# load_store_unit_flat

$ cat src/rtl/load_store_unit_if.sv
// rtl/load_store_unit_if.sv - word-wide data memory bus between the load/store unit and data memory
interface DataMemoryBus #(
    parameter int ADDR_WIDTH = 10,
    parameter int DATA_WIDTH = 32
);
    logic [ADDR_WIDTH-1:0] addr;
    logic [DATA_WIDTH-1:0] wrData;
    logic                  wrEnable;
    logic [DATA_WIDTH-1:0] rdData;

    modport master (output addr, output wrData, output wrEnable, input rdData);
    modport slave  (input addr, input wrData, input wrEnable, output rdData);
endinterface

$ cat src/rtl/load_store_unit.sv
// rtl/load_store_unit.sv - RV32 byte/half/word load-store bus master with read-modify-write sub-word stores
module load_store_unit (
    input  logic        i_clock,
    input  logic        i_reset,
    input  logic        i_req,
    input  logic        i_we,
    input  logic [1:0]  i_size,
    input  logic        i_unsigned,
    input  logic [31:0] i_addr,
    input  logic [31:0] i_wrData,
    output logic        o_ready,
    output logic        o_done,
    output logic        o_misaligned,
    output logic [31:0] o_rdData,
    DataMemoryBus.master bus
);
    localparam int ADDR_WIDTH = $bits(bus.addr);

    typedef enum logic [2:0] {
        IDLE, RD, RD_WAIT, WR, RMW_RD, RMW_MERGE, RMW_WR
    } state_t;

    state_t                state, state_n;
    logic [ADDR_WIDTH+1:0] addr_q;
    logic [1:0]            size_q;
    logic                  unsigned_q;
    logic [31:0]           wdata_q;
    logic                  accept;
    logic                  misaligned_req;
    logic [7:0]            byte_lane;
    logic [15:0]           half_lane;
    logic [31:0]           load_ext;
    logic [31:0]           merged;
    logic                  unused_addr_bits;

    assign unused_addr_bits = ^i_addr[31:ADDR_WIDTH+2];

    always_comb begin
        misaligned_req = 1'b0;
        case (i_size)
            2'b01:   misaligned_req = i_addr[0];
            2'b10:   misaligned_req = |i_addr[1:0];
            2'b11:   misaligned_req = 1'b1;
            default: misaligned_req = 1'b0;
        endcase
    end

    assign accept = i_req && o_ready;

    always_ff @(posedge i_clock) begin
        if (!i_reset) begin
            state <= IDLE;
        end else begin
            state <= state_n;
        end
    end

    always_comb begin
        state_n = state;
        case (state)
            IDLE: begin
                if (accept && !misaligned_req) begin
                    if (!i_we)                state_n = RD;
                    else if (i_size == 2'b10) state_n = WR;
                    else                      state_n = RMW_RD;
                end
            end
            RD:        state_n = RD_WAIT;
            RD_WAIT:   state_n = IDLE;
            WR:        state_n = IDLE;
            RMW_RD:    state_n = RMW_MERGE;
            RMW_MERGE: state_n = RMW_WR;
            RMW_WR:    state_n = IDLE;
            default:   state_n = IDLE;
        endcase
    end

    // Bus outputs decode only registered state, so i_req never reaches the bus combinationally.
    always_comb begin
        o_ready      = (state == IDLE) && i_reset;
        bus.addr     = '0;
        bus.wrData   = '0;
        bus.wrEnable = 1'b0;
        if (state != IDLE) begin
            bus.addr = addr_q[ADDR_WIDTH+1:2];
        end
        if (state == WR || state == RMW_WR) begin
            bus.wrData   = wdata_q;
            bus.wrEnable = 1'b1;
        end
    end

    always_comb begin
        byte_lane = bus.rdData[7:0];
        case (addr_q[1:0])
            2'd0: byte_lane = bus.rdData[7:0];
            2'd1: byte_lane = bus.rdData[15:8];
            2'd2: byte_lane = bus.rdData[23:16];
            2'd3: byte_lane = bus.rdData[31:24];
            default: byte_lane = bus.rdData[7:0];
        endcase
        half_lane = addr_q[1] ? bus.rdData[31:16] : bus.rdData[15:0];
        case (size_q)
            2'b00:   load_ext = unsigned_q ? {24'd0, byte_lane} : {{24{byte_lane[7]}}, byte_lane};
            2'b01:   load_ext = unsigned_q ? {16'd0, half_lane} : {{16{half_lane[15]}}, half_lane};
            default: load_ext = bus.rdData;
        endcase
    end

    // Old word with the addressed lane replaced by the right-aligned store data.
    always_comb begin
        merged = bus.rdData;
        if (size_q == 2'b00) begin
            case (addr_q[1:0])
                2'd0: merged[7:0]   = wdata_q[7:0];
                2'd1: merged[15:8]  = wdata_q[7:0];
                2'd2: merged[23:16] = wdata_q[7:0];
                2'd3: merged[31:24] = wdata_q[7:0];
                default: merged = bus.rdData;
            endcase
        end else if (addr_q[1]) begin
            merged[31:16] = wdata_q[15:0];
        end else begin
            merged[15:0] = wdata_q[15:0];
        end
    end

    always_ff @(posedge i_clock) begin
        if (!i_reset) begin
            addr_q       <= '0;
            size_q       <= 2'b00;
            unsigned_q   <= 1'b0;
            wdata_q      <= '0;
            o_done       <= 1'b0;
            o_misaligned <= 1'b0;
            o_rdData     <= '0;
        end else begin
            o_done       <= 1'b0;
            o_misaligned <= 1'b0;
            if (accept) begin
                addr_q     <= i_addr[ADDR_WIDTH+1:0];
                size_q     <= i_size;
                unsigned_q <= i_unsigned;
                wdata_q    <= i_wrData;
                if (misaligned_req) begin
                    o_done       <= 1'b1;
                    o_misaligned <= 1'b1;
                end
            end
            case (state)
                RD_WAIT: begin
                    o_rdData <= load_ext;
                    o_done   <= 1'b1;
                end
                WR:        o_done  <= 1'b1;
                RMW_MERGE: wdata_q <= merged;
                RMW_WR:    o_done  <= 1'b1;
                default: ;
            endcase
        end
    end
endmodule
$ cat src/flat_wrapper.sv
// flat-port wrapper written by rule: the top's interface ports become plain ports
module load_store_unit_flat 
  (i_clock, i_reset, i_req, i_we, i_size, i_unsigned, i_addr, i_wrData, o_ready, o_done, o_misaligned, o_rdData, bus_addr, bus_wrData, bus_wrEnable, bus_rdData);
  DataMemoryBus bus_i ();
  input  logic i_clock;
  input  logic i_reset;
  input  logic i_req;
  input  logic i_we;
  input  logic [1:0] i_size;
  input  logic i_unsigned;
  input  logic [31:0] i_addr;
  input  logic [31:0] i_wrData;
  output logic o_ready;
  output logic o_done;
  output logic o_misaligned;
  output logic [31:0] o_rdData;
  output wire logic [$bits(bus_i.addr)-1:0] bus_addr;
  output wire logic [$bits(bus_i.wrData)-1:0] bus_wrData;
  output wire logic [$bits(bus_i.wrEnable)-1:0] bus_wrEnable;
  input wire logic [$bits(bus_i.rdData)-1:0] bus_rdData;
  assign bus_addr = bus_i.addr;
  assign bus_wrData = bus_i.wrData;
  assign bus_wrEnable = bus_i.wrEnable;
  assign bus_i.rdData = bus_rdData;
  load_store_unit u_core (.i_clock(i_clock), .i_reset(i_reset), .i_req(i_req), .i_we(i_we), .i_size(i_size), .i_unsigned(i_unsigned), .i_addr(i_addr), .i_wrData(i_wrData), .o_ready(o_ready), .o_done(o_done), .o_misaligned(o_misaligned), .o_rdData(o_rdData), .bus(bus_i));
endmodule
$ cat config.mk
export PLATFORM = sky130hd
export DESIGN_NAME = load_store_unit_flat
export DESIGN_NICKNAME = d
export VERILOG_FILES = /design/src/rtl/load_store_unit_if.sv /design/src/rtl/load_store_unit.sv /design/src/flat_wrapper.sv
export SDC_FILE = /design/constraint.sdc
export NUM_CORES = 1
export LEC_CHECK = 0
export CORE_MARGIN = 2
export CORE_UTILIZATION = 44
export CTS_BUF_LIST = sky130_fd_sc_hd__clkbuf_16
export DETAILED_ROUTE_END_ITERATION = 10
export GPL_TIMING_DRIVEN = 0
export PLACE_DENSITY_LB_ADDON = 0.12
export SLEW_MARGIN = 20
export SYNTH_ARGS = -nofsm -noshare
export SYNTH_HDL_FRONTEND = slang
export SYNTH_SLANG_ARGS = --single-unit
$ cat constraint.sdc
create_clock -name i_clock -period 1.7 [get_ports i_clock]
set_clock_uncertainty 0.05 [all_clocks]
set_input_delay 0.255 -clock i_clock [delete_from_list [all_inputs] [get_ports i_clock]]
set_output_delay 0.255 -clock i_clock [all_outputs]
set_load 0.005 [all_outputs]
**load_store_unit_flat: signal wires on met1**

Drawn at 4 px/um. Supply wires on this layer in gray. Cells faint in the background.
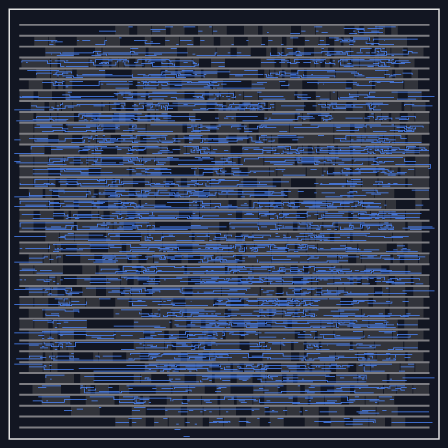
main direction = horizontal
longest straight run = 39.1 um
nets with wire on the layer = 780
wire length on this layer = 7920 um

**load_store_unit_flat: met2 routing**

Drawn at 4 px/um.
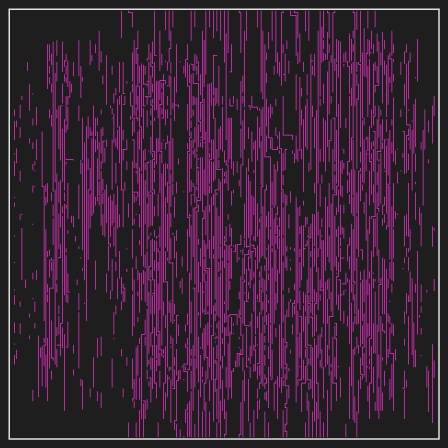
main direction = vertical
share of all routed wire = 47%

**load_store_unit_flat: signal wires on met3**

Drawn at 6 px/um. Cells faint in the background.
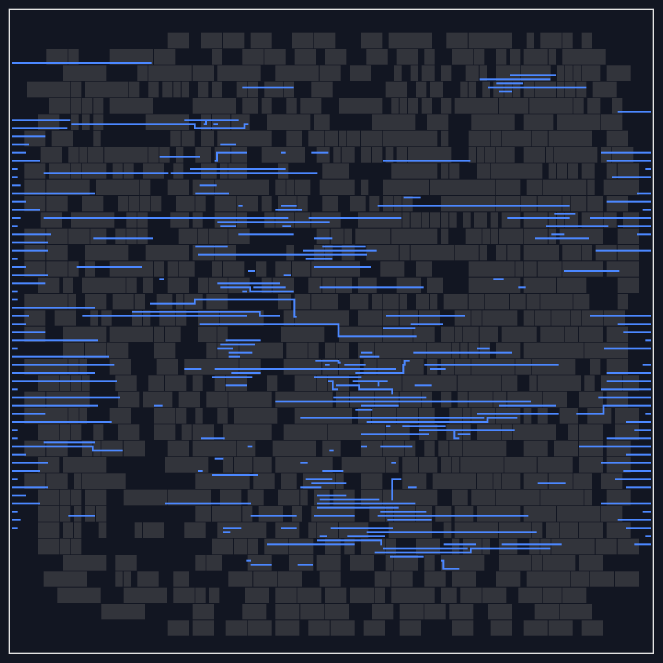
main direction = horizontal
wire length on this layer = 1830 um
longest straight run = 42.3 um
nets with wire on the layer = 189

==> CHANGELOG.md <==
## Flow update

- Violated checks: setup timing
- Clock tree from TritonCTS: yes
- Buffers from clock root to sink, at most: 2
- Top class by area: multi-input combinational cells
- Final setup violation count: 47
- Number of clock sinks seen by CTS: 84
- Library cell appearing most often on the critical path: buf_6
- Status: finished, violations left
- Final critical-path setup slack: -0.236 ns
- Floorplan Utilization: 45.3%
- Cell taking the most area after synthesis: dfxtp_1
- Die area: 11500 um^2
- Max capacitance violation total: 0
- Type of the worst setup path: reg2out
- Number of H-tree levels: 3
kinds of logic (layout without fill, tap and decap cells):
kind of cell,after synthesis,in the layout,synth area share [%]
compound gates,186,186,25.6
flops,84,84,36.0
simple gates,198,198,22.5
xor+xnor,1,1,0.187
mux,46,46,9.90
buf+inv,58,271,5.86
through the flow:
step	hold slack, ns	setup slack (ns)	power, W	cells	cell area [um^2]
6_report	0.397	-0.236	0.00599	922	7780
5_1_grt	0.416	-0.268	0.00620	922	7780
4_1_cts	0.397	-0.267	0.00578	909	7360
3_5_place_dp	0.391	-0.712	0.00358	869	6450
3_3_place_gp	0.388	-0.677	0.00355	869	6450
2_1_floorplan	0.304	0.154	0.00297	573	4680
Yosys cell counts, drive strengths merged, types with 3 or more instances:
cell type  number
a21boi          3
a21o            8
a21oi          57
a221oi          4
a22o            8
a22oi           7
a31oi           8
and2            3
and3           33
buf            23
clkbuf         31
dfxtp          84
inv             3
mux2i          44
nand2          75
nand2b          8
nand3          22
nor2           14
nor2b          12
nor3           10
nor3b           3
nor4bb          7
o211a           8
o21ai          44
o21bai          4
o221ai          9
o22a            6
o22ai           8
o32ai           3

# clock_core_gen

===== src/rtl/clock_core_gen.sv =====
// clock_core_gen: BCD time-of-day clock with validated load, keyed digit set with auto-repeat, and 12/24h hour display
module clock_core_gen #(
  parameter int RPT_DELAY = 500,
  parameter int RPT_PERIOD = 100
) (
  input  logic        clk,
  input  logic        rst,
  input  logic        tick,
  input  logic [1:0]  mode,
  input  logic [2:0]  pos,
  input  logic        inc,
  input  logic        dec,
  input  logic        load,
  input  logic [23:0] load_time,
  input  logic        mode_12h,
  output logic [3:0]  sec_ones,
  output logic [2:0]  sec_tens,
  output logic [3:0]  min_ones,
  output logic [2:0]  min_tens,
  output logic [3:0]  hour_ones,
  output logic [1:0]  hour_tens,
  output logic [3:0]  disp_hour_ones,
  output logic [1:0]  disp_hour_tens,
  output logic        pm,
  output logic        day_pulse
);
  localparam int CW = $clog2(RPT_DELAY + 1);
  function automatic logic [5:0] to_bcd(input logic [4:0] h);
    return h >= 5'd20 ? {2'd2, 4'(h - 5'd20)} : h >= 5'd10 ? {2'd1, 4'(h - 5'd10)} : {2'd0, h[3:0]};
  endfunction
  logic inc_q, dec_q, lock, lock_n, valid, fresh, step, lv, c1, c2, c3, c4, day_n;
  logic [2:0] pos_q;
  logic [1:0] mode_q;
  logic [CW-1:0] cnt, cnt_n;
  logic [4:0] hr, hr_up, hr_dn, dh;
  logic [3:0] s1_n, m1_n, h1_n;
  logic [2:0] s10_n, m10_n;
  logic [1:0] h10_n;
  always_comb begin
    hr = 5'(hour_tens) * 5'd10 + 5'(hour_ones);
    hr_up = hr == 5'd23 ? 5'd0 : hr + 5'd1;
    hr_dn = hr == 5'd0 ? 5'd23 : hr - 5'd1;
    lv = load && load_time[3:0] <= 4'd9 && load_time[7:4] <= 4'd5 && load_time[11:8] <= 4'd9
         && load_time[15:12] <= 4'd5 && load_time[19:16] <= 4'd9
         && (load_time[23:20] < 4'd2 || (load_time[23:20] == 4'd2 && load_time[19:16] <= 4'd3));
    valid = mode == 2'b01 && pos != 3'd0 && pos != 3'd7 && (inc ^ dec) && !lock;
    fresh = valid && {inc_q, dec_q, pos_q, mode_q} != {inc, dec, pos, mode};
    step = fresh || (valid && cnt == CW'(RPT_DELAY));
    cnt_n = !valid ? '0 : fresh ? CW'(1) : cnt == CW'(RPT_DELAY) ? CW'(RPT_DELAY - RPT_PERIOD + 1) : cnt + CW'(1);
    lock_n = lock && (inc || dec);
    c1 = sec_ones == 4'd9;
    c2 = c1 && sec_tens == 3'd5;
    c3 = c2 && min_ones == 4'd9;
    c4 = c3 && min_tens == 3'd5;
    {h10_n, h1_n, m10_n, m1_n, s10_n, s1_n} = {hour_tens, hour_ones, min_tens, min_ones, sec_tens, sec_ones};
    day_n = 1'b0;
    if (lv)
      {h10_n, h1_n, m10_n, m1_n, s10_n, s1_n} = {load_time[21:20], load_time[19:16], load_time[14:12],
                                                 load_time[11:8], load_time[6:4], load_time[3:0]};
    else if (step) begin
      if (pos == 3'd6) s1_n = inc ? (c1 ? 4'd0 : sec_ones + 4'd1) : (sec_ones == 4'd0 ? 4'd9 : sec_ones - 4'd1);
      if (pos == 3'd5) s10_n = inc ? (sec_tens == 3'd5 ? 3'd0 : sec_tens + 3'd1) : (sec_tens == 3'd0 ? 3'd5 : sec_tens - 3'd1);
      if (pos == 3'd4) m1_n = inc ? (min_ones == 4'd9 ? 4'd0 : min_ones + 4'd1) : (min_ones == 4'd0 ? 4'd9 : min_ones - 4'd1);
      if (pos == 3'd3) m10_n = inc ? (min_tens == 3'd5 ? 3'd0 : min_tens + 3'd1) : (min_tens == 3'd0 ? 3'd5 : min_tens - 3'd1);
      if (pos == 3'd2) {h10_n, h1_n} = to_bcd(inc ? hr_up : hr_dn);
      if (pos == 3'd1) {h10_n, h1_n} = to_bcd(inc ? (hr >= 5'd14 ? hr - 5'd14 : hr + 5'd10)
                                                  : (hr < 5'd10 ? hr + 5'd14 : hr - 5'd10));
    end else if (tick && mode[1] == mode[0]) begin
      s1_n = c1 ? 4'd0 : sec_ones + 4'd1;
      s10_n = c2 ? 3'd0 : c1 ? sec_tens + 3'd1 : sec_tens;
      m1_n = c3 ? 4'd0 : c2 ? min_ones + 4'd1 : min_ones;
      m10_n = c4 ? 3'd0 : c3 ? min_tens + 3'd1 : min_tens;
      if (c4) {h10_n, h1_n} = to_bcd(hr_up);
      day_n = c4 && hr == 5'd23;
    end
    dh = !mode_12h ? hr : hr == 5'd0 ? 5'd12 : hr > 5'd12 ? hr - 5'd12 : hr;
    {disp_hour_tens, disp_hour_ones} = to_bcd(dh);
    pm = hr >= 5'd12;
  end
  always_ff @(posedge clk) begin
    if (rst) begin
      {hour_tens, hour_ones, min_tens, min_ones, sec_tens, sec_ones} <= '0;
      day_pulse <= 1'b0;
      {inc_q, dec_q, pos_q, mode_q} <= '0;
      cnt <= '0;
      lock <= inc | dec;
    end else begin
      {hour_tens, hour_ones, min_tens, min_ones, sec_tens, sec_ones} <= {h10_n, h1_n, m10_n, m1_n, s10_n, s1_n};
      day_pulse <= day_n;
      {inc_q, dec_q, pos_q, mode_q} <= {inc, dec, pos, mode};
      cnt <= cnt_n;
      lock <= lock_n;
    end
  end
endmodule

===== config.mk =====
export PLATFORM = sky130hd
export DESIGN_NAME = clock_core_gen
export DESIGN_NICKNAME = d
export VERILOG_FILES = /design/src/rtl/clock_core_gen.sv
export SDC_FILE = /design/constraint.sdc
export NUM_CORES = 1
export LEC_CHECK = 0
export CORE_UTILIZATION = 50
export DETAILED_ROUTE_END_ITERATION = 6
export GPL_TIMING_DRIVEN = 0
export PLACE_DENSITY = 0.84
export SETUP_SLACK_MARGIN = 0.05
export SYNTH_ARGS = -nofsm -noshare
export SYNTH_HDL_FRONTEND = slang
export SYNTH_SLANG_ARGS = --single-unit
export TNS_END_PERCENT = 50

===== constraint.sdc =====
create_clock -name clk -period 11.4 [get_ports clk]
set_clock_uncertainty 0.2 [all_clocks]
set_input_delay 2.85 -clock clk [delete_from_list [all_inputs] [get_ports clk]]
set_output_delay 2.85 -clock clk [all_outputs]
set_load 0.05 [all_outputs]

**clock_core_gen: signal wires on met1**

Drawn at 4 px/um. Supply wires on this layer in gray. Cells faint in the background.
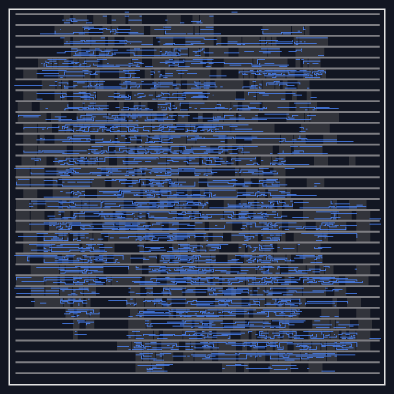
main direction = horizontal
share of all routed wire = 42%
nets with wire on the layer = 605

**clock_core_gen: met2 routing**

Drawn at 4 px/um.
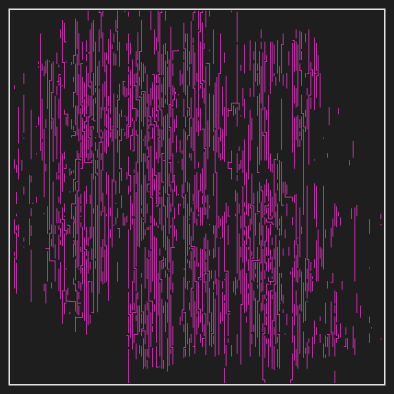
main direction = vertical
share of all routed wire = 48%
wire length on this layer = 5920 um
longest straight run = 37.7 um
nets with wire on the layer = 592

**clock_core_gen: signal wires on met3**

Drawn at 6 px/um. Cells faint in the background.
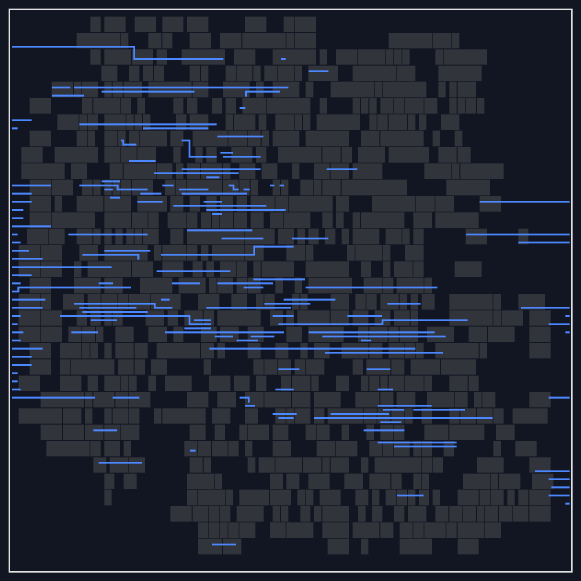
share of all routed wire = 8.2%
main direction = horizontal
wire length on this layer = 1020 um
nets with wire on the layer = 118
longest straight run = 35.4 um

worst reg2reg max path, cell delays in order (launching register included):
cell and delay (ns):
dfxtp_1 0.44, ha_1 0.33, clkbuf_1 0.28, inv_1 0.22, ha_1 0.31, nand3_1 0.11
nor4_1 0.46, nor3_1 0.15, a221oi_1 0.50, ha_1 0.26, a31oi_1 0.10, o21ai_1 0.20
or3_1 0.14, buf_4 0.14, a221oi_2 0.06, or3_1 0.39, a221oi_2 0.27
worst paths after layout:
kind                startpoint                end  cells past startpoint
hold reg to reg           lock               lock                      2
setup reg to reg  hour_ones[1]       hour_tens[1]                     16
setup / recovery      mode_12h  disp_hour_ones[3]                      9
hold / removal            lock               lock                      2
final cells by class:
| type | instances | share of cell area (%) |
|---|---|---|
| clock inverter | 3 | 0.897 |
| timing repair buffer | 59 | 11.8 |
| buffer | 27 | 2.89 |
| sequential | 38 | 15.1 |
| tap | 105 | 2.62 |
| multi-input combinational | 439 | 62.3 |
| inverter | 40 | 2.99 |
| clock buffer | 5 | 1.37 |
metal layers:
layer	GRT usage, %	wire [um]
met5	0	0
met4	11.3	238
met3	3.74	1020
met2	49.8	5920
met1	36.9	5190
==> CHANGELOG.md <==
## Flow update

- Fraction of the yosys area taken by sequential cells: 18.2%
- Ys flops: 38
- CP max stage delay: 0.82 ns
- Number of design rule violations left after detail routing: 0
- # nets final: 680
- Yosys aoi share: 31.3%
- Initial antenna violation count: 0
- Area fraction of the dominant cell type after synthesis: 18.2%
- Die area: 8740 um^2
- Worst reg2reg setup slack: 6.75 ns
- Reported sequential group power: 0.000138 W
- Netlist cell types: 91
- RSZ-0062 raised after global routing: no
- Final design area excluding fillers: 5020 um^2
- Setup Total Neg Slack: 0 ns
- Placer Congestion: 0.964
- Post-layout power: 0.000360 W
- Post-detailed-placement cell area: 4910 um^2
- Clock network power share: 33.5%
- Antenna Cells: 0
- Maximum fanout along the worst path: 6
- Startpoint class of the critical path: input port
- Portion of the clock cycle consumed by the worst path in the final layout: 78.0%
- Worst supply voltage drop on vdd: 52.5 uV
- Worst min-delay path category: reg2reg
- Status: finished clean

# wb_arbiter2

**wb_arbiter2: signal wires on met1**

Drawn at 6 px/um. Supply wires on this layer in gray. Cells faint in the background.
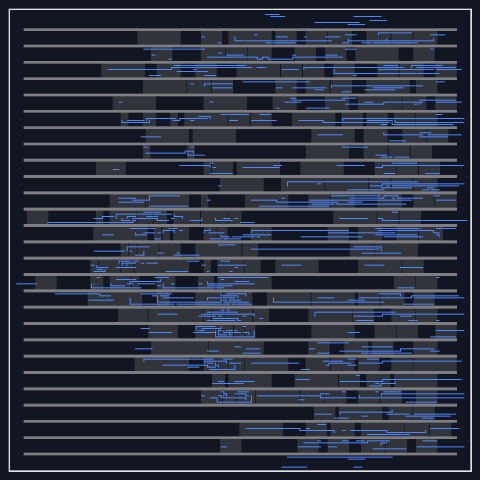
**wb_arbiter2: met2 routing**

Drawn at 6 px/um.
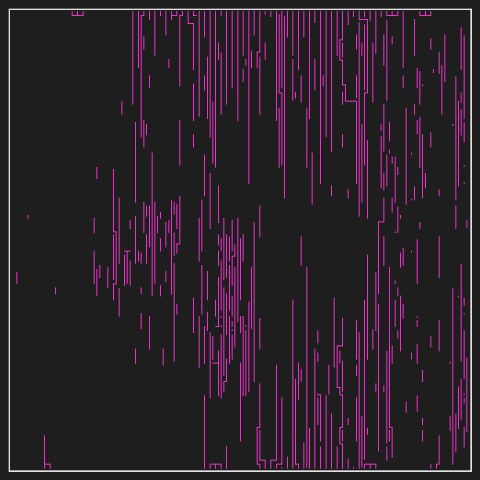
File: src/rtl/wb_arb_pkg.sv
// Shared types and helpers for the Wishbone two-master arbiter and its
// outstanding-transfer counter.
package wb_arb_pkg;

   typedef enum logic [1:0] {
      IDLE   = 2'd0,
      GRANT0 = 2'd1,
      GRANT1 = 2'd2
   } state_t;

   function automatic int cnt_width(input int max_out);
      return $clog2(max_out + 1);
   endfunction

endpackage

File: src/rtl/wb_outstanding_cnt.sv
// Counts transfers accepted by the slave but not yet acked; flags the
// pipelining limit and qualifies incoming acks against a non-empty count.
module wb_outstanding_cnt
   import wb_arb_pkg::*;
#(
   parameter int max_outstanding = 4,
   localparam int cnt_w = cnt_width(max_outstanding)
) (
   input  logic             clk,
   input  logic             rst,
   input  logic             clr,
   input  logic             accept,
   input  logic             ack,
   output logic [cnt_w-1:0] cnt,
   output logic             full,
   output logic             ack_valid
);

   logic inc;

   assign full      = (cnt == cnt_w'(max_outstanding));
   assign ack_valid = ack & (cnt != '0);
   assign inc       = accept & ~full;

   // An ack with nothing outstanding is stray and never underflows the count.
   always_ff @(posedge clk or negedge rst) begin
      if (!rst) begin
         cnt <= '0;
      end else if (clr) begin
         cnt <= '0;
      end else if (inc && !ack_valid) begin
         cnt <= cnt + cnt_w'(1);
      end else if (!inc && ack_valid) begin
         cnt <= cnt - cnt_w'(1);
      end
   end

endmodule

File: src/rtl/wb_arbiter2.sv
// Round-robin arbiter letting two pipelined Wishbone masters share one slave;
// the grant is held for the whole bus cycle.
module wb_arbiter2
   import wb_arb_pkg::*;
#(
   parameter int adr_width       = 16,
   parameter int dat_width       = 16,
   parameter int max_outstanding = 4
) (
   input  logic                 clk,
   input  logic                 rst,
   input  logic                 m0_cyc,
   input  logic                 m0_stb,
   input  logic                 m0_we,
   input  logic [adr_width-1:0] m0_adr,
   input  logic [dat_width-1:0] m0_wdat,
   output logic [dat_width-1:0] m0_rdat,
   output logic                 m0_ack,
   output logic                 m0_stall,
   input  logic                 m1_cyc,
   input  logic                 m1_stb,
   input  logic                 m1_we,
   input  logic [adr_width-1:0] m1_adr,
   input  logic [dat_width-1:0] m1_wdat,
   output logic [dat_width-1:0] m1_rdat,
   output logic                 m1_ack,
   output logic                 m1_stall,
   output logic                 s_cyc,
   output logic                 s_stb,
   output logic                 s_we,
   output logic [adr_width-1:0] s_adr,
   output logic [dat_width-1:0] s_wdat,
   input  logic [dat_width-1:0] s_rdat,
   input  logic                 s_ack,
   input  logic                 s_stall
);

   localparam int cnt_w = cnt_width(max_outstanding);

   state_t           state;
   logic             last;
   logic [cnt_w-1:0] cnt;
   logic             full;
   logic             ack_valid;
   logic             accept;
   logic             release_grant;
   logic             clr;

   // last remembers the most recent grant, so a tie goes to the other master.
   always_ff @(posedge clk or negedge rst) begin
      if (!rst) begin
         state <= IDLE;
         last  <= 1'b1;
      end else begin
         case (state)
            IDLE: begin
               if (m0_cyc && (!m1_cyc || last)) begin
                  state <= GRANT0;
                  last  <= 1'b0;
               end else if (m1_cyc) begin
                  state <= GRANT1;
                  last  <= 1'b1;
               end
            end
            GRANT0:  if (!m0_cyc) state <= IDLE;
            GRANT1:  if (!m1_cyc) state <= IDLE;
            default: state <= IDLE;
         endcase
      end
   end

   always_comb begin
      s_cyc    = 1'b0;
      s_stb    = 1'b0;
      s_we     = m0_we;
      s_adr    = m0_adr;
      s_wdat   = m0_wdat;
      m0_ack   = 1'b0;
      m1_ack   = 1'b0;
      m0_stall = 1'b1;
      m1_stall = 1'b1;
      case (state)
         GRANT0: begin
            s_cyc    = m0_cyc;
            s_stb    = m0_stb & ~full;
            m0_stall = s_stall | full;
            m0_ack   = ack_valid;
         end
         GRANT1: begin
            s_cyc    = m1_cyc;
            s_stb    = m1_stb & ~full;
            s_we     = m1_we;
            s_adr    = m1_adr;
            s_wdat   = m1_wdat;
            m1_stall = s_stall | full;
            m1_ack   = ack_valid;
         end
         default: ;
      endcase
   end

   assign m0_rdat = s_rdat;
   assign m1_rdat = s_rdat;

   // Dropping cyc with transfers in flight is an abort: their late acks must
   // not be credited to the next grant.
   assign accept        = s_cyc & s_stb & ~s_stall;
   assign release_grant = ((state == GRANT0) & ~m0_cyc) | ((state == GRANT1) & ~m1_cyc);
   assign clr           = release_grant & (cnt != '0);

   wb_outstanding_cnt #(
      .max_outstanding(max_outstanding)
   ) u_cnt (
      .clk      (clk),
      .rst      (rst),
      .clr      (clr),
      .accept   (accept),
      .ack      (s_ack),
      .cnt      (cnt),
      .full     (full),
      .ack_valid(ack_valid)
   );

endmodule

File: config.mk
export PLATFORM = sky130hd
export DESIGN_NAME = wb_arbiter2
export DESIGN_NICKNAME = d
export VERILOG_FILES = /design/src/rtl/wb_arb_pkg.sv /design/src/rtl/wb_outstanding_cnt.sv /design/src/rtl/wb_arbiter2.sv
export SDC_FILE = /design/constraint.sdc
export NUM_CORES = 1
export LEC_CHECK = 0
export CAP_MARGIN = 20
export CORE_MARGIN = 2
export CORE_UTILIZATION = 22
export CTS_CLUSTER_SIZE = 24
export DETAILED_ROUTE_END_ITERATION = 8
export PLACE_DENSITY = 0.81
export RECOVER_POWER = 25
export SYNTH_ARGS = -nofsm -noshare
export SYNTH_HDL_FRONTEND = slang
export SYNTH_SLANG_ARGS = --single-unit
File: constraint.sdc
create_clock -name clk -period 2.3 [get_ports clk]
set_input_delay 0.23 -clock clk [delete_from_list [all_inputs] [get_ports clk]]
set_output_delay 0.23 -clock clk [all_outputs]
set_load 0.1 [all_outputs]
==> CHANGELOG.md <==
## Flow update

- Portion of the clock cycle consumed by the worst path in the final layout: 95.9%
- Total length of routed met2 wires: 2.30 mm
- RSZ-0062 raised after global routing: no
- Vias: 1226
- Tightest Pin Transition: 0.646 ns
- Count of cells along the worst register-to-register path: 9
- Number of H-tree levels: 1
- First-pass iteration count of the detailed router: 4
- Yosys stat area: 1160 um^2
- # IOs: 161
- Status: finished clean
- Number of I/O port buffers: 112
- Synth Net Count: 220
- Crit path buffers/inverters: 3
- Highest Signal Layer: met4
- Worst setup slack after placement: -0.000970 ns
- Final Max Slew Viols: 0
- Setup Total Neg Slack: 0 ns
## Picture notes: 'signal wires on met1' of wb_arbiter2
longest straight run = 21.6 um
main direction = horizontal
share of all routed wire = 38%

## Picture notes: 'met2 routing' of wb_arbiter2
longest straight run = 33.3 um
main direction = vertical
nets with wire on the layer = 273
wire length on this layer = 2300 um
share of all routed wire = 52%

[kinds of logic after synthesis]
kind of cell | Yosys count | synth area share (%)
buffers and inverters | 40 | 23.9
multiplexers | 38 | 36.2
AND/OR/NAND/NOR | 24 | 12.4
AND-OR/OR-AND | 11 | 7.10
flip-flops | 6 | 13.0
adder cells (fa/ha/maj) | 5 | 6.02
XOR/XNOR | 1 | 1.40
[registers in the layout (all words and copies together) (netlist names)]
register   cells
u_cnt.cnt      3
last           1
state          2
[final timing paths]
| kind | end | from |
|---|---|---|
| worst max register to register | u_cnt.cnt[2] | state[0] |
| worst max-delay path | s_adr[9] | state[0] |
| min in group clk | m1_rdat[2] | s_rdat[2] |
| worst min-delay path | u_cnt.cnt[0] | rst |
| max in group asynchronous | last | rst |
| worst min register to register | last | last |
[timing repair]
| action | in CTS | in global routing |
|---|---|---|
| gates resized | 0 | 5 |
| setup buffers | 0 | 2 |
| endpoints found under the setup margin | 0 | 1 |
[routing by layer]
metal / GRT usage (%) / up-vias
li1: - / 575
met1: 16.5 / 570
met2: 26.1 / 79
met3: 4.94 / 2
met4: 3.45 / 0
met5: 0 / -

# alu_arbiter

**alu_arbiter: signal wires on met1**

Drawn at 1.5 px/um. Supply wires on this layer in gray. Cells faint in the background.
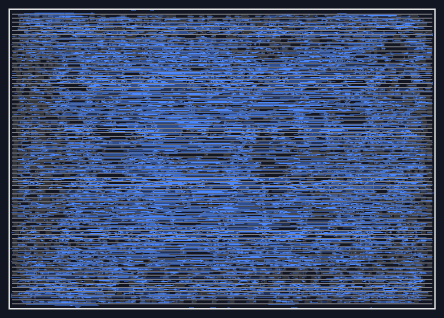
**alu_arbiter: met2 routing**

Drawn at 1.5 px/um.
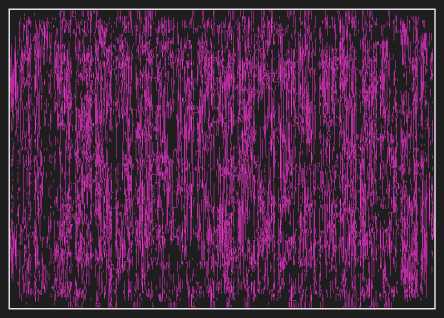
**alu_arbiter: signal wires on met3**

Drawn at 2 px/um. Cells faint in the background.
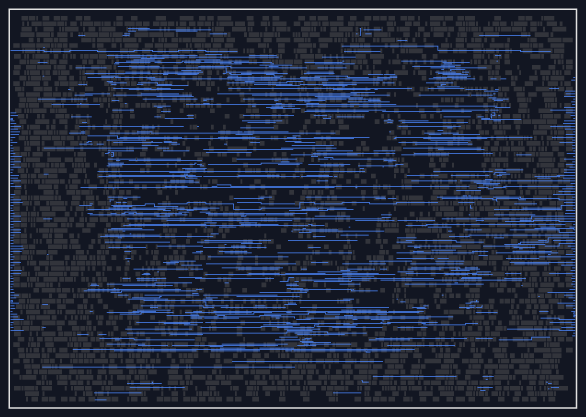
### src/rtl/alu_arbiter.sv
// Two-requester arbiter sharing one combinational ALU through valid/ready handshakes.
// Define ALU_ARB_ROUND_ROBIN_EN for round-robin tie breaking; default is fixed priority to requester 0.

module alu #(
    parameter int width = 64
) (
    input  logic [2:0]       op,
    input  logic [width-1:0] a,
    input  logic [width-1:0] b,
    output logic [width-1:0] out,
    output logic             negative,
    output logic             zero,
    output logic             overflow
);

    // Overflow is the two's-complement signed overflow of ADD/SUB; logic ops never overflow.
    always_comb begin
        out      = '0;
        overflow = 1'b0;
        case (op)
            3'b010: begin
                out      = a + b;
                overflow = (a[width-1] == b[width-1]) && (out[width-1] != a[width-1]);
            end
            3'b011: begin
                out      = a - b;
                overflow = (a[width-1] != b[width-1]) && (out[width-1] != a[width-1]);
            end
            3'b100:  out = a & b;
            3'b101:  out = a | b;
            3'b110:  out = ~(a | b);
            3'b111:  out = a ^ b;
            default: out = '0;
        endcase
        negative = out[width-1];
        zero     = (out == '0);
    end

endmodule

module alu_arbiter #(
    parameter int width = 64
) (
    input  logic             clk,
    input  logic             reset,
    input  logic [1:0]       req_valid,
    output logic [1:0]       req_ready,
    input  logic [width-1:0] req_a0,
    input  logic [width-1:0] req_b0,
    input  logic [2:0]       req_op0,
    input  logic [width-1:0] req_a1,
    input  logic [width-1:0] req_b1,
    input  logic [2:0]       req_op1,
    output logic [1:0]       rsp_valid,
    input  logic [1:0]       rsp_ready,
    output logic [width-1:0] rsp_out,
    output logic             rsp_negative,
    output logic             rsp_zero,
    output logic             rsp_overflow,
    output logic             busy
);

    typedef enum logic [1:0] {
        IDLE = 2'd0,
        EXEC = 2'd1,
        RESP = 2'd2
    } state_t;

    state_t             state;
    state_t             next_state;
    logic [width-1:0]   lat_a;
    logic [width-1:0]   lat_b;
    logic [2:0]         lat_op;
    logic               owner;
    logic               last_grant;
    logic               grant;
    logic [width-1:0]   alu_out;
    logic               alu_negative;
    logic               alu_zero;
    logic               alu_overflow;

    alu #(.width(width)) u_alu (
        .op       (lat_op),
        .a        (lat_a),
        .b        (lat_b),
        .out      (alu_out),
        .negative (alu_negative),
        .zero     (alu_zero),
        .overflow (alu_overflow)
    );

    // Grant selection: a lone requester always wins; ties depend on the build.
    always_comb begin
        grant = 1'b0;
        if (req_valid == 2'b11) begin
`ifdef ALU_ARB_ROUND_ROBIN_EN
            grant = ~last_grant;
`else
            grant = last_grant & 1'b0;
`endif
        end else if (req_valid[1]) begin
            grant = 1'b1;
        end
    end

    always_comb begin
        req_ready = 2'b00;
        if (state == IDLE && !reset && req_valid[grant])
            req_ready = grant ? 2'b10 : 2'b01;
    end

    assign busy = (state != IDLE);

    always_comb begin
        next_state = state;
        case (state)
            IDLE:    if (req_valid[grant]) next_state = EXEC;
            EXEC:    next_state = RESP;
            RESP:    if (rsp_ready[owner]) next_state = IDLE;
            default: next_state = IDLE;
        endcase
    end

    // Reset in EXEC/RESP simply discards the in-flight op; no response is produced.
    always_ff @(posedge clk) begin
        if (reset) begin
            state        <= IDLE;
            lat_a        <= '0;
            lat_b        <= '0;
            lat_op       <= '0;
            owner        <= 1'b0;
            last_grant   <= 1'b1;
            rsp_valid    <= 2'b00;
            rsp_out      <= '0;
            rsp_negative <= 1'b0;
            rsp_zero     <= 1'b0;
            rsp_overflow <= 1'b0;
        end else begin
            state <= next_state;
            case (state)
                IDLE: begin
                    if (req_valid[grant]) begin
                        lat_a      <= grant ? req_a1 : req_a0;
                        lat_b      <= grant ? req_b1 : req_b0;
                        lat_op     <= grant ? req_op1 : req_op0;
                        owner      <= grant;
                        last_grant <= grant;
                    end
                end
                EXEC: begin
                    rsp_out      <= alu_out;
                    rsp_negative <= alu_negative;
                    rsp_zero     <= alu_zero;
                    rsp_overflow <= alu_overflow;
                    rsp_valid    <= owner ? 2'b10 : 2'b01;
                end
                RESP: begin
                    if (rsp_ready[owner])
                        rsp_valid <= 2'b00;
                end
                default: ;
            endcase
        end
    end

endmodule

### config.mk
export PLATFORM = sky130hd
export DESIGN_NAME = alu_arbiter
export DESIGN_NICKNAME = d
export VERILOG_FILES = /design/src/rtl/alu_arbiter.sv
export SDC_FILE = /design/constraint.sdc
export NUM_CORES = 1
export LEC_CHECK = 0
export ABC_CLOCK_PERIOD_IN_PS = 5100
export CAP_MARGIN = 5
export CORE_ASPECT_RATIO = 0.7
export CORE_UTILIZATION = 40
export CTS_BUF_LIST = sky130_fd_sc_hd__clkbuf_4 sky130_fd_sc_hd__clkbuf_8
export CTS_CLUSTER_SIZE = 25
export DETAILED_ROUTE_END_ITERATION = 12
export PLACE_DENSITY = 0.64
export SETUP_SLACK_MARGIN = 0.2
export SYNTH_ARGS = -nofsm -noshare
export SYNTH_HDL_FRONTEND = slang
export SYNTH_HIERARCHICAL = 1
export SYNTH_SLANG_ARGS = --single-unit
### constraint.sdc
create_clock -name clk -period 5.1 [get_ports clk]
set_input_delay 0.51 -clock clk [delete_from_list [all_inputs] [get_ports clk]]
set_output_delay 0.51 -clock clk [all_outputs]
set_load 0.01 [all_outputs]
==> CHANGELOG.md <==
## Flow update

- Status: finished clean
- Number of cells in Yosys stat: 3130
- Ys flops: 203
- Worst setup slack after placement: -0.216 ns
- Top class by area: multi-input combinational cells
- Share of cell area taken by flip-flops and latches: 13.5%
- Yosys stat area: 22100 um^2
- Routing layer with the top usage in global route: met1
- Fraction of power consumed by sequential logic: 20.1%
- Highest-count logic cell in the final layout: nand2_1
- Global Route Usage Sum: 38.2%
- Avg Synthesized Cell Area: 7.06 um^2
- Tap cells: 730
- HPWL after detailed placement: 88.7 mm
- Post-detailed-placement cell area: 29100 um^2
- Root Buffer Master: clkbuf_8
- Synth top cell by count: nand2_1
- Setup Total Neg Slack: 0 ns
- Multi-input gate count: 2476
- Max-Slew Margin vs Limit: 18.8%
- Data arrival time of the critical path: 5.61 ns
- Met2 layer usage reported by global route: 53.2%
- Netlist cell types: 89
- Standard-cell row count: 71
- Internal power component: 0.00499 W
- Critical path capture point type: register
About 'signal wires on met1' of alu_arbiter:
main direction = horizontal
longest straight run = 98.4 um
wire length on this layer = 51.7 mm
share of all routed wire = 47%

About 'met2 routing' of alu_arbiter:
wire length on this layer = 43.5 mm
share of all routed wire = 39%
main direction = vertical
nets with wire on the layer = 3491
longest straight run = 87.7 um

About 'signal wires on met3' of alu_arbiter:
share of all routed wire = 12%
wire length on this layer = 13000 um
nets with wire on the layer = 620
main direction = horizontal

sequential cells by signal (all words and copies together) (netlist names), 2 cells and up:
register and count:
lat_a 64, lat_b 64, rsp_out 64, lat_op 3, rsp_valid 2, state 2
cell families after synthesis:
| group | count (synthesis) | share of synthesized area, % |
|---|---|---|
| muxes | 54 | 2.54 |
| DFF | 203 | 18.4 |
| AOI/OAI and AO/OA | 1091 | 35.1 |
| adders and majority gates | 211 | 12.0 |
| buffers and inverters | 451 | 8.63 |
| and+or+nand+nor | 1088 | 22.1 |
| xor gates and xnor gates | 32 | 1.27 |
worst max-delay path: cells and delay by family (launching register included):
| family | cells | cell delay, ns |
|---|---|---|
| and+or+nand+nor | 6 | 1.91 |
| buffers and inverters | 2 | 0.29 |
| DFF | 1 | 0.38 |
| AOI/OAI and AO/OA | 7 | 2.02 |
| adders and majority gates | 1 | 0.42 |
timing repair:
action | CTS | global route
gates resized | 28 | 26
gates cloned | 0 | 0
hold endpoints to repair | 0 | 0
pin swaps | 6 | 6
endpoints found under the setup margin | 2 | 2
setup buffers | 3 | 4

# multicycle_controller

**multicycle_controller: signal wires on met1**

Drawn at 8 px/um. Supply wires on this layer in gray. Cells faint in the background.
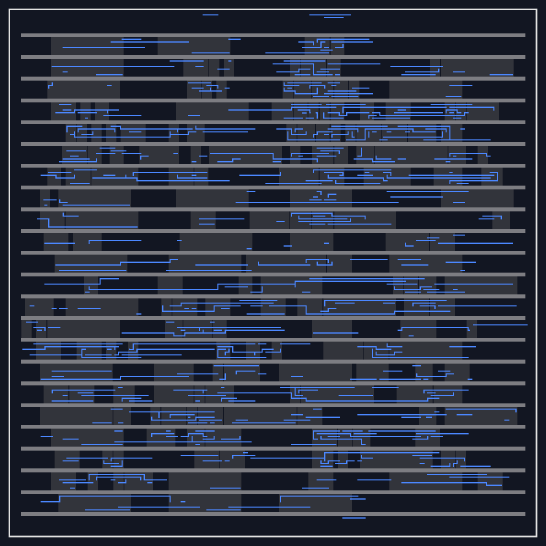
**multicycle_controller: met2 routing**

Drawn at 8 px/um.
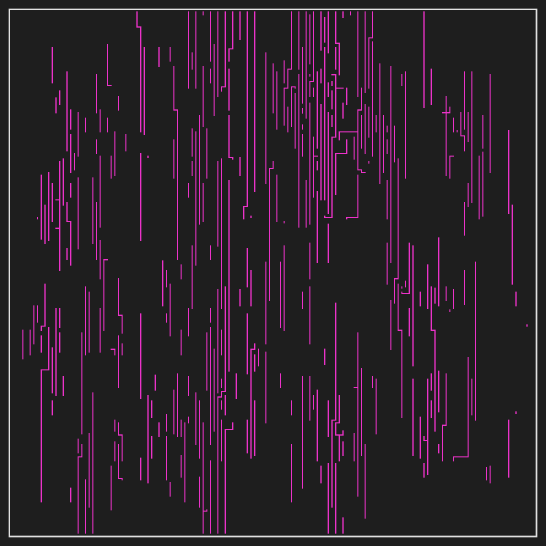
==> config.mk <==
export PLATFORM = sky130hd
export DESIGN_NAME = multicycle_controller
export DESIGN_NICKNAME = d
export VERILOG_FILES = /design/src/rtl/rv_ctrl_pkg.sv /design/src/rtl/multicycle_controller.sv
export SDC_FILE = /design/constraint.sdc
export NUM_CORES = 1
export LEC_CHECK = 0
export CAP_MARGIN = 20
export CORE_UTILIZATION = 50
export CTS_CLUSTER_SIZE = 12
export DETAILED_ROUTE_END_ITERATION = 7
export DONT_BUFFER_PORTS = 1
export GPL_ROUTABILITY_DRIVEN = 0
export HOLD_SLACK_MARGIN = 0.05
export SYNTH_ARGS = -nofsm -noshare
export SYNTH_HDL_FRONTEND = slang
export SYNTH_SLANG_ARGS = --single-unit
export TNS_END_PERCENT = 30
==> constraint.sdc <==
create_clock -name clk -period 4.7 [get_ports clk]
set_input_delay 0.94 -clock clk [delete_from_list [all_inputs] [get_ports clk]]
set_output_delay 0.94 -clock clk [all_outputs]
set_load 0.02 [all_outputs]
==> src/rtl/rv_ctrl_pkg.sv <==
// Shared definitions for the RV32I multi-cycle control path: opcode
// encodings (inst[6:2]), sequencer state encoding and store byte masks.
package rv_ctrl_pkg;

    localparam logic [4:0] OPC_LUI    = 5'b01101;
    localparam logic [4:0] OPC_AUIPC  = 5'b00101;
    localparam logic [4:0] OPC_JAL    = 5'b11011;
    localparam logic [4:0] OPC_JALR   = 5'b11001;
    localparam logic [4:0] OPC_BRANCH = 5'b11000;
    localparam logic [4:0] OPC_LOAD   = 5'b00000;
    localparam logic [4:0] OPC_STORE  = 5'b01000;
    localparam logic [4:0] OPC_OPIMM  = 5'b00100;
    localparam logic [4:0] OPC_OP     = 5'b01100;

    typedef enum logic [2:0] {
        ST_BOOT   = 3'd0,
        ST_FETCH  = 3'd1,
        ST_DECODE = 3'd2,
        ST_EXEC   = 3'd3,
        ST_MEM    = 3'd4,
        ST_WB     = 3'd5
    } state_t;

    localparam logic [3:0] MASK_BYTE = 4'b0001;
    localparam logic [3:0] MASK_HALF = 4'b0011;
    localparam logic [3:0] MASK_WORD = 4'b1111;

    // True for any opcode the sequencer knows how to step through.
    function automatic logic is_legal(input logic [4:0] op);
        return (op == OPC_LUI)    || (op == OPC_AUIPC) || (op == OPC_JAL)   ||
               (op == OPC_JALR)   || (op == OPC_BRANCH)|| (op == OPC_LOAD)  ||
               (op == OPC_STORE)  || (op == OPC_OPIMM) || (op == OPC_OP);
    endfunction

    // Store byte-enable mask from func3 (SB / SH / SW).
    function automatic logic [3:0] store_mask(input logic [2:0] f3);
        case (f3)
            3'b000:  return MASK_BYTE;
            3'b001:  return MASK_HALF;
            default: return MASK_WORD;
        endcase
    endfunction

endpackage

==> src/rtl/multicycle_controller.sv <==
// Multi-cycle sequencer: steps each instruction through
// BOOT/FETCH/DECODE/EXEC/MEM/WB, holds memory requests until acknowledged,
// pulses architectural write enables once per instruction and counts
// retired instructions. All outputs except instret are state decodes, so
// reset forces them low immediately.
module multicycle_controller
    import rv_ctrl_pkg::*;
#(
    parameter int COUNT_W = 32
) (
    input  logic               clk,
    input  logic               rst_n,
    input  logic [4:0]         opcode,
    input  logic [2:0]         func3,
    input  logic               alu_out,
    input  logic               im_ready,
    input  logic               dm_ready,
    output logic               im_req,
    output logic               ir_w_en,
    output logic               dm_req,
    output logic [3:0]         dm_w_en,
    output logic               wb_en,
    output logic               wb_sel,
    output logic               pc_w_en,
    output logic               next_pc_sel,
    output logic               alu_op1_sel,
    output logic               alu_op2_sel,
    output logic               jb_op1_sel,
    output logic               illegal,
    output logic [COUNT_W-1:0] instret
);

    state_t             state_reg, state_next;
    logic [COUNT_W-1:0] instret_reg;
    logic               in_datapath;
    logic               op_is_jump;

    // Sequencer state register.
    always_ff @(posedge clk or negedge rst_n) begin
        if (!rst_n) state_reg <= ST_BOOT;
        else        state_reg <= state_next;
    end

    // Retired-instruction counter: one tick per PC update, wrapping.
    always_ff @(posedge clk or negedge rst_n) begin
        if (!rst_n)       instret_reg <= '0;
        else if (pc_w_en) instret_reg <= instret_reg + COUNT_W'(1);
    end

    assign instret     = instret_reg;
    assign in_datapath = (state_reg == ST_DECODE) || (state_reg == ST_EXEC) ||
                         (state_reg == ST_MEM)    || (state_reg == ST_WB);
    assign op_is_jump  = (opcode == OPC_JAL) || (opcode == OPC_JALR);

    // Next-state logic and per-state control decode.
    always_comb begin
        state_next  = state_reg;
        im_req      = 1'b0;
        ir_w_en     = 1'b0;
        dm_req      = 1'b0;
        dm_w_en     = 4'b0000;
        wb_en       = 1'b0;
        pc_w_en     = 1'b0;
        next_pc_sel = 1'b0;
        illegal     = 1'b0;
        // Operand/writeback selects only matter once the IR holds the
        // instruction, so they stay low while booting or fetching.
        alu_op1_sel = in_datapath && ((opcode == OPC_AUIPC) || op_is_jump);
        alu_op2_sel = in_datapath && !((opcode == OPC_OP) || (opcode == OPC_BRANCH));
        jb_op1_sel  = in_datapath && (opcode != OPC_JALR);
        wb_sel      = in_datapath && (opcode != OPC_LOAD);
        case (state_reg)
            ST_BOOT: state_next = ST_FETCH;
            ST_FETCH: begin
                im_req = 1'b1;
                if (im_ready) begin
                    ir_w_en    = 1'b1;
                    state_next = ST_DECODE;
                end
            end
            ST_DECODE: state_next = ST_EXEC;
            ST_EXEC: begin
                if ((opcode == OPC_LOAD) || (opcode == OPC_STORE)) begin
                    state_next = ST_MEM;
                end else if (opcode == OPC_BRANCH) begin
                    pc_w_en     = 1'b1;
                    next_pc_sel = ~alu_out;
                    state_next  = ST_FETCH;
                end else if (!is_legal(opcode)) begin
                    // Skip the bad instruction: flag it and step PC+4.
                    pc_w_en     = 1'b1;
                    next_pc_sel = 1'b1;
                    illegal     = 1'b1;
                    state_next  = ST_FETCH;
                end else begin
                    state_next = ST_WB;
                end
            end
            ST_MEM: begin
                dm_req = 1'b1;
                if (opcode == OPC_STORE) dm_w_en = store_mask(func3);
                if (dm_ready) begin
                    if (opcode == OPC_STORE) begin
                        pc_w_en     = 1'b1;
                        next_pc_sel = 1'b1;
                        state_next  = ST_FETCH;
                    end else begin
                        state_next  = ST_WB;
                    end
                end
            end
            ST_WB: begin
                wb_en       = 1'b1;
                pc_w_en     = 1'b1;
                next_pc_sel = ~op_is_jump;
                state_next  = ST_FETCH;
            end
            default: state_next = ST_BOOT;
        endcase
    end

endmodule

==> CHANGELOG.md <==
## Flow update

- Status: finished clean
- FILL cells: 336
- First-pass iteration count of the detailed router: 4
- Antenna Cells: 0
- Switching share of total power: 37.8%
- Yosys stat area: 2030 um^2
- Worst reg2reg setup slack: 2.65 ns
- Clock tree from TritonCTS: yes
- Standard-cell row count: 22
- Crit path launch: opcode[4]
- Final Hold Violating Endpoints: 0
- Buffers from clock root to sink, at most: 2
- Worst min-delay path category: in2async
- Reported sequential group power: 0.000412 W
- Sequential standard cell area: 876 um^2
- Area fraction in and, or, nand and nor cells after synthesis: 28.1%
- CP max stage delay: 0.62 ns
- Mapped Area: 2030 um^2
## Picture notes: 'signal wires on met1' of multicycle_controller
wire length on this layer = 1790 um
main direction = horizontal
longest straight run = 20.2 um
nets with wire on the layer = 183

## Picture notes: 'met2 routing' of multicycle_controller
wire length on this layer = 2000 um
longest straight run = 24.5 um

==> per-stage QoR <==
| step | utilization (%) | setup WS [ns] | area [um^2] | hold WS, ns |
|---|---|---|---|---|
| after floorplan | - | 1.58 | 2030 | 0.510 |
| after global placement | 53.8 | 1.50 | 2030 | 0.572 |
| after detailed placement | 53.8 | 1.47 | 2030 | 0.574 |
| after CTS | 56.5 | 1.47 | 2130 | 0.334 |
| after global routing | 56.5 | 1.38 | 2130 | 0.321 |
| final | 56.5 | 1.47 | 2130 | 0.342 |
==> layer usage <==
layer	track usage, %	wire [um]	vias to the layer above
met5	0	0	-
met4	7.61	44	0
li1	-	-	661
met2	33.0	2000	45
met1	25.9	1790	690
met3	6.94	252	6
==> Yosys cell counts, drive strengths merged <==
cell,instances
or2,1
nor3b,2
xnor2,10
nor4,2
a31o,1
and4bb,1
nor4b,1
nand4,6
nand3b,1
a21o,1
o21ai,2
buf,6
nand4b,1
nor2,19
nand3,11
a21oi,3
mux2,2
dfrtp,35
and4,3
nand2b,2
ha,1
o31a,1
a211oi,2
a22o,1
and3,4
and2b,2
a2111oi,1
inv,9
nand2,16
and3b,3
o211ai,1
nor3,13
a31oi,3
xor2,23
and2,2

# data_bus_arbiter

<file path="src/rtl/data_bus_arbiter.sv">
// rtl/data_bus_arbiter.sv - data RAM arbiter between the CPU data port and a DMA/debug master
// CPU has default priority; a starvation counter and a capped locked-burst mode keep DMA moving.
module data_bus_arbiter #(
    parameter int ADDR_W    = 16,
    parameter int DATA_W    = 8,
    parameter int MAX_WAIT  = 4,
    parameter int MAX_BURST = 8
) (
    input  logic              clk,
    input  logic              reset,
    input  logic [ADDR_W-1:0] cpu_addr,
    input  logic              cpu_ren,
    input  logic              cpu_wen,
    input  logic [DATA_W-1:0] cpu_wdata,
    output logic [DATA_W-1:0] cpu_rdata,
    output logic              cpu_stall,
    input  logic              dma_req,
    input  logic              dma_we,
    input  logic              dma_lock,
    input  logic [ADDR_W-1:0] dma_addr,
    input  logic [DATA_W-1:0] dma_wdata,
    output logic              dma_gnt,
    output logic              dma_rvalid,
    output logic [DATA_W-1:0] dma_rdata,
    output logic [ADDR_W-1:0] mem_addr,
    output logic              mem_ren,
    output logic              mem_wen,
    output logic [DATA_W-1:0] mem_wdata,
    input  logic [DATA_W-1:0] mem_rdata
);

    localparam int WAIT_W  = $clog2(MAX_WAIT + 1);
    localparam int BURST_W = $clog2(MAX_BURST + 1);
    localparam logic [WAIT_W-1:0]  WAIT_MAX  = WAIT_W'(MAX_WAIT);
    localparam logic [BURST_W-1:0] BURST_MAX = BURST_W'(MAX_BURST);

    typedef enum logic [1:0] {
        ARB,
        BURST,
        YIELD
    } state_t;

    state_t             state;
    state_t             next_state;
    logic [WAIT_W-1:0]  wait_cnt;
    logic [BURST_W-1:0] burst_cnt;
    logic               cpu_act;
    logic               dma_arb;
    logic               dma_win;
    logic               cpu_win;

    assign cpu_act = cpu_ren | cpu_wen;
    // Plain arbitration outcome, shared by ARB and the early-exit path out of BURST.
    assign dma_arb = dma_req & (~cpu_act | (wait_cnt >= WAIT_MAX));

    always_comb begin
        next_state = state;
        dma_win    = 1'b0;
        case (state)
            ARB: begin
                dma_win = dma_arb;
                if (dma_arb && dma_lock) begin
                    next_state = BURST;
                end
            end
            BURST: begin
                if (!(dma_req && dma_lock)) begin
                    dma_win    = dma_arb;
                    next_state = ARB;
                end else if (burst_cnt < BURST_MAX) begin
                    dma_win = 1'b1;
                end else begin
                    next_state = YIELD;
                end
            end
            YIELD: begin
                dma_win    = dma_req & ~cpu_act;
                next_state = ARB;
            end
            default: next_state = ARB;
        endcase
        if (!reset) begin
            dma_win = 1'b0;
        end
    end

    assign cpu_win   = reset & cpu_act & ~dma_win;
    assign dma_gnt   = dma_win;
    assign cpu_stall = cpu_act & dma_win;
    assign cpu_rdata = mem_rdata;
    assign dma_rdata = mem_rdata;

    always_comb begin
        mem_addr  = '0;
        mem_wdata = '0;
        mem_ren   = 1'b0;
        mem_wen   = 1'b0;
        if (dma_win) begin
            mem_addr  = dma_addr;
            mem_wdata = dma_wdata;
            mem_ren   = ~dma_we;
            mem_wen   = dma_we;
        end else if (cpu_win) begin
            mem_addr  = cpu_addr;
            mem_wdata = cpu_wdata;
            mem_ren   = cpu_ren;
            mem_wen   = cpu_wen;
        end
    end

    always_ff @(posedge clk or negedge reset) begin
        if (!reset) begin
            state <= ARB;
        end else begin
            state <= next_state;
        end
    end

    // A locked grant outside YIELD either opens a burst (from ARB) or extends it (in BURST).
    always_ff @(posedge clk or negedge reset) begin
        if (!reset) begin
            burst_cnt <= '0;
        end else if (dma_win && dma_lock && state != YIELD) begin
            burst_cnt <= (state == BURST) ? burst_cnt + 1'b1 : BURST_W'(1);
        end else if (next_state != BURST) begin
            burst_cnt <= '0;
        end
    end

    always_ff @(posedge clk or negedge reset) begin
        if (!reset) begin
            wait_cnt <= '0;
        end else if (!dma_req || dma_win) begin
            wait_cnt <= '0;
        end else if (wait_cnt < WAIT_MAX) begin
            wait_cnt <= wait_cnt + 1'b1;
        end
    end

    always_ff @(posedge clk or negedge reset) begin
        if (!reset) begin
            dma_rvalid <= 1'b0;
        end else begin
            dma_rvalid <= dma_win & ~dma_we;
        end
    end

endmodule

</file>
<file path="config.mk">
export PLATFORM = sky130hd
export DESIGN_NAME = data_bus_arbiter
export DESIGN_NICKNAME = d
export VERILOG_FILES = /design/src/rtl/data_bus_arbiter.sv
export SDC_FILE = /design/constraint.sdc
export NUM_CORES = 1
export LEC_CHECK = 0
export CAP_MARGIN = 20
export CORE_MARGIN = 1
export CORE_UTILIZATION = 25
export DETAILED_ROUTE_END_ITERATION = 7
export PLACE_DENSITY = 0.75
export SETUP_SLACK_MARGIN = 0.1
export SYNTH_ARGS = -nofsm -noshare
export SYNTH_HDL_FRONTEND = slang
export SYNTH_SLANG_ARGS = --single-unit
</file>
<file path="constraint.sdc">
create_clock -name clk -period 2.1 [get_ports clk]
set_input_delay 0.42 -clock clk [delete_from_list [all_inputs] [get_ports clk]]
set_output_delay 0.42 -clock clk [all_outputs]
set_load 0.02 [all_outputs]
</file>
**data_bus_arbiter: signal wires on met1**

Drawn at 8 px/um. Supply wires on this layer in gray. Cells faint in the background.
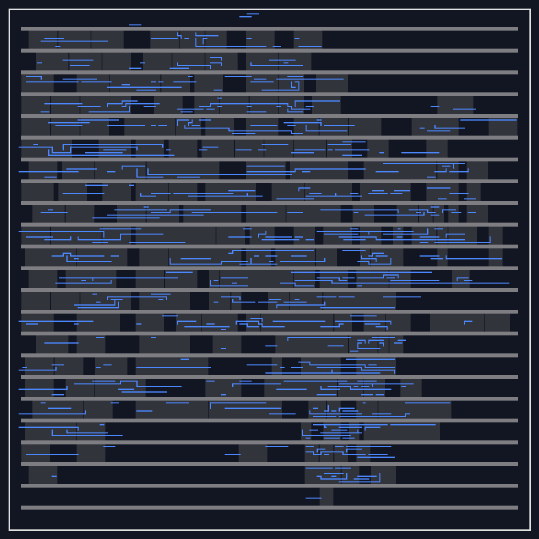
longest straight run = 22.1 um
wire length on this layer = 1370 um
main direction = horizontal
share of all routed wire = 33%

==> CHANGELOG.md <==
## Flow update

- CP Data Required Time: 1.68 ns
- Number of H-tree levels: 1
- Data arrival time of the critical path: 1.86 ns
- Final setup violation count: 24
- FILL cells: 297
- Final critical-path setup slack: -0.179 ns
- HPWL after detailed placement: 3.02 mm
- Share of post-route cells with drive strength above 1: 45.4%
- Logic depth of the worst setup path including buffers: 6
- Root Buffer Master: clkbuf_8
- Cell taking the most area after synthesis: dfrtp_1
- Met2 layer usage reported by global route: 37.9%
- Max-Slew Margin vs Limit: 85.5%
- Die area: 4210 um^2
- Number of I/O port buffers: 83
- Leakage: 1.08 nW
- Violated checks: setup timing
- Status: finished, violations left
- Power per unit of standard cell area: 419 nW/um^2
- Placer Congestion: 0.824
- Type of the worst setup path: reg2out
- Instance count after placement with tap cells included: 230
- Core area: 3720 um^2
- Worst hold margin: 0.373 ns
- Global Route Usage Sum: 19.1%
==> layer usage <==
layer	wire length [um]	part of all wire [%]
met1	1370	33
met2	2390	57
met3	357	8.5
met4	80	1.9
met5	0	0
==> cell type report <==
class | count | area, um^2 | share of cell area, %
inverter | 2 | 7.51 | 0.331
sequential | 10 | 251 | 11.1
multi-input combinational | 72 | 748 | 33.0
tap | 48 | 60.1 | 2.65
clock buffer | 4 | 55.1 | 2.43
timing repair buffer | 108 | 1140 | 50.5
==> power breakdown <==
| part | internal, W | leakage, nW | total [W] | switching [W] |
|---|---|---|---|---|
| logic | 0.000298 | 0.914 | 0.000494 | 0.000196 |
| registers | 0.000203 | 0.135 | 0.000211 | 0.00000795 |
| clock network | 0.000165 | 0.0288 | 0.000245 | 0.0000798 |
==> flip-flops by register name, summed over array words and instances (netlist names) <==
signal      flops
burst_cnt       4
dma_rvalid      1
state           2
wait_cnt        3
==> cell families after synthesis <==
family | Yosys count | share of synthesized area (%)
AOI/OAI and AO/OA | 40 | 33.9
and+or+nand+nor | 27 | 17.1
buffers and inverters | 24 | 18.5
DFF | 10 | 25.3
xor gates and xnor gates | 2 | 1.77
adders and majority gates | 2 | 2.53
muxes | 1 | 1.01

# boot_loader_ctrl

**boot_loader_ctrl: signal wires on met1**

Drawn at 4 px/um. Supply wires on this layer in gray. Cells faint in the background.
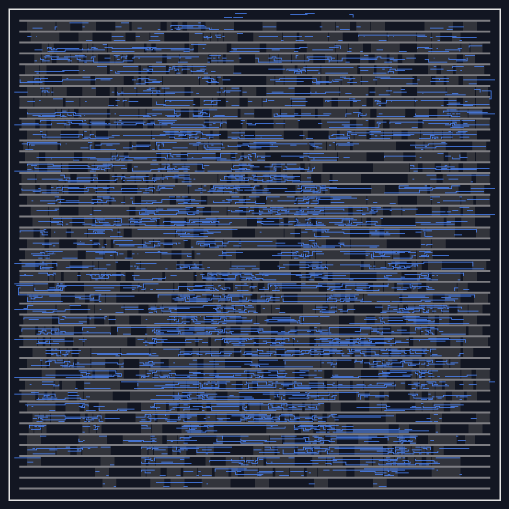
**boot_loader_ctrl: met2 routing**

Drawn at 4 px/um.
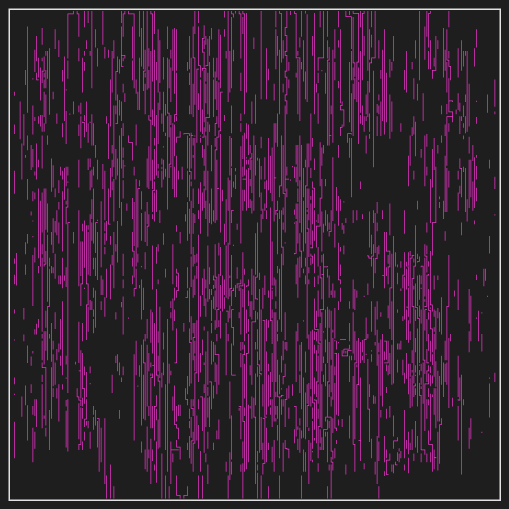
### config.mk
export PLATFORM = sky130hd
export DESIGN_NAME = boot_loader_ctrl
export DESIGN_NICKNAME = d
export VERILOG_FILES = /design/src/rtl/boot_loader_ctrl.sv
export SDC_FILE = /design/constraint.sdc
export NUM_CORES = 1
export LEC_CHECK = 0
export ABC_AREA = 0
export CORE_MARGIN = 2
export CORE_UTILIZATION = 46
export CTS_CLUSTER_SIZE = 30
export DETAILED_ROUTE_END_ITERATION = 10
export PLACE_DENSITY_LB_ADDON = 0.1
export SKIP_CTS_REPAIR_TIMING = 1
export SYNTH_ARGS = -nofsm -noshare
export SYNTH_HDL_FRONTEND = slang
export SYNTH_SLANG_ARGS = --single-unit
### constraint.sdc
create_clock -name clk -period 2.8 [get_ports clk]
set_clock_uncertainty 0.2 [all_clocks]
set_input_delay 0.56 -clock clk [delete_from_list [all_inputs] [get_ports clk]]
set_output_delay 0.56 -clock clk [all_outputs]
set_load 0.01 [all_outputs]
### src/rtl/boot_loader_ctrl.sv
// boot_loader_ctrl: loads a program into instruction memory from a word
// stream, releases the core from reset, counts run cycles and stops the core
// on a jump-to-self halt or when the cycle limit is reached.
//
// Stream format: one header word (length in bits [15:0]), then `length`
// payload words. Each payload word goes to the next instruction memory word
// address, starting at 0.
//
// Optional feature, enabled by defining BOOT_LOADER_CHECKSUM_EN: after the
// payload, one extra checksum word (sum of payload words mod 2**32) is
// accepted. A mismatch flags err and ends in DONE without releasing the core.
//
// Debug: dbg_state exposes the FSM state
//   0 IDLE, 1 HDR, 2 LOAD, 3 CHK, 4 RUN, 5 DONE
module boot_loader_ctrl #(
  parameter int ADDR_WIDTH = 8,
  parameter int MAX_CYCLES = 1024
) (
  input  logic                  clk,
  input  logic                  reset,
  input  logic                  start,
  input  logic                  in_valid,
  input  logic [31:0]           in_data,
  output logic                  in_ready,
  output logic                  imem_we,
  output logic [ADDR_WIDTH-1:0] imem_addr,
  output logic [31:0]           imem_wdata,
  output logic                  cpu_reset,
  input  logic [31:0]           pc,
  output logic                  busy,
  output logic                  done,
  output logic                  timeout,
  output logic                  err,
  output logic [31:0]           cycle_count,
  output logic [2:0]            dbg_state
);

  typedef enum logic [2:0] {
    S_IDLE = 3'd0,
    S_HDR  = 3'd1,
    S_LOAD = 3'd2,
    S_CHK  = 3'd3,
    S_RUN  = 3'd4,
    S_DONE = 3'd5
  } state_t;

  localparam int CAPACITY = 1 << ADDR_WIDTH;

  state_t                state;
  logic [ADDR_WIDTH-1:0] word_cnt;
  logic [ADDR_WIDTH-1:0] last_idx;
  logic [31:0]           prev_pc;
  logic                  pc_stable;
  logic                  xfer;
  logic                  hdr_bad;
  logic                  run_halt;
  logic [31:0]           cycle_next;
`ifdef BOOT_LOADER_CHECKSUM_EN
  logic [31:0]           sum;
`endif

  // Handshake: a word transfers on a rising edge where in_valid && in_ready.
  // in_ready depends only on the state, never on in_valid, and the source
  // holds in_data stable while in_valid is high and no transfer has occurred.
  always_comb begin
    in_ready = (state == S_HDR) || (state == S_LOAD) || (state == S_CHK);
  end

  assign xfer       = in_valid && in_ready;
  // Length 0 or larger than the memory cannot be loaded.
  assign hdr_bad    = (in_data[15:0] == 16'd0) ||
                      ({16'd0, in_data[15:0]} > 32'(CAPACITY));
  // Halt: pc unchanged across two consecutive edges; edges during the first
  // RUN cycle are skipped because the core is still held in reset then.
  assign run_halt   = (cycle_count != 32'd0) && (pc == prev_pc) && pc_stable;
  assign cycle_next = cycle_count + 32'd1;
  assign dbg_state  = state;

  // Main sequencer: state, registered outputs and load/run bookkeeping.
  always_ff @(posedge clk) begin
    if (!reset) begin
      state       <= S_IDLE;
      imem_we     <= 1'b0;
      imem_addr   <= '0;
      imem_wdata  <= 32'd0;
      cpu_reset   <= 1'b1;
      busy        <= 1'b0;
      done        <= 1'b0;
      timeout     <= 1'b0;
      err         <= 1'b0;
      cycle_count <= 32'd0;
      word_cnt    <= '0;
      last_idx    <= '0;
      prev_pc     <= 32'd0;
      pc_stable   <= 1'b0;
`ifdef BOOT_LOADER_CHECKSUM_EN
      sum         <= 32'd0;
`endif
    end else begin
      imem_we   <= 1'b0;
      prev_pc   <= pc;
      // The core is released one cycle after RUN entry and re-held one cycle
      // after RUN exit.
      cpu_reset <= (state != S_RUN);

      case (state)
        S_IDLE: begin
          if (start) begin
            state       <= S_HDR;
            busy        <= 1'b1;
            err         <= 1'b0;
            timeout     <= 1'b0;
            cycle_count <= 32'd0;
          end
        end

        S_HDR: begin
          if (xfer) begin
            if (hdr_bad) begin
              err   <= 1'b1;
              busy  <= 1'b0;
              done  <= 1'b1;
              state <= S_DONE;
            end else begin
              last_idx <= ADDR_WIDTH'(in_data[15:0] - 16'd1);
              word_cnt <= '0;
`ifdef BOOT_LOADER_CHECKSUM_EN
              sum      <= 32'd0;
`endif
              state    <= S_LOAD;
            end
          end
        end

        S_LOAD: begin
          if (xfer) begin
            imem_we    <= 1'b1;
            imem_addr  <= word_cnt;
            imem_wdata <= in_data;
            word_cnt   <= word_cnt + ADDR_WIDTH'(1);
`ifdef BOOT_LOADER_CHECKSUM_EN
            sum        <= sum + in_data;
`endif
            if (word_cnt == last_idx) begin
`ifdef BOOT_LOADER_CHECKSUM_EN
              state     <= S_CHK;
`else
              state     <= S_RUN;
              pc_stable <= 1'b0;
`endif
            end
          end
        end

`ifdef BOOT_LOADER_CHECKSUM_EN
        S_CHK: begin
          if (xfer) begin
            if (in_data == sum) begin
              state     <= S_RUN;
              pc_stable <= 1'b0;
            end else begin
              err   <= 1'b1;
              busy  <= 1'b0;
              done  <= 1'b1;
              state <= S_DONE;
            end
          end
        end
`endif

        S_RUN: begin
          cycle_count <= cycle_next;
          pc_stable   <= (cycle_count != 32'd0) && (pc == prev_pc);
          if (run_halt) begin
            busy  <= 1'b0;
            done  <= 1'b1;
            state <= S_DONE;
          end else if (cycle_next == 32'(MAX_CYCLES)) begin
            timeout <= 1'b1;
            busy    <= 1'b0;
            done    <= 1'b1;
            state   <= S_DONE;
          end
        end

        S_DONE: begin
          if (start) begin
            state       <= S_HDR;
            done        <= 1'b0;
            busy        <= 1'b1;
            err         <= 1'b0;
            timeout     <= 1'b0;
            cycle_count <= 32'd0;
          end
        end

        default: begin
          state <= S_IDLE;
        end
      endcase
    end
  end

endmodule

==> CHANGELOG.md <==
## Flow update

- Synth Net Count: 873
- Initial antenna violation count: 0
- Power per unit of standard cell area: 505 nW/um^2
- Tap cells: 180
- Number of cells on the worst hold path: 2
- Violated checks: setup timing
- Warnings, synthesis: 0
- Number of clock sinks seen by CTS: 130
- Worst skew pair latency: 0.42 ns
- Global-route wire length before repair: 30.4 mm
- Worst hold path endpoint: imem_addr[6]
- Final setup violation count: 4
- Status: finished, violations left
- Final critical-path setup slack: -0.167 ns
- Final Max Slew Viols: 0
- Critical path capture point type: register
- Number of cells in Yosys stat: 799
- Final design area excluding fillers: 9650 um^2
- Number of sequential cells in the layout: 130
- Average vias per placed instance: 5.42
- Xor+xnor area frac: 8.29%
- Met2 layer usage reported by global route: 43.0%
- Area share of buffers outside the clock network: 25.7%
- Standard-cell row count: 43
- Die extent in y: 122 um
- Layout-stage area growth over the synthesis result: 49.8%
- Largest net degree at the start of global routing: 44
- Share of cell area taken by flip-flops and latches: 27.1%
- Netlist cell types: 62
- Cell taking the most area after synthesis: dfxtp_1
About 'signal wires on met1' of boot_loader_ctrl:
main direction = horizontal
wire length on this layer = 8030 um

About 'met2 routing' of boot_loader_ctrl:
longest straight run = 42.5 um
nets with wire on the layer = 959
share of all routed wire = 49%

flip-flops by register name, summed over array words and instances (netlist names):
register and flops:
imem_wdata 32, dbg_state 3, done 1, busy 1
imem_addr 8, word_cnt 8, err 1, timeout 1
cycle_count 32, pc_stable 1, last_idx 8, cpu_reset 1
prev_pc 32, imem_we 1
cells in the final DEF (no fill, tap or decap), drive strengths merged, types with 17 or more instances in the layout:
cell type and instances:
clkdlybuf4s50 145, nand2 130, dfxtp 130, buf 123, a21oi 77, nor2 63, xnor2 45, and2 37
o21ai 36, nand4 27, nor3 26, nand3 23, clkbuf 21, nor4 17, inv 17
per-layer routing:
layer	share of wire [%]	vias to the layer above
met2	49	239
met1	42	3127
li1	-	3256
met4	1.5	0
met5	0	-
met3	7.4	27
critical path, stage by stage (launching register included):
cell and delay [ns]:
dfxtp_4 0.37, ha_4 0.16, nand3_4 0.09, nor3_4 0.19
xnor2_1 0.10, or4_1 0.52, or4_1 0.40, or4_4 0.48
a2111oi_4 0.36
power by group:
group          switching, W  total (W)  leakage (nW)  internal [W]
logic              0.000198   0.000416          2.34      0.000218
registers         0.0000237    0.00191          1.06       0.00188
clock network      0.000826    0.00255         0.329       0.00173

# sample_iter_ctrl_flat

**sample_iter_ctrl_flat: signal wires on met1**

Drawn at 1.5 px/um. Supply wires on this layer in gray. Cells faint in the background.
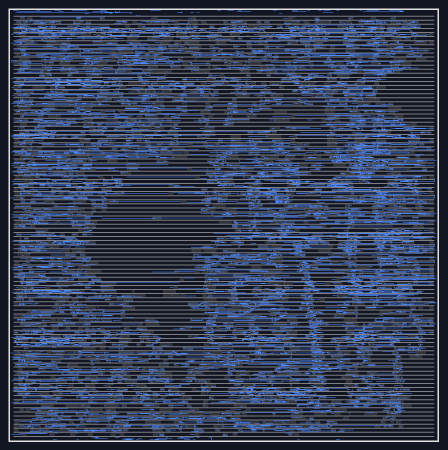
**sample_iter_ctrl_flat: met2 routing**

Drawn at 1.5 px/um.
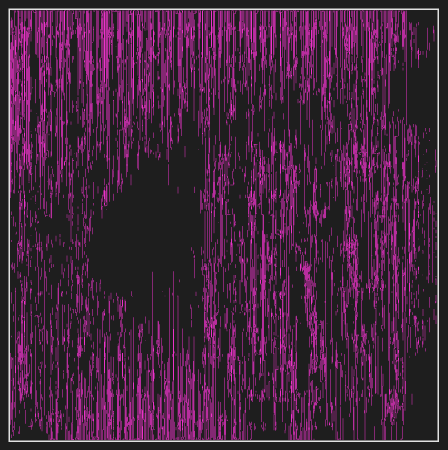
===== src/rtl/sample_iter_if.sv =====
// Bbox-to-sample-test handshake bundle for sample_iter_ctrl.
// SAMPLE_ITER_CNT_EN adds the per-triangle consumed-sample count.
interface sample_iter_if #(
  parameter int unsigned SIGFIG = 24,
  parameter int unsigned VERTS  = 3,
  parameter int unsigned AXIS   = 3,
  parameter int unsigned COLORS = 3
);
  logic signed [VERTS-1:0][AXIS-1:0][SIGFIG-1:0] tri_R13S;
  logic        [COLORS-1:0][SIGFIG-1:0]          color_R13U;
  logic signed [1:0][1:0][SIGFIG-1:0]            box_R13S;
  logic                                          validTri_R13H;
  logic                                          halt_RnnnnL;
  logic        [3:0]                             subSample_RnnnnU;
  logic                                          sampReady_R14H;
  logic signed [VERTS-1:0][AXIS-1:0][SIGFIG-1:0] tri_R14S;
  logic        [COLORS-1:0][SIGFIG-1:0]          color_R14U;
  logic signed [1:0][SIGFIG-1:0]                 sample_R14S;
  logic                                          validSamp_R14H;
`ifdef SAMPLE_ITER_CNT_EN
  logic        [31:0]                            sampCnt_R14U;
`endif

  // Controller side
  modport slave (
`ifdef SAMPLE_ITER_CNT_EN
    output sampCnt_R14U,
`endif
    input  tri_R13S, color_R13U, box_R13S, validTri_R13H, subSample_RnnnnU, sampReady_R14H,
    output halt_RnnnnL, tri_R14S, color_R14U, sample_R14S, validSamp_R14H
  );

  // Bbox / sample-test side
  modport master (
`ifdef SAMPLE_ITER_CNT_EN
    input  sampCnt_R14U,
`endif
    output tri_R13S, color_R13U, box_R13S, validTri_R13H, subSample_RnnnnU, sampReady_R14H,
    input  halt_RnnnnL, tri_R14S, color_R14U, sample_R14S, validSamp_R14H
  );
endinterface


===== src/rtl/sample_iter_ctrl.sv =====
// Walks a grid-snapped bounding box in raster order at the subsample pitch.
// Define SAMPLE_ITER_CNT_EN to add the sampCnt_R14U consumed-sample counter.
module sample_iter_ctrl #(
  parameter int unsigned SIGFIG = 24,
  parameter int unsigned RADIX  = 10,
  parameter int unsigned VERTS  = 3,
  parameter int unsigned AXIS   = 3,
  parameter int unsigned COLORS = 3
) (
  input  logic          clk,
  input  logic          rst,
  sample_iter_if.slave  bus
);
  localparam int unsigned EW = SIGFIG + 1;

  typedef enum logic {S_WAIT = 1'b0, S_ITER = 1'b1} state_t;

  state_t state_q, state_d;

  logic        [VERTS-1:0][AXIS-1:0][SIGFIG-1:0] tri_q;
  logic        [COLORS-1:0][SIGFIG-1:0]          color_q;
  logic signed [EW-1:0]                          ll_x_q, ll_y_q, ur_x_q, ur_y_q, step_q;
  logic        [1:0][SIGFIG-1:0]                 sample_q, sample_d;
  logic                                          valid_q, valid_d, ld_d;
`ifdef SAMPLE_ITER_CNT_EN
  logic        [31:0]                            cnt_q;
`endif

  logic signed [EW-1:0] in_ll_x, in_ll_y, in_ur_x, in_ur_y, step_in;
  logic signed [EW-1:0] cur_x, cur_y, nx, ny;
  logic        [1:0]    ss_lg;
  logic                 inv_in, x_ok, y_ok;

  // Incoming box widened one bit so signed compares and +step never wrap
  always_comb begin
    in_ll_x = EW'($signed(bus.box_R13S[0][0]));
    in_ll_y = EW'($signed(bus.box_R13S[0][1]));
    in_ur_x = EW'($signed(bus.box_R13S[1][0]));
    in_ur_y = EW'($signed(bus.box_R13S[1][1]));
    inv_in  = (in_ll_x > in_ur_x) || (in_ll_y > in_ur_y);
    ss_lg   = 2'd0;
    if (bus.subSample_RnnnnU[0])      ss_lg = 2'd3;
    else if (bus.subSample_RnnnnU[1]) ss_lg = 2'd2;
    else if (bus.subSample_RnnnnU[2]) ss_lg = 2'd1;
    step_in = EW'(1) << (RADIX - 32'(ss_lg));
  end

  // Raster advance candidates from the latched box and step
  always_comb begin
    cur_x = EW'($signed(sample_q[0]));
    cur_y = EW'($signed(sample_q[1]));
    nx    = cur_x + step_q;
    ny    = cur_y + step_q;
    x_ok  = (nx <= ur_x_q);
    y_ok  = (ny <= ur_y_q);
  end

  always_ff @(posedge clk) begin
    if (!rst) state_q <= S_WAIT;
    else      state_q <= state_d;
  end

  always_comb begin
    state_d = state_q;
    case (state_q)
      S_WAIT:  if (bus.validTri_R13H && !inv_in) state_d = S_ITER;
      S_ITER:  if (bus.sampReady_R14H && !x_ok && !y_ok) state_d = S_WAIT;
      default: state_d = S_WAIT;
    endcase
  end

  always_comb begin
    ld_d     = 1'b0;
    sample_d = sample_q;
    valid_d  = valid_q;
    bus.halt_RnnnnL = (state_q == S_WAIT);
    case (state_q)
      S_WAIT: begin
        valid_d = 1'b0;
        if (bus.validTri_R13H) begin
          ld_d = 1'b1;
          if (!inv_in) begin
            sample_d[0] = SIGFIG'(in_ll_x);
            sample_d[1] = SIGFIG'(in_ll_y);
            valid_d     = 1'b1;
          end
        end
      end
      S_ITER: begin
        if (bus.sampReady_R14H) begin
          if (x_ok) begin
            sample_d[0] = SIGFIG'(nx);
          end else if (y_ok) begin
            sample_d[0] = SIGFIG'(ll_x_q);
            sample_d[1] = SIGFIG'(ny);
          end else begin
            valid_d = 1'b0;
          end
        end
      end
      default: valid_d = 1'b0;
    endcase
  end

  // Datapath registers; box and step are frozen for the whole triangle
  always_ff @(posedge clk) begin
    if (!rst) begin
      tri_q    <= '0;
      color_q  <= '0;
      ll_x_q   <= '0;
      ll_y_q   <= '0;
      ur_x_q   <= '0;
      ur_y_q   <= '0;
      step_q   <= '0;
      sample_q <= '0;
      valid_q  <= 1'b0;
    end else begin
      if (ld_d) begin
        tri_q   <= bus.tri_R13S;
        color_q <= bus.color_R13U;
        ll_x_q  <= in_ll_x;
        ll_y_q  <= in_ll_y;
        ur_x_q  <= in_ur_x;
        ur_y_q  <= in_ur_y;
        step_q  <= step_in;
      end
      sample_q <= sample_d;
      valid_q  <= valid_d;
    end
  end

`ifdef SAMPLE_ITER_CNT_EN
  always_ff @(posedge clk) begin
    if (!rst)                                  cnt_q <= '0;
    else if (ld_d)                             cnt_q <= '0;
    else if (valid_q && bus.sampReady_R14H)    cnt_q <= cnt_q + 32'd1;
  end
  assign bus.sampCnt_R14U = cnt_q;
`endif

  assign bus.tri_R14S       = tri_q;
  assign bus.color_R14U     = color_q;
  assign bus.sample_R14S    = sample_q;
  assign bus.validSamp_R14H = valid_q;
endmodule


===== src/flat_wrapper.sv =====
// flat-port wrapper written by rule: the top's interface ports become plain ports
module sample_iter_ctrl_flat 
#(
  parameter int unsigned SIGFIG = 24,
  parameter int unsigned RADIX  = 10,
  parameter int unsigned VERTS  = 3,
  parameter int unsigned AXIS   = 3,
  parameter int unsigned COLORS = 3
)
  (clk, rst, bus_tri_R13S, bus_color_R13U, bus_box_R13S, bus_validTri_R13H, bus_subSample_RnnnnU, bus_sampReady_R14H, bus_halt_RnnnnL, bus_tri_R14S, bus_color_R14U, bus_sample_R14S, bus_validSamp_R14H);
  sample_iter_if #(.SIGFIG(SIGFIG), .VERTS(VERTS), .AXIS(AXIS), .COLORS(COLORS)) bus_i ();
  input  logic clk;
  input  logic rst;
  input wire logic [$bits(bus_i.tri_R13S)-1:0] bus_tri_R13S;
  input wire logic [$bits(bus_i.color_R13U)-1:0] bus_color_R13U;
  input wire logic [$bits(bus_i.box_R13S)-1:0] bus_box_R13S;
  input wire logic [$bits(bus_i.validTri_R13H)-1:0] bus_validTri_R13H;
  input wire logic [$bits(bus_i.subSample_RnnnnU)-1:0] bus_subSample_RnnnnU;
  input wire logic [$bits(bus_i.sampReady_R14H)-1:0] bus_sampReady_R14H;
  output wire logic [$bits(bus_i.halt_RnnnnL)-1:0] bus_halt_RnnnnL;
  output wire logic [$bits(bus_i.tri_R14S)-1:0] bus_tri_R14S;
  output wire logic [$bits(bus_i.color_R14U)-1:0] bus_color_R14U;
  output wire logic [$bits(bus_i.sample_R14S)-1:0] bus_sample_R14S;
  output wire logic [$bits(bus_i.validSamp_R14H)-1:0] bus_validSamp_R14H;
  assign bus_i.tri_R13S = bus_tri_R13S;
  assign bus_i.color_R13U = bus_color_R13U;
  assign bus_i.box_R13S = bus_box_R13S;
  assign bus_i.validTri_R13H = bus_validTri_R13H;
  assign bus_i.subSample_RnnnnU = bus_subSample_RnnnnU;
  assign bus_i.sampReady_R14H = bus_sampReady_R14H;
  assign bus_halt_RnnnnL = bus_i.halt_RnnnnL;
  assign bus_tri_R14S = bus_i.tri_R14S;
  assign bus_color_R14U = bus_i.color_R14U;
  assign bus_sample_R14S = bus_i.sample_R14S;
  assign bus_validSamp_R14H = bus_i.validSamp_R14H;
  sample_iter_ctrl #(.SIGFIG(SIGFIG), .RADIX(RADIX), .VERTS(VERTS), .AXIS(AXIS), .COLORS(COLORS)) u_core (.clk(clk), .rst(rst), .bus(bus_i));
endmodule

===== config.mk =====
export PLATFORM = sky130hd
export DESIGN_NAME = sample_iter_ctrl_flat
export DESIGN_NICKNAME = d
export VERILOG_FILES = /design/src/rtl/sample_iter_if.sv /design/src/rtl/sample_iter_ctrl.sv /design/src/flat_wrapper.sv
export SDC_FILE = /design/constraint.sdc
export NUM_CORES = 1
export LEC_CHECK = 0
export CORE_AREA = 2 2 283 285
export CTS_CLUSTER_DIAMETER = 30
export CTS_CLUSTER_SIZE = 16
export DETAILED_ROUTE_END_ITERATION = 7
export DIE_AREA = 0 0 285 287
export GPL_ROUTABILITY_DRIVEN = 1
export HOLD_SLACK_MARGIN = 0.03
export PLACE_DENSITY_LB_ADDON = 0.05
export SYNTH_ARGS = -nofsm -noshare
export SYNTH_HDL_FRONTEND = slang
export SYNTH_SLANG_ARGS = --single-unit

===== constraint.sdc =====
create_clock -name clk -period 5.5 [get_ports clk]
set_input_delay 0.55 -clock clk [delete_from_list [all_inputs] [get_ports clk]]
set_output_delay 0.55 -clock clk [all_outputs]
set_load 0.05 [all_outputs]

==> CHANGELOG.md <==
## Flow update

- Status: finished clean
- Power per unit of standard cell area: 457 nW/um^2
- # nets final: 3795
- Crit path launch: u_core.step_q[4]
- Worst skew pair latency: 0.71 ns
- Clock edge transition at the registers on the reported setup and hold paths: 0.04 ns
- Met2 layer usage reported by global route: 37.8%
- Top_reg_cell synth: dfxtp_1
- Fraction of the yosys area taken by sequential cells: 43.6%
- Die extent in y: 287 um
- Logic depth of the worst setup path including buffers: 25
- Clock network power share: 54.8%
- Final design area excluding fillers: 33100 um^2
- Clock net power: 0.00828 W
- Total of cells resized after clock tree synthesis: 2
Notes on 'signal wires on met1' of sample_iter_ctrl_flat above:
nets with wire on the layer = 3498
main direction = horizontal
longest straight run = 98.0 um

Notes on 'met2 routing' of sample_iter_ctrl_flat above:
main direction = vertical
longest straight run = 104 um

[cell type report]
class	instances	area (um^2)	area share, %
Clock inverter	50	751	2.27
Antenna cell	9	22.5	0.0681
Timing Repair Buffer	782	7780	23.5
Sequential cell	423	8470	25.6
Clock buffer	216	4320	13.0
Tap cell	1050	1310	3.97
Multi-Input combinational cell	1802	9980	30.2
Inverter	116	443	1.34
[cells by family after synthesis]
family	after synthesis
AND-OR/OR-AND	603
multiplexers	56
flip-flops	423
buffers and inverters	267
AND/OR/NAND/NOR	968
XOR/XNOR	42
adder cells (fa/ha/maj)	132
[worst min-delay path: cells and delay by family]
family / cells / cell delay, ns
buf+inv: 1 / 0.39
simple gates: 1 / 0.05
compound gates: 1 / 0.05
[registers in the layout, summed over array words and instances, names as in the netlist]
register                   flops
u_core.ur_x_q                 24
u_core.bus.sample_R14S        48
u_core.ur_y_q                 24
u_core.bus.color_R14U         72
u_core.bus.tri_R14S          216
u_core.bus.validSamp_R14H      1
u_core.state_q                 1
u_core.step_q                 13
u_core.ll_x_q                 24
[per-layer routing]
metal	wire length [um]	part of all wire [%]
met1	34800	39
met2	45500	51
met3	6470	7.3
met4	2150	2.4
met5	72	0.081

# fft_peak_detect

**fft_peak_detect: signal wires on met1**

Drawn at 2 px/um. Supply wires on this layer in gray. Cells faint in the background.
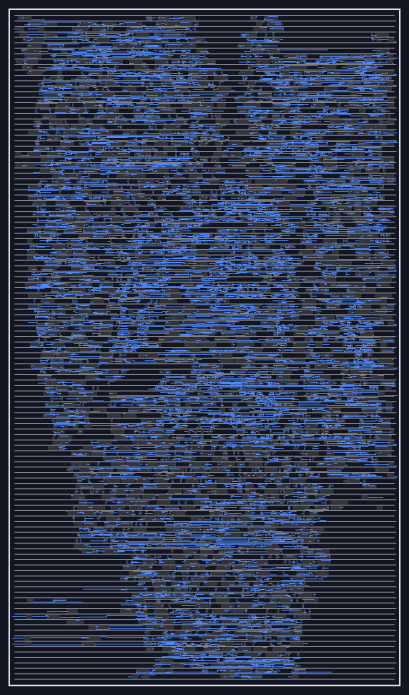
**fft_peak_detect: met2 routing**

Drawn at 2 px/um.
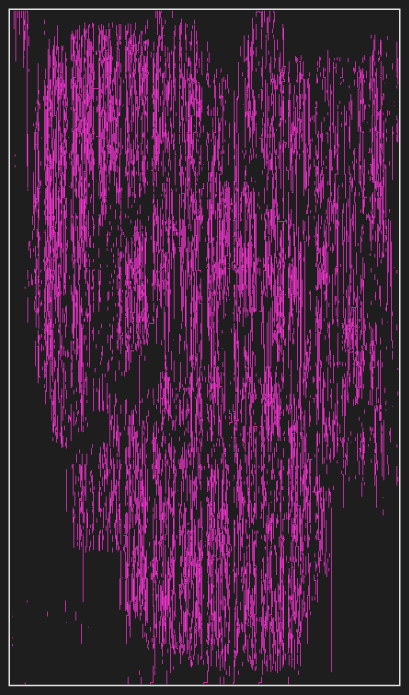
==> src/rtl/fft_sink_pkg.sv <==
// Shared definitions for the FFT result-stream sink blocks: default widths
// and the framing state encoding.
package fft_sink_pkg;

   localparam int DEFAULT_IW     = 16;
   localparam int DEFAULT_LGSIZE = 10;

   typedef enum logic {
      HUNT,
      ACCUM
   } frame_state_t;

endpackage

==> src/rtl/fft_magsq.sv <==
// Three-stage re^2 + im^2 pipeline: operand register, squares, sum.
// Valid bit and bin index travel alongside the data unchanged.
module fft_magsq
   import fft_sink_pkg::*;
#(
   parameter int IW = DEFAULT_IW,
   parameter int BW = DEFAULT_LGSIZE
) (
   input  logic            clk,
   input  logic            rst,
   input  logic            i_ce,
   input  logic [2*IW-1:0] i_result,
   input  logic [BW-1:0]   i_bin,
   output logic            o_valid,
   output logic [2*IW-1:0] o_mag,
   output logic [BW-1:0]   o_bin
);

   logic                   s1_valid;
   logic signed [IW-1:0]   s1_re;
   logic signed [IW-1:0]   s1_im;
   logic [BW-1:0]          s1_bin;

   logic                   s2_valid;
   logic [2*IW-1:0]        s2_sq_re;
   logic [2*IW-1:0]        s2_sq_im;
   logic [BW-1:0]          s2_bin;

   logic signed [2*IW-1:0] re_ext;
   logic signed [2*IW-1:0] im_ext;
   logic signed [2*IW-1:0] sq_re;
   logic signed [2*IW-1:0] sq_im;

   // Each square is at most 2^(2*IW-2), so the 2*IW-bit product is exact.
   assign re_ext = (2*IW)'(s1_re);
   assign im_ext = (2*IW)'(s1_im);
   assign sq_re  = re_ext * re_ext;
   assign sq_im  = im_ext * im_ext;

   always_ff @(posedge clk) begin
      if (!rst) begin
         s1_valid <= 1'b0;
         s2_valid <= 1'b0;
         o_valid  <= 1'b0;
      end else begin
         s1_valid <= i_ce;
         s2_valid <= s1_valid;
         o_valid  <= s2_valid;
      end
   end

   // NOTE: datapath registers carry no reset; every consumer qualifies them
   // with the matching valid bit, so their post-reset contents are never seen.
   always_ff @(posedge clk) begin
      s1_re    <= i_result[2*IW-1:IW];
      s1_im    <= i_result[IW-1:0];
      s1_bin   <= i_bin;
      s2_sq_re <= $unsigned(sq_re);
      s2_sq_im <= $unsigned(sq_im);
      s2_bin   <= s1_bin;
      o_mag    <= s2_sq_re + s2_sq_im;
      o_bin    <= s2_bin;
   end

endmodule

==> src/rtl/fft_peak_detect.sv <==
// Natural-order FFT result sink: frames the stream, squares each bin and reports
// the largest bin per frame. Define FFT_PEAK_SKIP_DC_EN to exclude bin 0.
module fft_peak_detect
   import fft_sink_pkg::*;
#(
   parameter int IW     = DEFAULT_IW,
   parameter int LGSIZE = DEFAULT_LGSIZE
) (
   input  logic              clk,
   input  logic              rst,
   input  logic              i_ce,
   input  logic [2*IW-1:0]   i_result,
   input  logic              i_sync,
   output logic [LGSIZE-1:0] o_peak_bin,
   output logic [2*IW-1:0]   o_peak_mag,
   output logic              o_valid,
   output logic              o_frame_err
);

   localparam logic [LGSIZE-1:0] LAST_BIN = '1;
`ifdef FFT_PEAK_SKIP_DC_EN
   localparam logic [LGSIZE-1:0] FIRST_BIN = LGSIZE'(1);
`else
   localparam logic [LGSIZE-1:0] FIRST_BIN = '0;
`endif

   frame_state_t      state;
   logic [LGSIZE-1:0] cnt;

   logic              take;
   logic              err;
   logic [LGSIZE-1:0] take_bin;

   // A sync always starts a frame; otherwise only an open frame with bins
   // still outstanding accepts the sample. cnt == 0 in ACCUM means a frame
   // just completed and the next sample owes us a sync.
   assign take     = i_ce && (i_sync || (state == ACCUM && cnt != '0));
   assign err      = i_ce && state == ACCUM && (i_sync ? (cnt != '0) : (cnt == '0));
   assign take_bin = i_sync ? '0 : cnt;

   // NOTE: all sequential state uses non-blocking assignments so every
   // register samples the pre-edge values, whatever the statement order.
   always_ff @(posedge clk) begin
      if (!rst) begin
         state       <= HUNT;
         cnt         <= '0;
         o_frame_err <= 1'b0;
      end else begin
         o_frame_err <= err;
         if (take) begin
            state <= ACCUM;
            cnt   <= take_bin + LGSIZE'(1);
         end else if (err) begin
            state <= HUNT;
         end
      end
   end

   logic              m_valid;
   logic [2*IW-1:0]   m_mag;
   logic [LGSIZE-1:0] m_bin;

   fft_magsq #(
      .IW (IW),
      .BW (LGSIZE)
   ) u_magsq (
      .clk      (clk),
      .rst      (rst),
      .i_ce     (take),
      .i_result (i_result),
      .i_bin    (take_bin),
      .o_valid  (m_valid),
      .o_mag    (m_mag),
      .o_bin    (m_bin)
   );

   logic [LGSIZE-1:0] cand_bin;
   logic [2*IW-1:0]   cand_mag;
   logic [LGSIZE-1:0] next_bin;
   logic [2*IW-1:0]   next_mag;
   logic              frame_done;

   // An aborted frame never reaches LAST_BIN, and the new frame's first
   // eligible bin reloads the candidate, so aborted data cannot leak out.
   // NOTE: every always_comb output gets a default first so no path can
   // leave it unassigned and infer a latch.
   always_comb begin
      next_bin = cand_bin;
      next_mag = cand_mag;
      if (m_valid) begin
         if (m_bin == FIRST_BIN) begin
            next_bin = m_bin;
            next_mag = m_mag;
         end else if (m_bin > FIRST_BIN && m_mag > cand_mag) begin
            next_bin = m_bin;
            next_mag = m_mag;
         end
      end
   end

   assign frame_done = m_valid && m_bin == LAST_BIN;

   always_ff @(posedge clk) begin
      if (!rst) begin
         cand_bin   <= '0;
         cand_mag   <= '0;
         o_peak_bin <= '0;
         o_peak_mag <= '0;
         o_valid    <= 1'b0;
      end else begin
         cand_bin <= next_bin;
         cand_mag <= next_mag;
         o_valid  <= frame_done;
         if (frame_done) begin
            o_peak_bin <= next_bin;
            o_peak_mag <= next_mag;
         end
      end
   end

endmodule

==> config.mk <==
export PLATFORM = sky130hd
export DESIGN_NAME = fft_peak_detect
export DESIGN_NICKNAME = d
export VERILOG_FILES = /design/src/rtl/fft_sink_pkg.sv /design/src/rtl/fft_magsq.sv /design/src/rtl/fft_peak_detect.sv
export SDC_FILE = /design/constraint.sdc
export NUM_CORES = 2
export LEC_CHECK = 0
export ABC_AREA = 1
export CAP_MARGIN = 10
export CORE_ASPECT_RATIO = 1.75
export CORE_MARGIN = 2
export CORE_UTILIZATION = 45
export CTS_BUF_LIST = sky130_fd_sc_hd__clkbuf_16
export CTS_CLUSTER_DIAMETER = 200
export DETAILED_ROUTE_END_ITERATION = 6
export SETUP_SLACK_MARGIN = 0.05
export SYNTH_ARGS = -nofsm -noshare
export SYNTH_HDL_FRONTEND = slang
export SYNTH_SLANG_ARGS = --single-unit
==> constraint.sdc <==
create_clock -name clk -period 11.3 [get_ports clk]
set_clock_uncertainty 0.1 [all_clocks]
set_input_delay 2.26 -clock clk [delete_from_list [all_inputs] [get_ports clk]]
set_output_delay 2.26 -clock clk [all_outputs]
set_load 0.02 [all_outputs]
==> CHANGELOG.md <==
## Flow update

- Status: finished clean
- Highest-count logic cell in the final layout: inv_1
- Most common logic cells in the final layout: inv_1 (912), nand2_1 (513), fa_1 (472), dfxtp_1 (256), ha_1 (238)
- Max capacitance violation total: 0
- Grt met1 use: 20.3%
- Standard-cell row count: 122
- Area share of buffers outside the clock network: 2.72%
- Maximum fanout along the worst path: 23
- Fa+ha+maj area frac: 43.5%
- Layout-stage area growth over the synthesis result: 7.68%
- Number of cells on the worst hold path: 0
- Top class by area: multi-input combinational cells
- Count of cells along the worst register-to-register path: 19
- Number of H-tree levels: 1
- Logic depth of the worst setup path including buffers: 19
- Registers with the most flip-flops: cand_mag: 32 flops, o_peak_mag: 32 flops, u_magsq.o_mag: 32 flops
- Yosys aoi share: 6.77%
- Layout buffer count excluding clock buffers: 86
## Picture notes: 'signal wires on met1' of fft_peak_detect
wire length on this layer = 23.0 mm
share of all routed wire = 35%

## Picture notes: 'met2 routing' of fft_peak_detect
main direction = vertical
wire length on this layer = 37.7 mm

Yosys cell counts (3+ instances only):
cell,instances,area [um^2]
a21oi_1,164,821
xnor2_1,37,324
xor2_1,87,762
a21o_1,11,82.6
dfxtp_1,256,5120
a21boi_0,3,22.5
clkbuf_1,68,255
nand4_1,11,68.8
nand2_1,513,1930
a31oi_1,8,50.1
o21ai_1,8,40.0
a21oi_2,3,26.3
nor2_1,120,450
clkbuf_8,8,110
nand3_2,24,240
dlygate4sd1_1,5,43.8
o21bai_1,11,82.6
buf_12,5,100
buf_4,4,30.0
o21ai_0,56,280
inv_1,910,3420
or2_2,4,25.0
nand2_4,41,462
fa_1,472,9450
ha_1,238,2980
nor3_1,16,80.1
nor4_1,11,68.8
nand3_1,103,515
o21a_1,50,375
a31o_2,3,26.3
through the flow:
step	worst slack (ns)	utilization [%]	area, um^2	std cells
global route	4.44	48.8	30800	4132
CTS	4.84	48.8	30800	4132
floorplan	5.62	-	28600	3287
global placement	4.96	47.3	29800	4083
finish	4.85	48.8	30800	4132
detailed placement	4.84	47.3	29800	4083

# spi_slave_param

**spi_slave_param: signal wires on met1**

Drawn at 6 px/um. Supply wires on this layer in gray. Cells faint in the background.
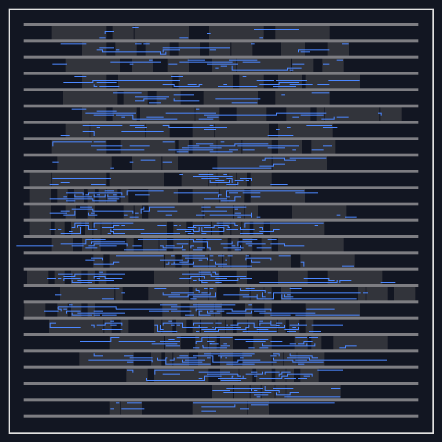
**spi_slave_param: met2 routing**

Drawn at 6 px/um.
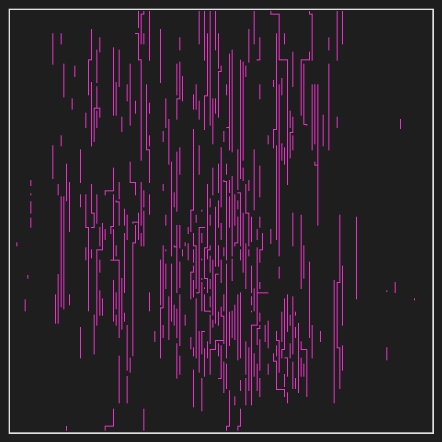
**spi_slave_param: signal wires on met3**

Drawn at 8 px/um. Cells faint in the background.
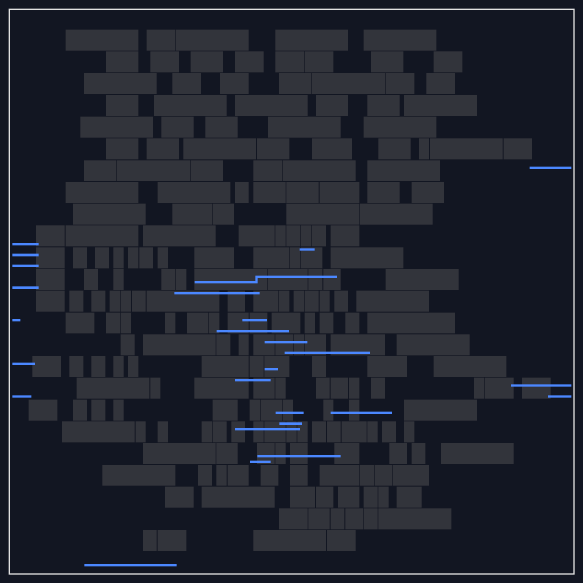
$ cat src/rtl/spi_slave_param.sv
// Parametrised SPI slave front-end: deserialises {cmd, payload} frames from MOSI,
// hands read data back on MISO after a tx_valid/tx_ready handshake, and flags
// aborted frames or read-data timeouts on frame_err.
module spi_slave_param #(
    parameter int DATA_WIDTH = 8,
    parameter bit MSB_FIRST  = 1'b1,
    parameter int RD_TIMEOUT = 16
) (
    input  logic                  clk,
    input  logic                  rst_n,
    input  logic                  SS_n,
    input  logic                  MOSI,
    output logic                  MISO,
    output logic [DATA_WIDTH+1:0] rx_data,
    output logic                  rx_valid,
    input  logic [DATA_WIDTH-1:0] tx_data,
    input  logic                  tx_valid,
    output logic                  tx_ready,
    output logic                  frame_err
);

    localparam int CNT_W = $clog2(DATA_WIDTH + 2);
    localparam int TMO_W = (RD_TIMEOUT > 1) ? $clog2(RD_TIMEOUT) : 1;
    localparam logic [CNT_W-1:0] RX_LAST  = CNT_W'(DATA_WIDTH + 1);
    localparam logic [CNT_W-1:0] TX_LAST  = CNT_W'(DATA_WIDTH - 1);
    localparam logic [CNT_W-1:0] CMD_BITS = CNT_W'(2);
    localparam logic [TMO_W-1:0] TMO_LAST = TMO_W'(RD_TIMEOUT - 1);

    typedef enum logic [2:0] {
        IDLE,
        CHK_CMD,
        WRITE,
        READ_ADD,
        READ_DATA,
        TX_WAIT,
        TX_SHIFT
    } state_t;

    state_t                  state_q, state_d;
    logic [CNT_W-1:0]        cnt_q, cnt_d;
    logic [TMO_W-1:0]        tmo_q, tmo_d;
    logic [1:0]              cmd_q, cmd_d;
    logic [DATA_WIDTH-1:0]   pay_q, pay_d;
    logic [DATA_WIDTH-1:0]   tx_q, tx_d;
    logic [DATA_WIDTH+1:0]   rx_data_q, rx_data_d;
    logic                    rx_valid_q, rx_valid_d;
    logic                    frame_err_q, frame_err_d;
    logic                    rd_seen_q, rd_seen_d;
    logic [DATA_WIDTH-1:0]   pay_shift;
    logic [DATA_WIDTH-1:0]   tx_shift;

    // State register and all datapath registers; async reset returns everything to idle.
    always_ff @(posedge clk or negedge rst_n) begin
        if (!rst_n) begin
            state_q     <= IDLE;
            cnt_q       <= '0;
            tmo_q       <= '0;
            cmd_q       <= '0;
            pay_q       <= '0;
            tx_q        <= '0;
            rx_data_q   <= '0;
            rx_valid_q  <= 1'b0;
            frame_err_q <= 1'b0;
            rd_seen_q   <= 1'b0;
        end else begin
            state_q     <= state_d;
            cnt_q       <= cnt_d;
            tmo_q       <= tmo_d;
            cmd_q       <= cmd_d;
            pay_q       <= pay_d;
            tx_q        <= tx_d;
            rx_data_q   <= rx_data_d;
            rx_valid_q  <= rx_valid_d;
            frame_err_q <= frame_err_d;
            rd_seen_q   <= rd_seen_d;
        end
    end

    // Next-state logic: frame sequencing, bit shifting, handshake, timeout and abort.
    always_comb begin
        state_d     = state_q;
        cnt_d       = cnt_q;
        tmo_d       = tmo_q;
        cmd_d       = cmd_q;
        pay_d       = pay_q;
        tx_d        = tx_q;
        rx_data_d   = rx_data_q;
        rx_valid_d  = 1'b0;
        frame_err_d = 1'b0;
        rd_seen_d   = rd_seen_q;
        pay_shift   = MSB_FIRST ? {pay_q[DATA_WIDTH-2:0], MOSI} : {MOSI, pay_q[DATA_WIDTH-1:1]};
        tx_shift    = MSB_FIRST ? {tx_q[DATA_WIDTH-2:0], 1'b0} : {1'b0, tx_q[DATA_WIDTH-1:1]};

        case (state_q)
            IDLE: begin
                if (!SS_n) begin
                    state_d = CHK_CMD;
                end
            end

            CHK_CMD: begin
                cnt_d = '0;
                if (SS_n) begin
                    state_d = IDLE;
                end else if (!MOSI) begin
                    state_d = WRITE;
                end else if (rd_seen_q) begin
                    state_d = READ_DATA;
                end else begin
                    state_d = READ_ADD;
                end
            end

            WRITE, READ_ADD, READ_DATA: begin
                if (cnt_q == RX_LAST) begin
                    rx_data_d  = {cmd_q, pay_shift};
                    rx_valid_d = 1'b1;
                    cnt_d      = '0;
                    if (state_q == READ_DATA) begin
                        state_d   = TX_WAIT;
                        rd_seen_d = 1'b0;
                        tmo_d     = '0;
                    end else begin
                        state_d = IDLE;
                        if (state_q == READ_ADD) begin
                            rd_seen_d = 1'b1;
                        end
                    end
                end else if (SS_n) begin
                    state_d     = IDLE;
                    frame_err_d = 1'b1;
                end else begin
                    if (cnt_q < CMD_BITS) begin
                        cmd_d = {cmd_q[0], MOSI};
                    end else begin
                        pay_d = pay_shift;
                    end
                    cnt_d = cnt_q + CNT_W'(1);
                end
            end

            TX_WAIT: begin
                if (SS_n) begin
                    state_d     = IDLE;
                    frame_err_d = 1'b1;
                    tmo_d       = '0;
                end else if (tx_valid) begin
                    tx_d    = tx_data;
                    state_d = TX_SHIFT;
                    cnt_d   = '0;
                    tmo_d   = '0;
                end else if (tmo_q == TMO_LAST) begin
                    state_d     = IDLE;
                    frame_err_d = 1'b1;
                    tmo_d       = '0;
                end else begin
                    tmo_d = tmo_q + TMO_W'(1);
                end
            end

            TX_SHIFT: begin
                if (SS_n) begin
                    state_d     = IDLE;
                    frame_err_d = 1'b1;
                    tx_d        = '0;
                    cnt_d       = '0;
                end else if (cnt_q == TX_LAST) begin
                    state_d = IDLE;
                    tx_d    = '0;
                    cnt_d   = '0;
                end else begin
                    tx_d  = tx_shift;
                    cnt_d = cnt_q + CNT_W'(1);
                end
            end

            default: begin
                state_d = IDLE;
            end
        endcase
    end

    assign MISO      = (state_q == TX_SHIFT) && (MSB_FIRST ? tx_q[DATA_WIDTH-1] : tx_q[0]);
    assign tx_ready  = (state_q == TX_WAIT);
    assign rx_data   = rx_data_q;
    assign rx_valid  = rx_valid_q;
    assign frame_err = frame_err_q;

endmodule

$ cat config.mk
export PLATFORM = sky130hd
export DESIGN_NAME = spi_slave_param
export DESIGN_NICKNAME = d
export VERILOG_FILES = /design/src/rtl/spi_slave_param.sv
export SDC_FILE = /design/constraint.sdc
export NUM_CORES = 1
export LEC_CHECK = 0
export ABC_CLOCK_PERIOD_IN_PS = 3200
export CORE_MARGIN = 2
export CORE_UTILIZATION = 45
export DETAILED_ROUTE_END_ITERATION = 7
export PLACE_DENSITY = 0.78
export SETUP_SLACK_MARGIN = 0.05
export SYNTH_ARGS = -nofsm -noshare
export SYNTH_HDL_FRONTEND = slang
export SYNTH_SLANG_ARGS = --single-unit
$ cat constraint.sdc
create_clock -name clk -period 3.2 [get_ports clk]
set_input_delay 0.48 -clock clk [delete_from_list [all_inputs] [get_ports clk]]
set_output_delay 0.48 -clock clk [all_outputs]
set_load 0.01 [all_outputs]
==> CHANGELOG.md <==
## Flow update

- # IOs: 27
- Footprint of the multi-input gates: 878 um^2
- Clock net power: 0.000429 W
- Worst supply voltage drop on vdd: 302 uV
- Mapped Area: 1980 um^2
- Status: finished clean
- Crit path max-delay cell type: dfrtp_1
- Share of post-route cells with drive strength above 1: 16.7%
- Top_reg_cell synth: dfrtp_1
- CP Data Required Time: 2.72 ns
- CP max stage delay: 0.55 ns
- Combinational gate power: 0.000217 W
- Antenna Nets Post-Route: 0
- Setup Total Neg Slack: 0 ns
- Number of global-route vias before repair: 1397
- # hold bufs at CTS: 0
- Synth top cell by count: dfrtp_1
Notes on 'signal wires on met1' of spi_slave_param above:
main direction = horizontal
nets with wire on the layer = 210
share of all routed wire = 44%

Notes on 'met2 routing' of spi_slave_param above:
main direction = vertical
nets with wire on the layer = 186
wire length on this layer = 1860 um
share of all routed wire = 50%

Notes on 'signal wires on met3' of spi_slave_param above:
main direction = horizontal
share of all routed wire = 3.8%
nets with wire on the layer = 22
wire length on this layer = 139 um
longest straight run = 11.3 um

[cell type report]
| cell class | count | area share (%) |
|---|---|---|
| flip-flops and latches | 41 | 43.0 |
| multi-input cells | 130 | 36.8 |
| repair buffers | 27 | 11.0 |
| clock buffers | 6 | 3.46 |
| well taps | 52 | 2.73 |
| clock inverters | 2 | 1.57 |
| inverters | 9 | 1.42 |
[kinds of logic after synthesis]
| logic type | share of synthesized area [%] |
|---|---|
| buffers and inverters | 4.03 |
| muxes | 11.3 |
| AOI/OAI and AO/OA | 14.6 |
| adders and majority gates | 1.89 |
| DFF | 51.7 |
| and+or+nand+nor | 16.5 |
[worst min path at each step]
stage,endpoint,slack [ns],depth (start not counted)
final,state_q[1],0.30,1
after global routing,tx_q[0],0.39,1
after CTS,state_q[1],0.35,1
after detailed placement,tmo_q[3],0.49,1
after global placement,tmo_q[3],0.47,1
after floorplan,cmd_q[0],0.18,0
[layer usage]
layer  share of wire, %  vias up  track usage [%]
met3                3.8        6             3.90
met1                 44      707             21.9
li1                   -      723                -
met5                  0        -                0
met4                1.8        0             5.77
met2                 50       41             26.3

# summ_seq_ctrl

==> src/rtl/summ_seq_ctrl.sv <==
// Beamforming channel-summer sequencer: per focal point clears the summer, fetches one delayed
// sample per channel, closes the sum and hands the pixel downstream. Optional: CHANNEL_MASK_EN.
module summ_seq_ctrl #(
  parameter int DATA_WIDTH   = 16,
  parameter int NUM_CHANNELS = 4,
  parameter int NUM_PIXELS   = 64,
  parameter int SUM_WIDTH    = DATA_WIDTH + $clog2(NUM_CHANNELS),
  parameter int CH_W         = (NUM_CHANNELS > 1) ? $clog2(NUM_CHANNELS) : 1,
  parameter int PIX_W        = (NUM_PIXELS > 1) ? $clog2(NUM_PIXELS) : 1
) (
  input  logic                  clk,
  input  logic                  reset,
  input  logic                  start,
`ifdef CHANNEL_MASK_EN
  input  logic [NUM_CHANNELS-1:0] channel_mask,
`endif
  output logic                  busy,
  output logic                  done,
  output logic                  ch_req_valid,
  input  logic                  ch_req_ready,
  output logic [CH_W-1:0]       ch_idx,
  output logic [PIX_W-1:0]      pix_idx,
  input  logic                  ch_rsp_valid,
  input  logic [DATA_WIDTH-1:0] ch_rsp_data,
  output logic                  start_sum,
  output logic                  sum_en,
  output logic [DATA_WIDTH-1:0] delayed_sample,
  output logic                  done_channel,
  input  logic [SUM_WIDTH-1:0]  sum_result,
  input  logic                  sum_valid,
  output logic                  pix_valid,
  input  logic                  pix_ready,
  output logic [SUM_WIDTH-1:0]  pix_data
);

  typedef enum logic [3:0] {
    S_IDLE, S_CLEAR, S_REQ, S_WAIT, S_ACC, S_FLUSH, S_COLLECT, S_OUTPUT, S_DONE
  } state_t;

  state_t state;
  int     nxt_ch;

`ifdef CHANNEL_MASK_EN
  logic [NUM_CHANNELS-1:0] ch_mask;
`else
  localparam logic [NUM_CHANNELS-1:0] ch_mask = '1;
`endif

  // Lowest enabled channel at or above 'from'; NUM_CHANNELS when none is left.
  function automatic int next_en(input logic [NUM_CHANNELS-1:0] m, input int from);
    int r;
    r = NUM_CHANNELS;
    for (int i = NUM_CHANNELS - 1; i >= 0; i--)
      if (i >= from && m[i]) r = i;
    return r;
  endfunction

  always_comb nxt_ch = next_en(ch_mask, (state == S_ACC) ? int'(ch_idx) + 1 : 0);

  always_ff @(posedge clk or negedge reset) begin
    if (!reset) begin
      state          <= S_IDLE;
      busy           <= 1'b0;
      done           <= 1'b0;
      ch_req_valid   <= 1'b0;
      ch_idx         <= '0;
      pix_idx        <= '0;
      start_sum      <= 1'b0;
      sum_en         <= 1'b0;
      delayed_sample <= '0;
      done_channel   <= 1'b0;
      pix_valid      <= 1'b0;
      pix_data       <= '0;
`ifdef CHANNEL_MASK_EN
      ch_mask        <= '0;
`endif
    end else begin
      start_sum    <= 1'b0;
      sum_en       <= 1'b0;
      done_channel <= 1'b0;
      done         <= 1'b0;
      case (state)
        S_IDLE: begin
          if (start) begin
            state     <= S_CLEAR;
            busy      <= 1'b1;
            pix_idx   <= '0;
            start_sum <= 1'b1;
`ifdef CHANNEL_MASK_EN
            ch_mask   <= channel_mask;
`endif
          end
        end
        // CLEAR and ACC both pick the next enabled channel, or close the sum if none remain.
        S_CLEAR, S_ACC: begin
          if (nxt_ch == NUM_CHANNELS) begin
            state        <= S_FLUSH;
            done_channel <= 1'b1;
            if (state == S_CLEAR) ch_idx <= '0;
          end else begin
            state        <= S_REQ;
            ch_idx       <= CH_W'(nxt_ch);
            ch_req_valid <= 1'b1;
          end
        end
        S_REQ: begin
          if (ch_req_ready) begin
            ch_req_valid <= 1'b0;
            state        <= S_WAIT;
          end
        end
        S_WAIT: begin
          if (ch_rsp_valid) begin
            sum_en         <= 1'b1;
            delayed_sample <= ch_rsp_data;
            state          <= S_ACC;
          end
        end
        S_FLUSH: state <= S_COLLECT;
        S_COLLECT: begin
          if (sum_valid) begin
            pix_data  <= sum_result;
            pix_valid <= 1'b1;
            state     <= S_OUTPUT;
          end
        end
        S_OUTPUT: begin
          if (pix_ready) begin
            pix_valid <= 1'b0;
            if (pix_idx == PIX_W'(NUM_PIXELS - 1)) begin
              state <= S_DONE;
              done  <= 1'b1;
            end else begin
              pix_idx   <= pix_idx + 1'b1;
              state     <= S_CLEAR;
              start_sum <= 1'b1;
            end
          end
        end
        S_DONE: begin
          busy  <= 1'b0;
          state <= S_IDLE;
        end
        default: state <= S_IDLE;
      endcase
    end
  end

endmodule

==> config.mk <==
export PLATFORM = sky130hd
export DESIGN_NAME = summ_seq_ctrl
export DESIGN_NICKNAME = d
export VERILOG_FILES = /design/src/rtl/summ_seq_ctrl.sv
export SDC_FILE = /design/constraint.sdc
export NUM_CORES = 1
export LEC_CHECK = 0
export ABC_AREA = 1
export CAP_MARGIN = 5
export CORE_ASPECT_RATIO = 0.6
export CORE_MARGIN = 1
export CORE_UTILIZATION = 55
export CTS_BUF_LIST = sky130_fd_sc_hd__clkbuf_8
export DETAILED_ROUTE_END_ITERATION = 10
export DONT_BUFFER_PORTS = 1
export PLACE_DENSITY = 0.7
export SKIP_CTS_REPAIR_TIMING = 1
export SLEW_MARGIN = 20
export SYNTH_ARGS = -nofsm -noshare
export SYNTH_HDL_FRONTEND = slang
export SYNTH_SLANG_ARGS = --single-unit
export TNS_END_PERCENT = 5
==> constraint.sdc <==
create_clock -name clk -period 1.62 [get_ports clk]
set_clock_uncertainty 0.05 [all_clocks]
set_input_delay 0.324 -clock clk [delete_from_list [all_inputs] [get_ports clk]]
set_output_delay 0.324 -clock clk [all_outputs]
set_load 0.05 [all_outputs]
**summ_seq_ctrl: signal wires on met1**

Drawn at 8 px/um. Supply wires on this layer in gray. Cells faint in the background.
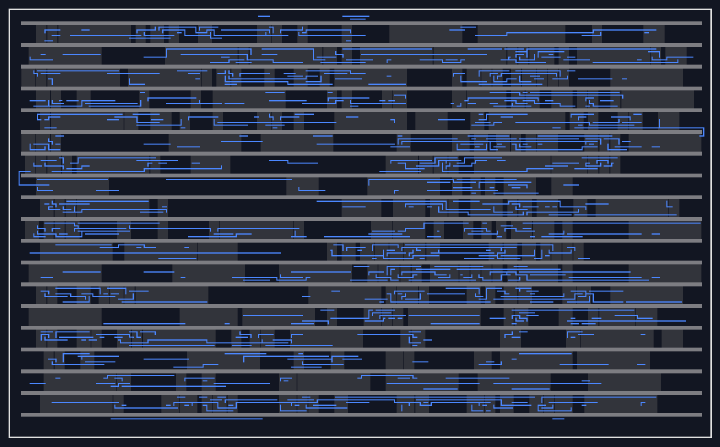
wire length on this layer = 2390 um
nets with wire on the layer = 296

==> CHANGELOG.md <==
## Flow update

- Number of sequential cells in the layout: 53
- Power per unit of standard cell area: 2330 nW/um^2
- Xor+xnor area frac: 0.363%
- Antenna Cells: 0
- Top class by area: flip-flops and latches
- Count of mapped cells out of synthesis: 276
- Ys flops: 53
- Post-layout power: 0.00611 W
- Violated checks: hold timing
- Fa+ha+maj area frac: 1.04%
- Placer Congestion: 0.856
- CP max stage delay: 0.41 ns
- Clock buf count: 5
- Total congestion overflow after global routing: 0
- Final Hold Violating Endpoints: 53
- Worst hold margin: -0.341 ns
- Status: finished, violations left
- Core area: 4170 um^2
-- synthesized netlist by cell type --
| master | number |
|---|---|
| inv_2 | 4 |
| buf_2 | 3 |
| nand3_1 | 36 |
| dfrtp_1 | 53 |
| o21bai_1 | 2 |
| o211ai_1 | 1 |
| nor2_8 | 1 |
| nor3_1 | 4 |
| buf_12 | 1 |
| nand2_1 | 91 |
| nor2_1 | 13 |
| o22ai_1 | 1 |
| xor2_1 | 1 |
| nor2_4 | 3 |
| nand3b_1 | 3 |
| nand2_4 | 4 |
| nand3_2 | 1 |
| nand2_2 | 10 |
| clkbuf_1 | 2 |
| o21ai_0 | 11 |
| a21oi_1 | 2 |
| buf_1 | 1 |
| o21ai_1 | 12 |
| inv_1 | 13 |
| nor2_2 | 1 |
| ha_1 | 2 |
-- sequential cells by signal, indices dropped and copies added (netlist names) --
signal / cells
pix_idx: 6
pix_data: 18
delayed_sample: 16
ch_idx: 2
ch_req_valid: 1
done_channel: 1
busy: 1
state: 4
done: 1
pix_valid: 1
start_sum: 1
sum_en: 1
-- power by group --
part           switching (W)  leakage (nW)  internal, W
logic                0.00107         0.666     0.000510
clock network       0.000401        0.0540     0.000449
registers            0.00187         0.670      0.00181
total                0.00335          1.39      0.00277

# playfield_commit_ctrl

**playfield_commit_ctrl: signal wires on met1**

Drawn at 1 px/um. Supply wires on this layer in gray. Cells faint in the background.
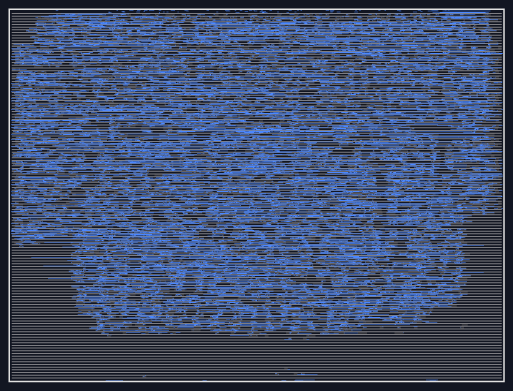
**playfield_commit_ctrl: met2 routing**

Drawn at 1 px/um.
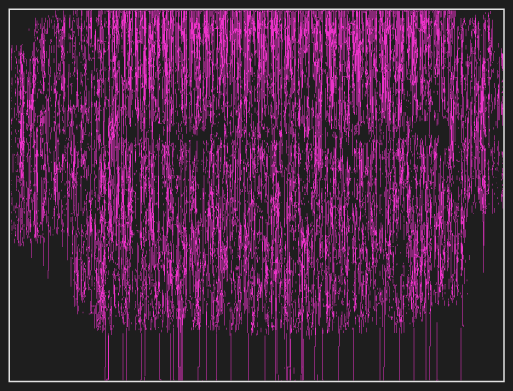
### config.mk
export PLATFORM = sky130hd
export DESIGN_NAME = playfield_commit_ctrl
export DESIGN_NICKNAME = d
export VERILOG_FILES = /design/src/rtl/playfield_commit_ctrl.sv
export SDC_FILE = /design/constraint.sdc
export NUM_CORES = 2
export LEC_CHECK = 0
export ABC_AREA = 1
export CAP_MARGIN = 5
export CORE_ASPECT_RATIO = 0.75
export CORE_MARGIN = 1.5
export CORE_UTILIZATION = 30
export CTS_CLUSTER_SIZE = 28
export DETAILED_ROUTE_END_ITERATION = 6
export PLACE_DENSITY_LB_ADDON = 0.12
export SLEW_MARGIN = 30
export SYNTH_ARGS = -nofsm -noshare
export SYNTH_HDL_FRONTEND = slang
export SYNTH_SLANG_ARGS = --single-unit
### constraint.sdc
create_clock -name clock -period 48.9 [get_ports clock]
set_input_delay 9.78 -clock clock [delete_from_list [all_inputs] [get_ports clock]]
set_output_delay 9.78 -clock clock [all_outputs]
set_load 0.03 [all_outputs]
### src/rtl/playfield_commit_ctrl.sv
// Tear-free playfield commit controller: shadow rows are written freely, then copied to display_data one row per cycle during vertical blank.
// Optional feature macro: PF_COMMIT_COUNT_EN adds a wrapping 16-bit commit_count output.
package DisplayPkg;
  localparam int PLAYFIELD_ROWS = 20;
  localparam int PLAYFIELD_COLS = 10;
  typedef enum logic [2:0] {BLANK, I, O, T, S, Z, J, L} tile_type_t;
endpackage

module playfield_commit_ctrl
  import DisplayPkg::*;
#(
  parameter int VBLANK_ROW = 480
) (
  input  logic                                                clock,
  input  logic                                                reset,
  input  logic [9:0]                                          VGA_row,
  input  logic                                                wr_valid,
  output logic                                                wr_ready,
  input  logic [4:0]                                          wr_row,
  input  tile_type_t [PLAYFIELD_COLS-1:0]                     wr_data,
  input  logic                                                commit_req,
  output logic                                                commit_ack,
  output logic                                                busy,
  output tile_type_t [PLAYFIELD_ROWS-1:0][PLAYFIELD_COLS-1:0] display_data
`ifdef PF_COMMIT_COUNT_EN
  ,
  output logic [15:0]                                         commit_count
`endif
);

  typedef enum logic [1:0] {IDLE, PENDING, COPY, DONE} state_t;

  localparam logic [4:0] LAST_ROW = 5'(PLAYFIELD_ROWS - 1);
  localparam logic [9:0] VBLANK   = 10'(VBLANK_ROW);

  state_t state, state_next;
  logic [4:0] copy_cnt;
  tile_type_t [PLAYFIELD_ROWS-1:0][PLAYFIELD_COLS-1:0] shadow;

  logic in_vblank;
  logic wr_fire;
  logic wr_in_range;

  assign in_vblank   = (VGA_row >= VBLANK);
  assign wr_fire     = wr_valid && wr_ready;
  assign wr_in_range = (wr_row <= LAST_ROW);

  always_comb begin
    state_next = state;
    wr_ready   = 1'b0;
    commit_ack = 1'b0;
    busy       = 1'b1;
    case (state)
      IDLE: begin
        wr_ready = 1'b1;
        busy     = 1'b0;
        if (commit_req) state_next = PENDING;
      end
      PENDING: begin
        if (in_vblank) state_next = COPY;
      end
      COPY: begin
        if (copy_cnt == LAST_ROW) state_next = DONE;
      end
      DONE: begin
        commit_ack = 1'b1;
        state_next = IDLE;
      end
      default: state_next = IDLE;
    endcase
  end

  always_ff @(posedge clock or posedge reset) begin
    if (reset) state <= IDLE;
    else       state <= state_next;
  end

  // The counter is cleared while pending so every copy starts at row 0.
  always_ff @(posedge clock or posedge reset) begin
    if (reset) begin
      copy_cnt <= '0;
    end else if (state == COPY) begin
      copy_cnt <= (copy_cnt == LAST_ROW) ? 5'd0 : copy_cnt + 5'd1;
    end else if (state == PENDING) begin
      copy_cnt <= '0;
    end
  end

  always_ff @(posedge clock or posedge reset) begin
    if (reset) begin
      for (int r = 0; r < PLAYFIELD_ROWS; r++)
        for (int c = 0; c < PLAYFIELD_COLS; c++)
          shadow[r][c] <= BLANK;
    end else if (wr_fire && wr_in_range) begin
      shadow[wr_row] <= wr_data;
    end
  end

  // Only the COPY state touches the display, so it cannot change mid-frame.
  always_ff @(posedge clock or posedge reset) begin
    if (reset) begin
      for (int r = 0; r < PLAYFIELD_ROWS; r++)
        for (int c = 0; c < PLAYFIELD_COLS; c++)
          display_data[r][c] <= BLANK;
    end else if (state == COPY) begin
      display_data[copy_cnt] <= shadow[copy_cnt];
    end
  end

`ifdef PF_COMMIT_COUNT_EN
  always_ff @(posedge clock or posedge reset) begin
    if (reset)           commit_count <= '0;
    else if (commit_ack) commit_count <= commit_count + 16'd1;
  end
`endif

endmodule

==> CHANGELOG.md <==
## Flow update

- Status: finished clean
- First-pass iteration count of the detailed router: 5
- Crit path max-delay cell type: buf_4
- Sequential standard cell area: 30200 um^2
- Largest net degree at the start of global routing: 151
- Synth Net Count: 6605
- Instance count after placement with tap cells included: 9180
- Logic depth of the worst setup path including buffers: 7
- Number of I/O port buffers: 646
- Number of logged tool warnings: 58
- Maximum fanout along the worst path: 119
- Worst hold path endpoint: display_data[342]
- # nets final: 6997
- Detailed Route Iter0 Violations: 3705
- Warnings, synthesis: 0
- Achievable frequency: 0.0764 GHz
- Portion of the clock cycle consumed by the worst path in the final layout: 26.8%
About 'signal wires on met1' of playfield_commit_ctrl:
main direction = horizontal
wire length on this layer = 90.4 mm
share of all routed wire = 44%

About 'met2 routing' of playfield_commit_ctrl:
longest straight run = 148 um
main direction = vertical

==> per-layer routing <==
| layer | global-route usage (%) | up-vias | share of wire, % |
|---|---|---|---|
| li1 | - | 21300 | - |
| met1 | 29.2 | 21600 | 44 |
| met2 | 36.0 | 1079 | 47 |
| met4 | 7.73 | 8 | 3.7 |
| met5 | 0 | - | 0.024 |
| met3 | 4.59 | 290 | 5.4 |
==> power breakdown <==
| part | total (W) | switching (W) | internal, W |
|---|---|---|---|
| Sequential | 0.00126 | 0.0000947 | 0.00117 |
| Clock | 0.00103 | 0.000428 | 0.000599 |
| Combinational | 0.00102 | 0.000724 | 0.000298 |
==> worst register-to-register path, delay by kind of cell, from the launching register on <==
| kind | cells | cell delay, ns |
|---|---|---|
| AND/OR/NAND/NOR | 3 | 0.63 |
| buffers and inverters | 4 | 2.46 |
| flip-flops | 1 | 0.77 |
| AND-OR/OR-AND | 3 | 0.66 |
==> logic make-up after synthesis <==
group / share of synthesized area, %
simple gates: 22.3
compound gates: 14.6
flops: 55.8
buf+inv: 7.05
fa+ha+maj: 0.185
xor+xnor: 0.0486
==> registers in the layout, indices dropped and copies added, names as in the netlist <==
name / count
copy_cnt: 5
shadow: 600
display_data: 600
state: 2


==> layout pictures side by side <==
Routed clock nets over the placement.
Drawn at 4 px/um.
shot_01.png
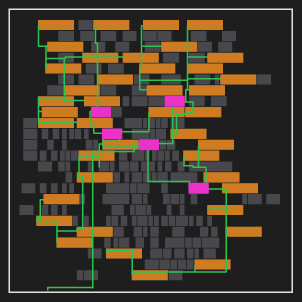
shot_02.png
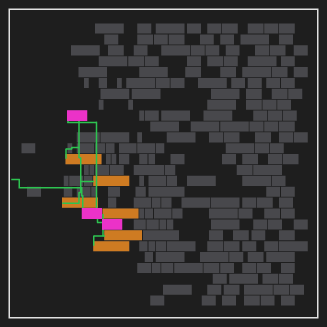
shot_03.png
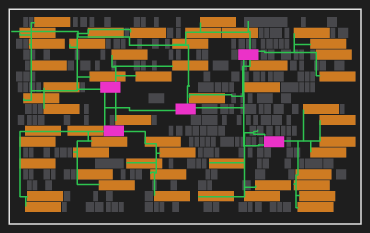
shot_04.png
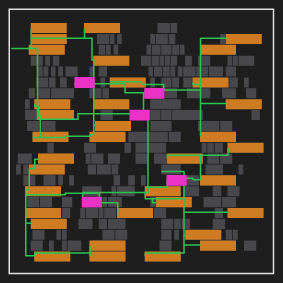
shot_05.png
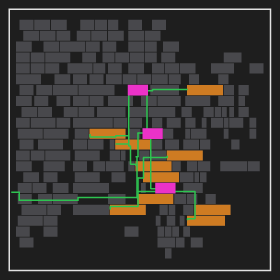
- largest die: shot_02.png
- most sequential cells: shot_03.png
- multicycle_controller = shot_04.png
- wb_arbiter2 = shot_02.png
- summ_seq_ctrl = shot_03.png
- spi_slave_param = shot_01.png
- data_bus_arbiter = shot_05.png

Key to shot_04.png:
clock-net drivers -> magenta  # count 5
flip-flops -> orange  # count 35
clock wires -> green  # length 429 um
routed clock nets = 6
flops lie = widely spread


## Gallery

Met4 routing.
Plate I
Drawn at 1.5 px/um. Supply wires on this layer in gray. Cells faint in the background.
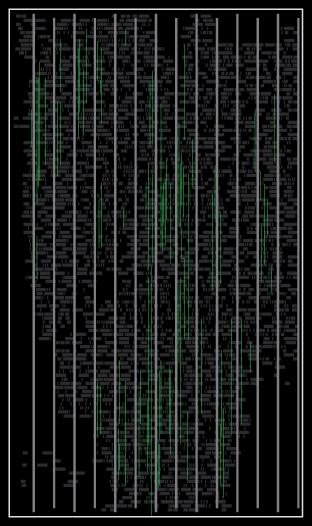
Plate II
Drawn at 1 px/um. Supply wires on this layer in gray. Cells faint in the background.
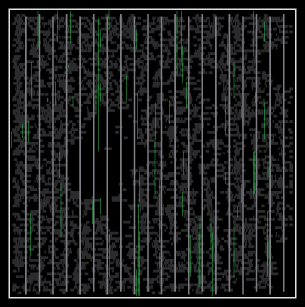
Plate III
Drawn at 3 px/um. Supply wires on this layer in gray. Cells faint in the background.
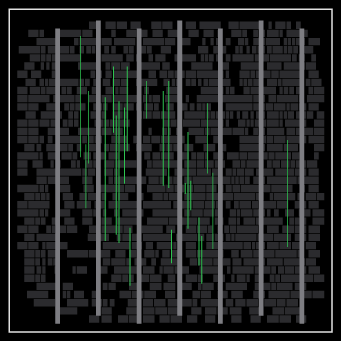
Plate IV
Drawn at 4 px/um. Supply wires on this layer in gray. Cells faint in the background.
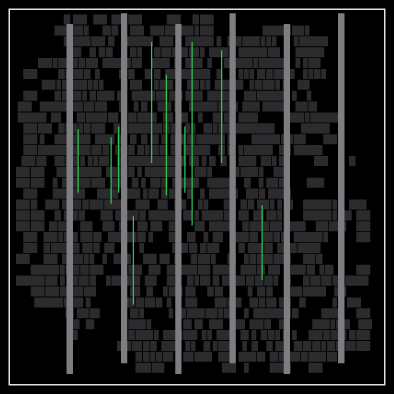
Plate V
Drawn at 3 px/um. Supply wires on this layer in gray. Cells faint in the background.
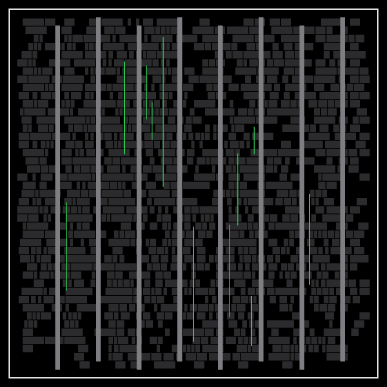
Plate VI
Drawn at 1 px/um. Supply wires on this layer in gray. Cells faint in the background.
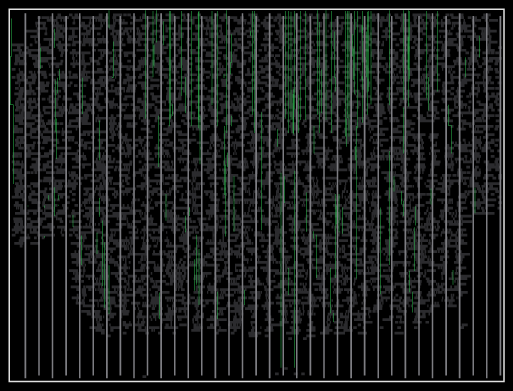
fft_peak_detect -> Plate I
boot_loader_ctrl -> Plate V
clock_core_gen -> Plate IV
sample_iter_ctrl_flat -> Plate II
playfield_commit_ctrl -> Plate VI
load_store_unit_flat -> Plate III
- largest die: Plate VI
- smallest die: Plate IV

Power and IR drop assume default switching activity.
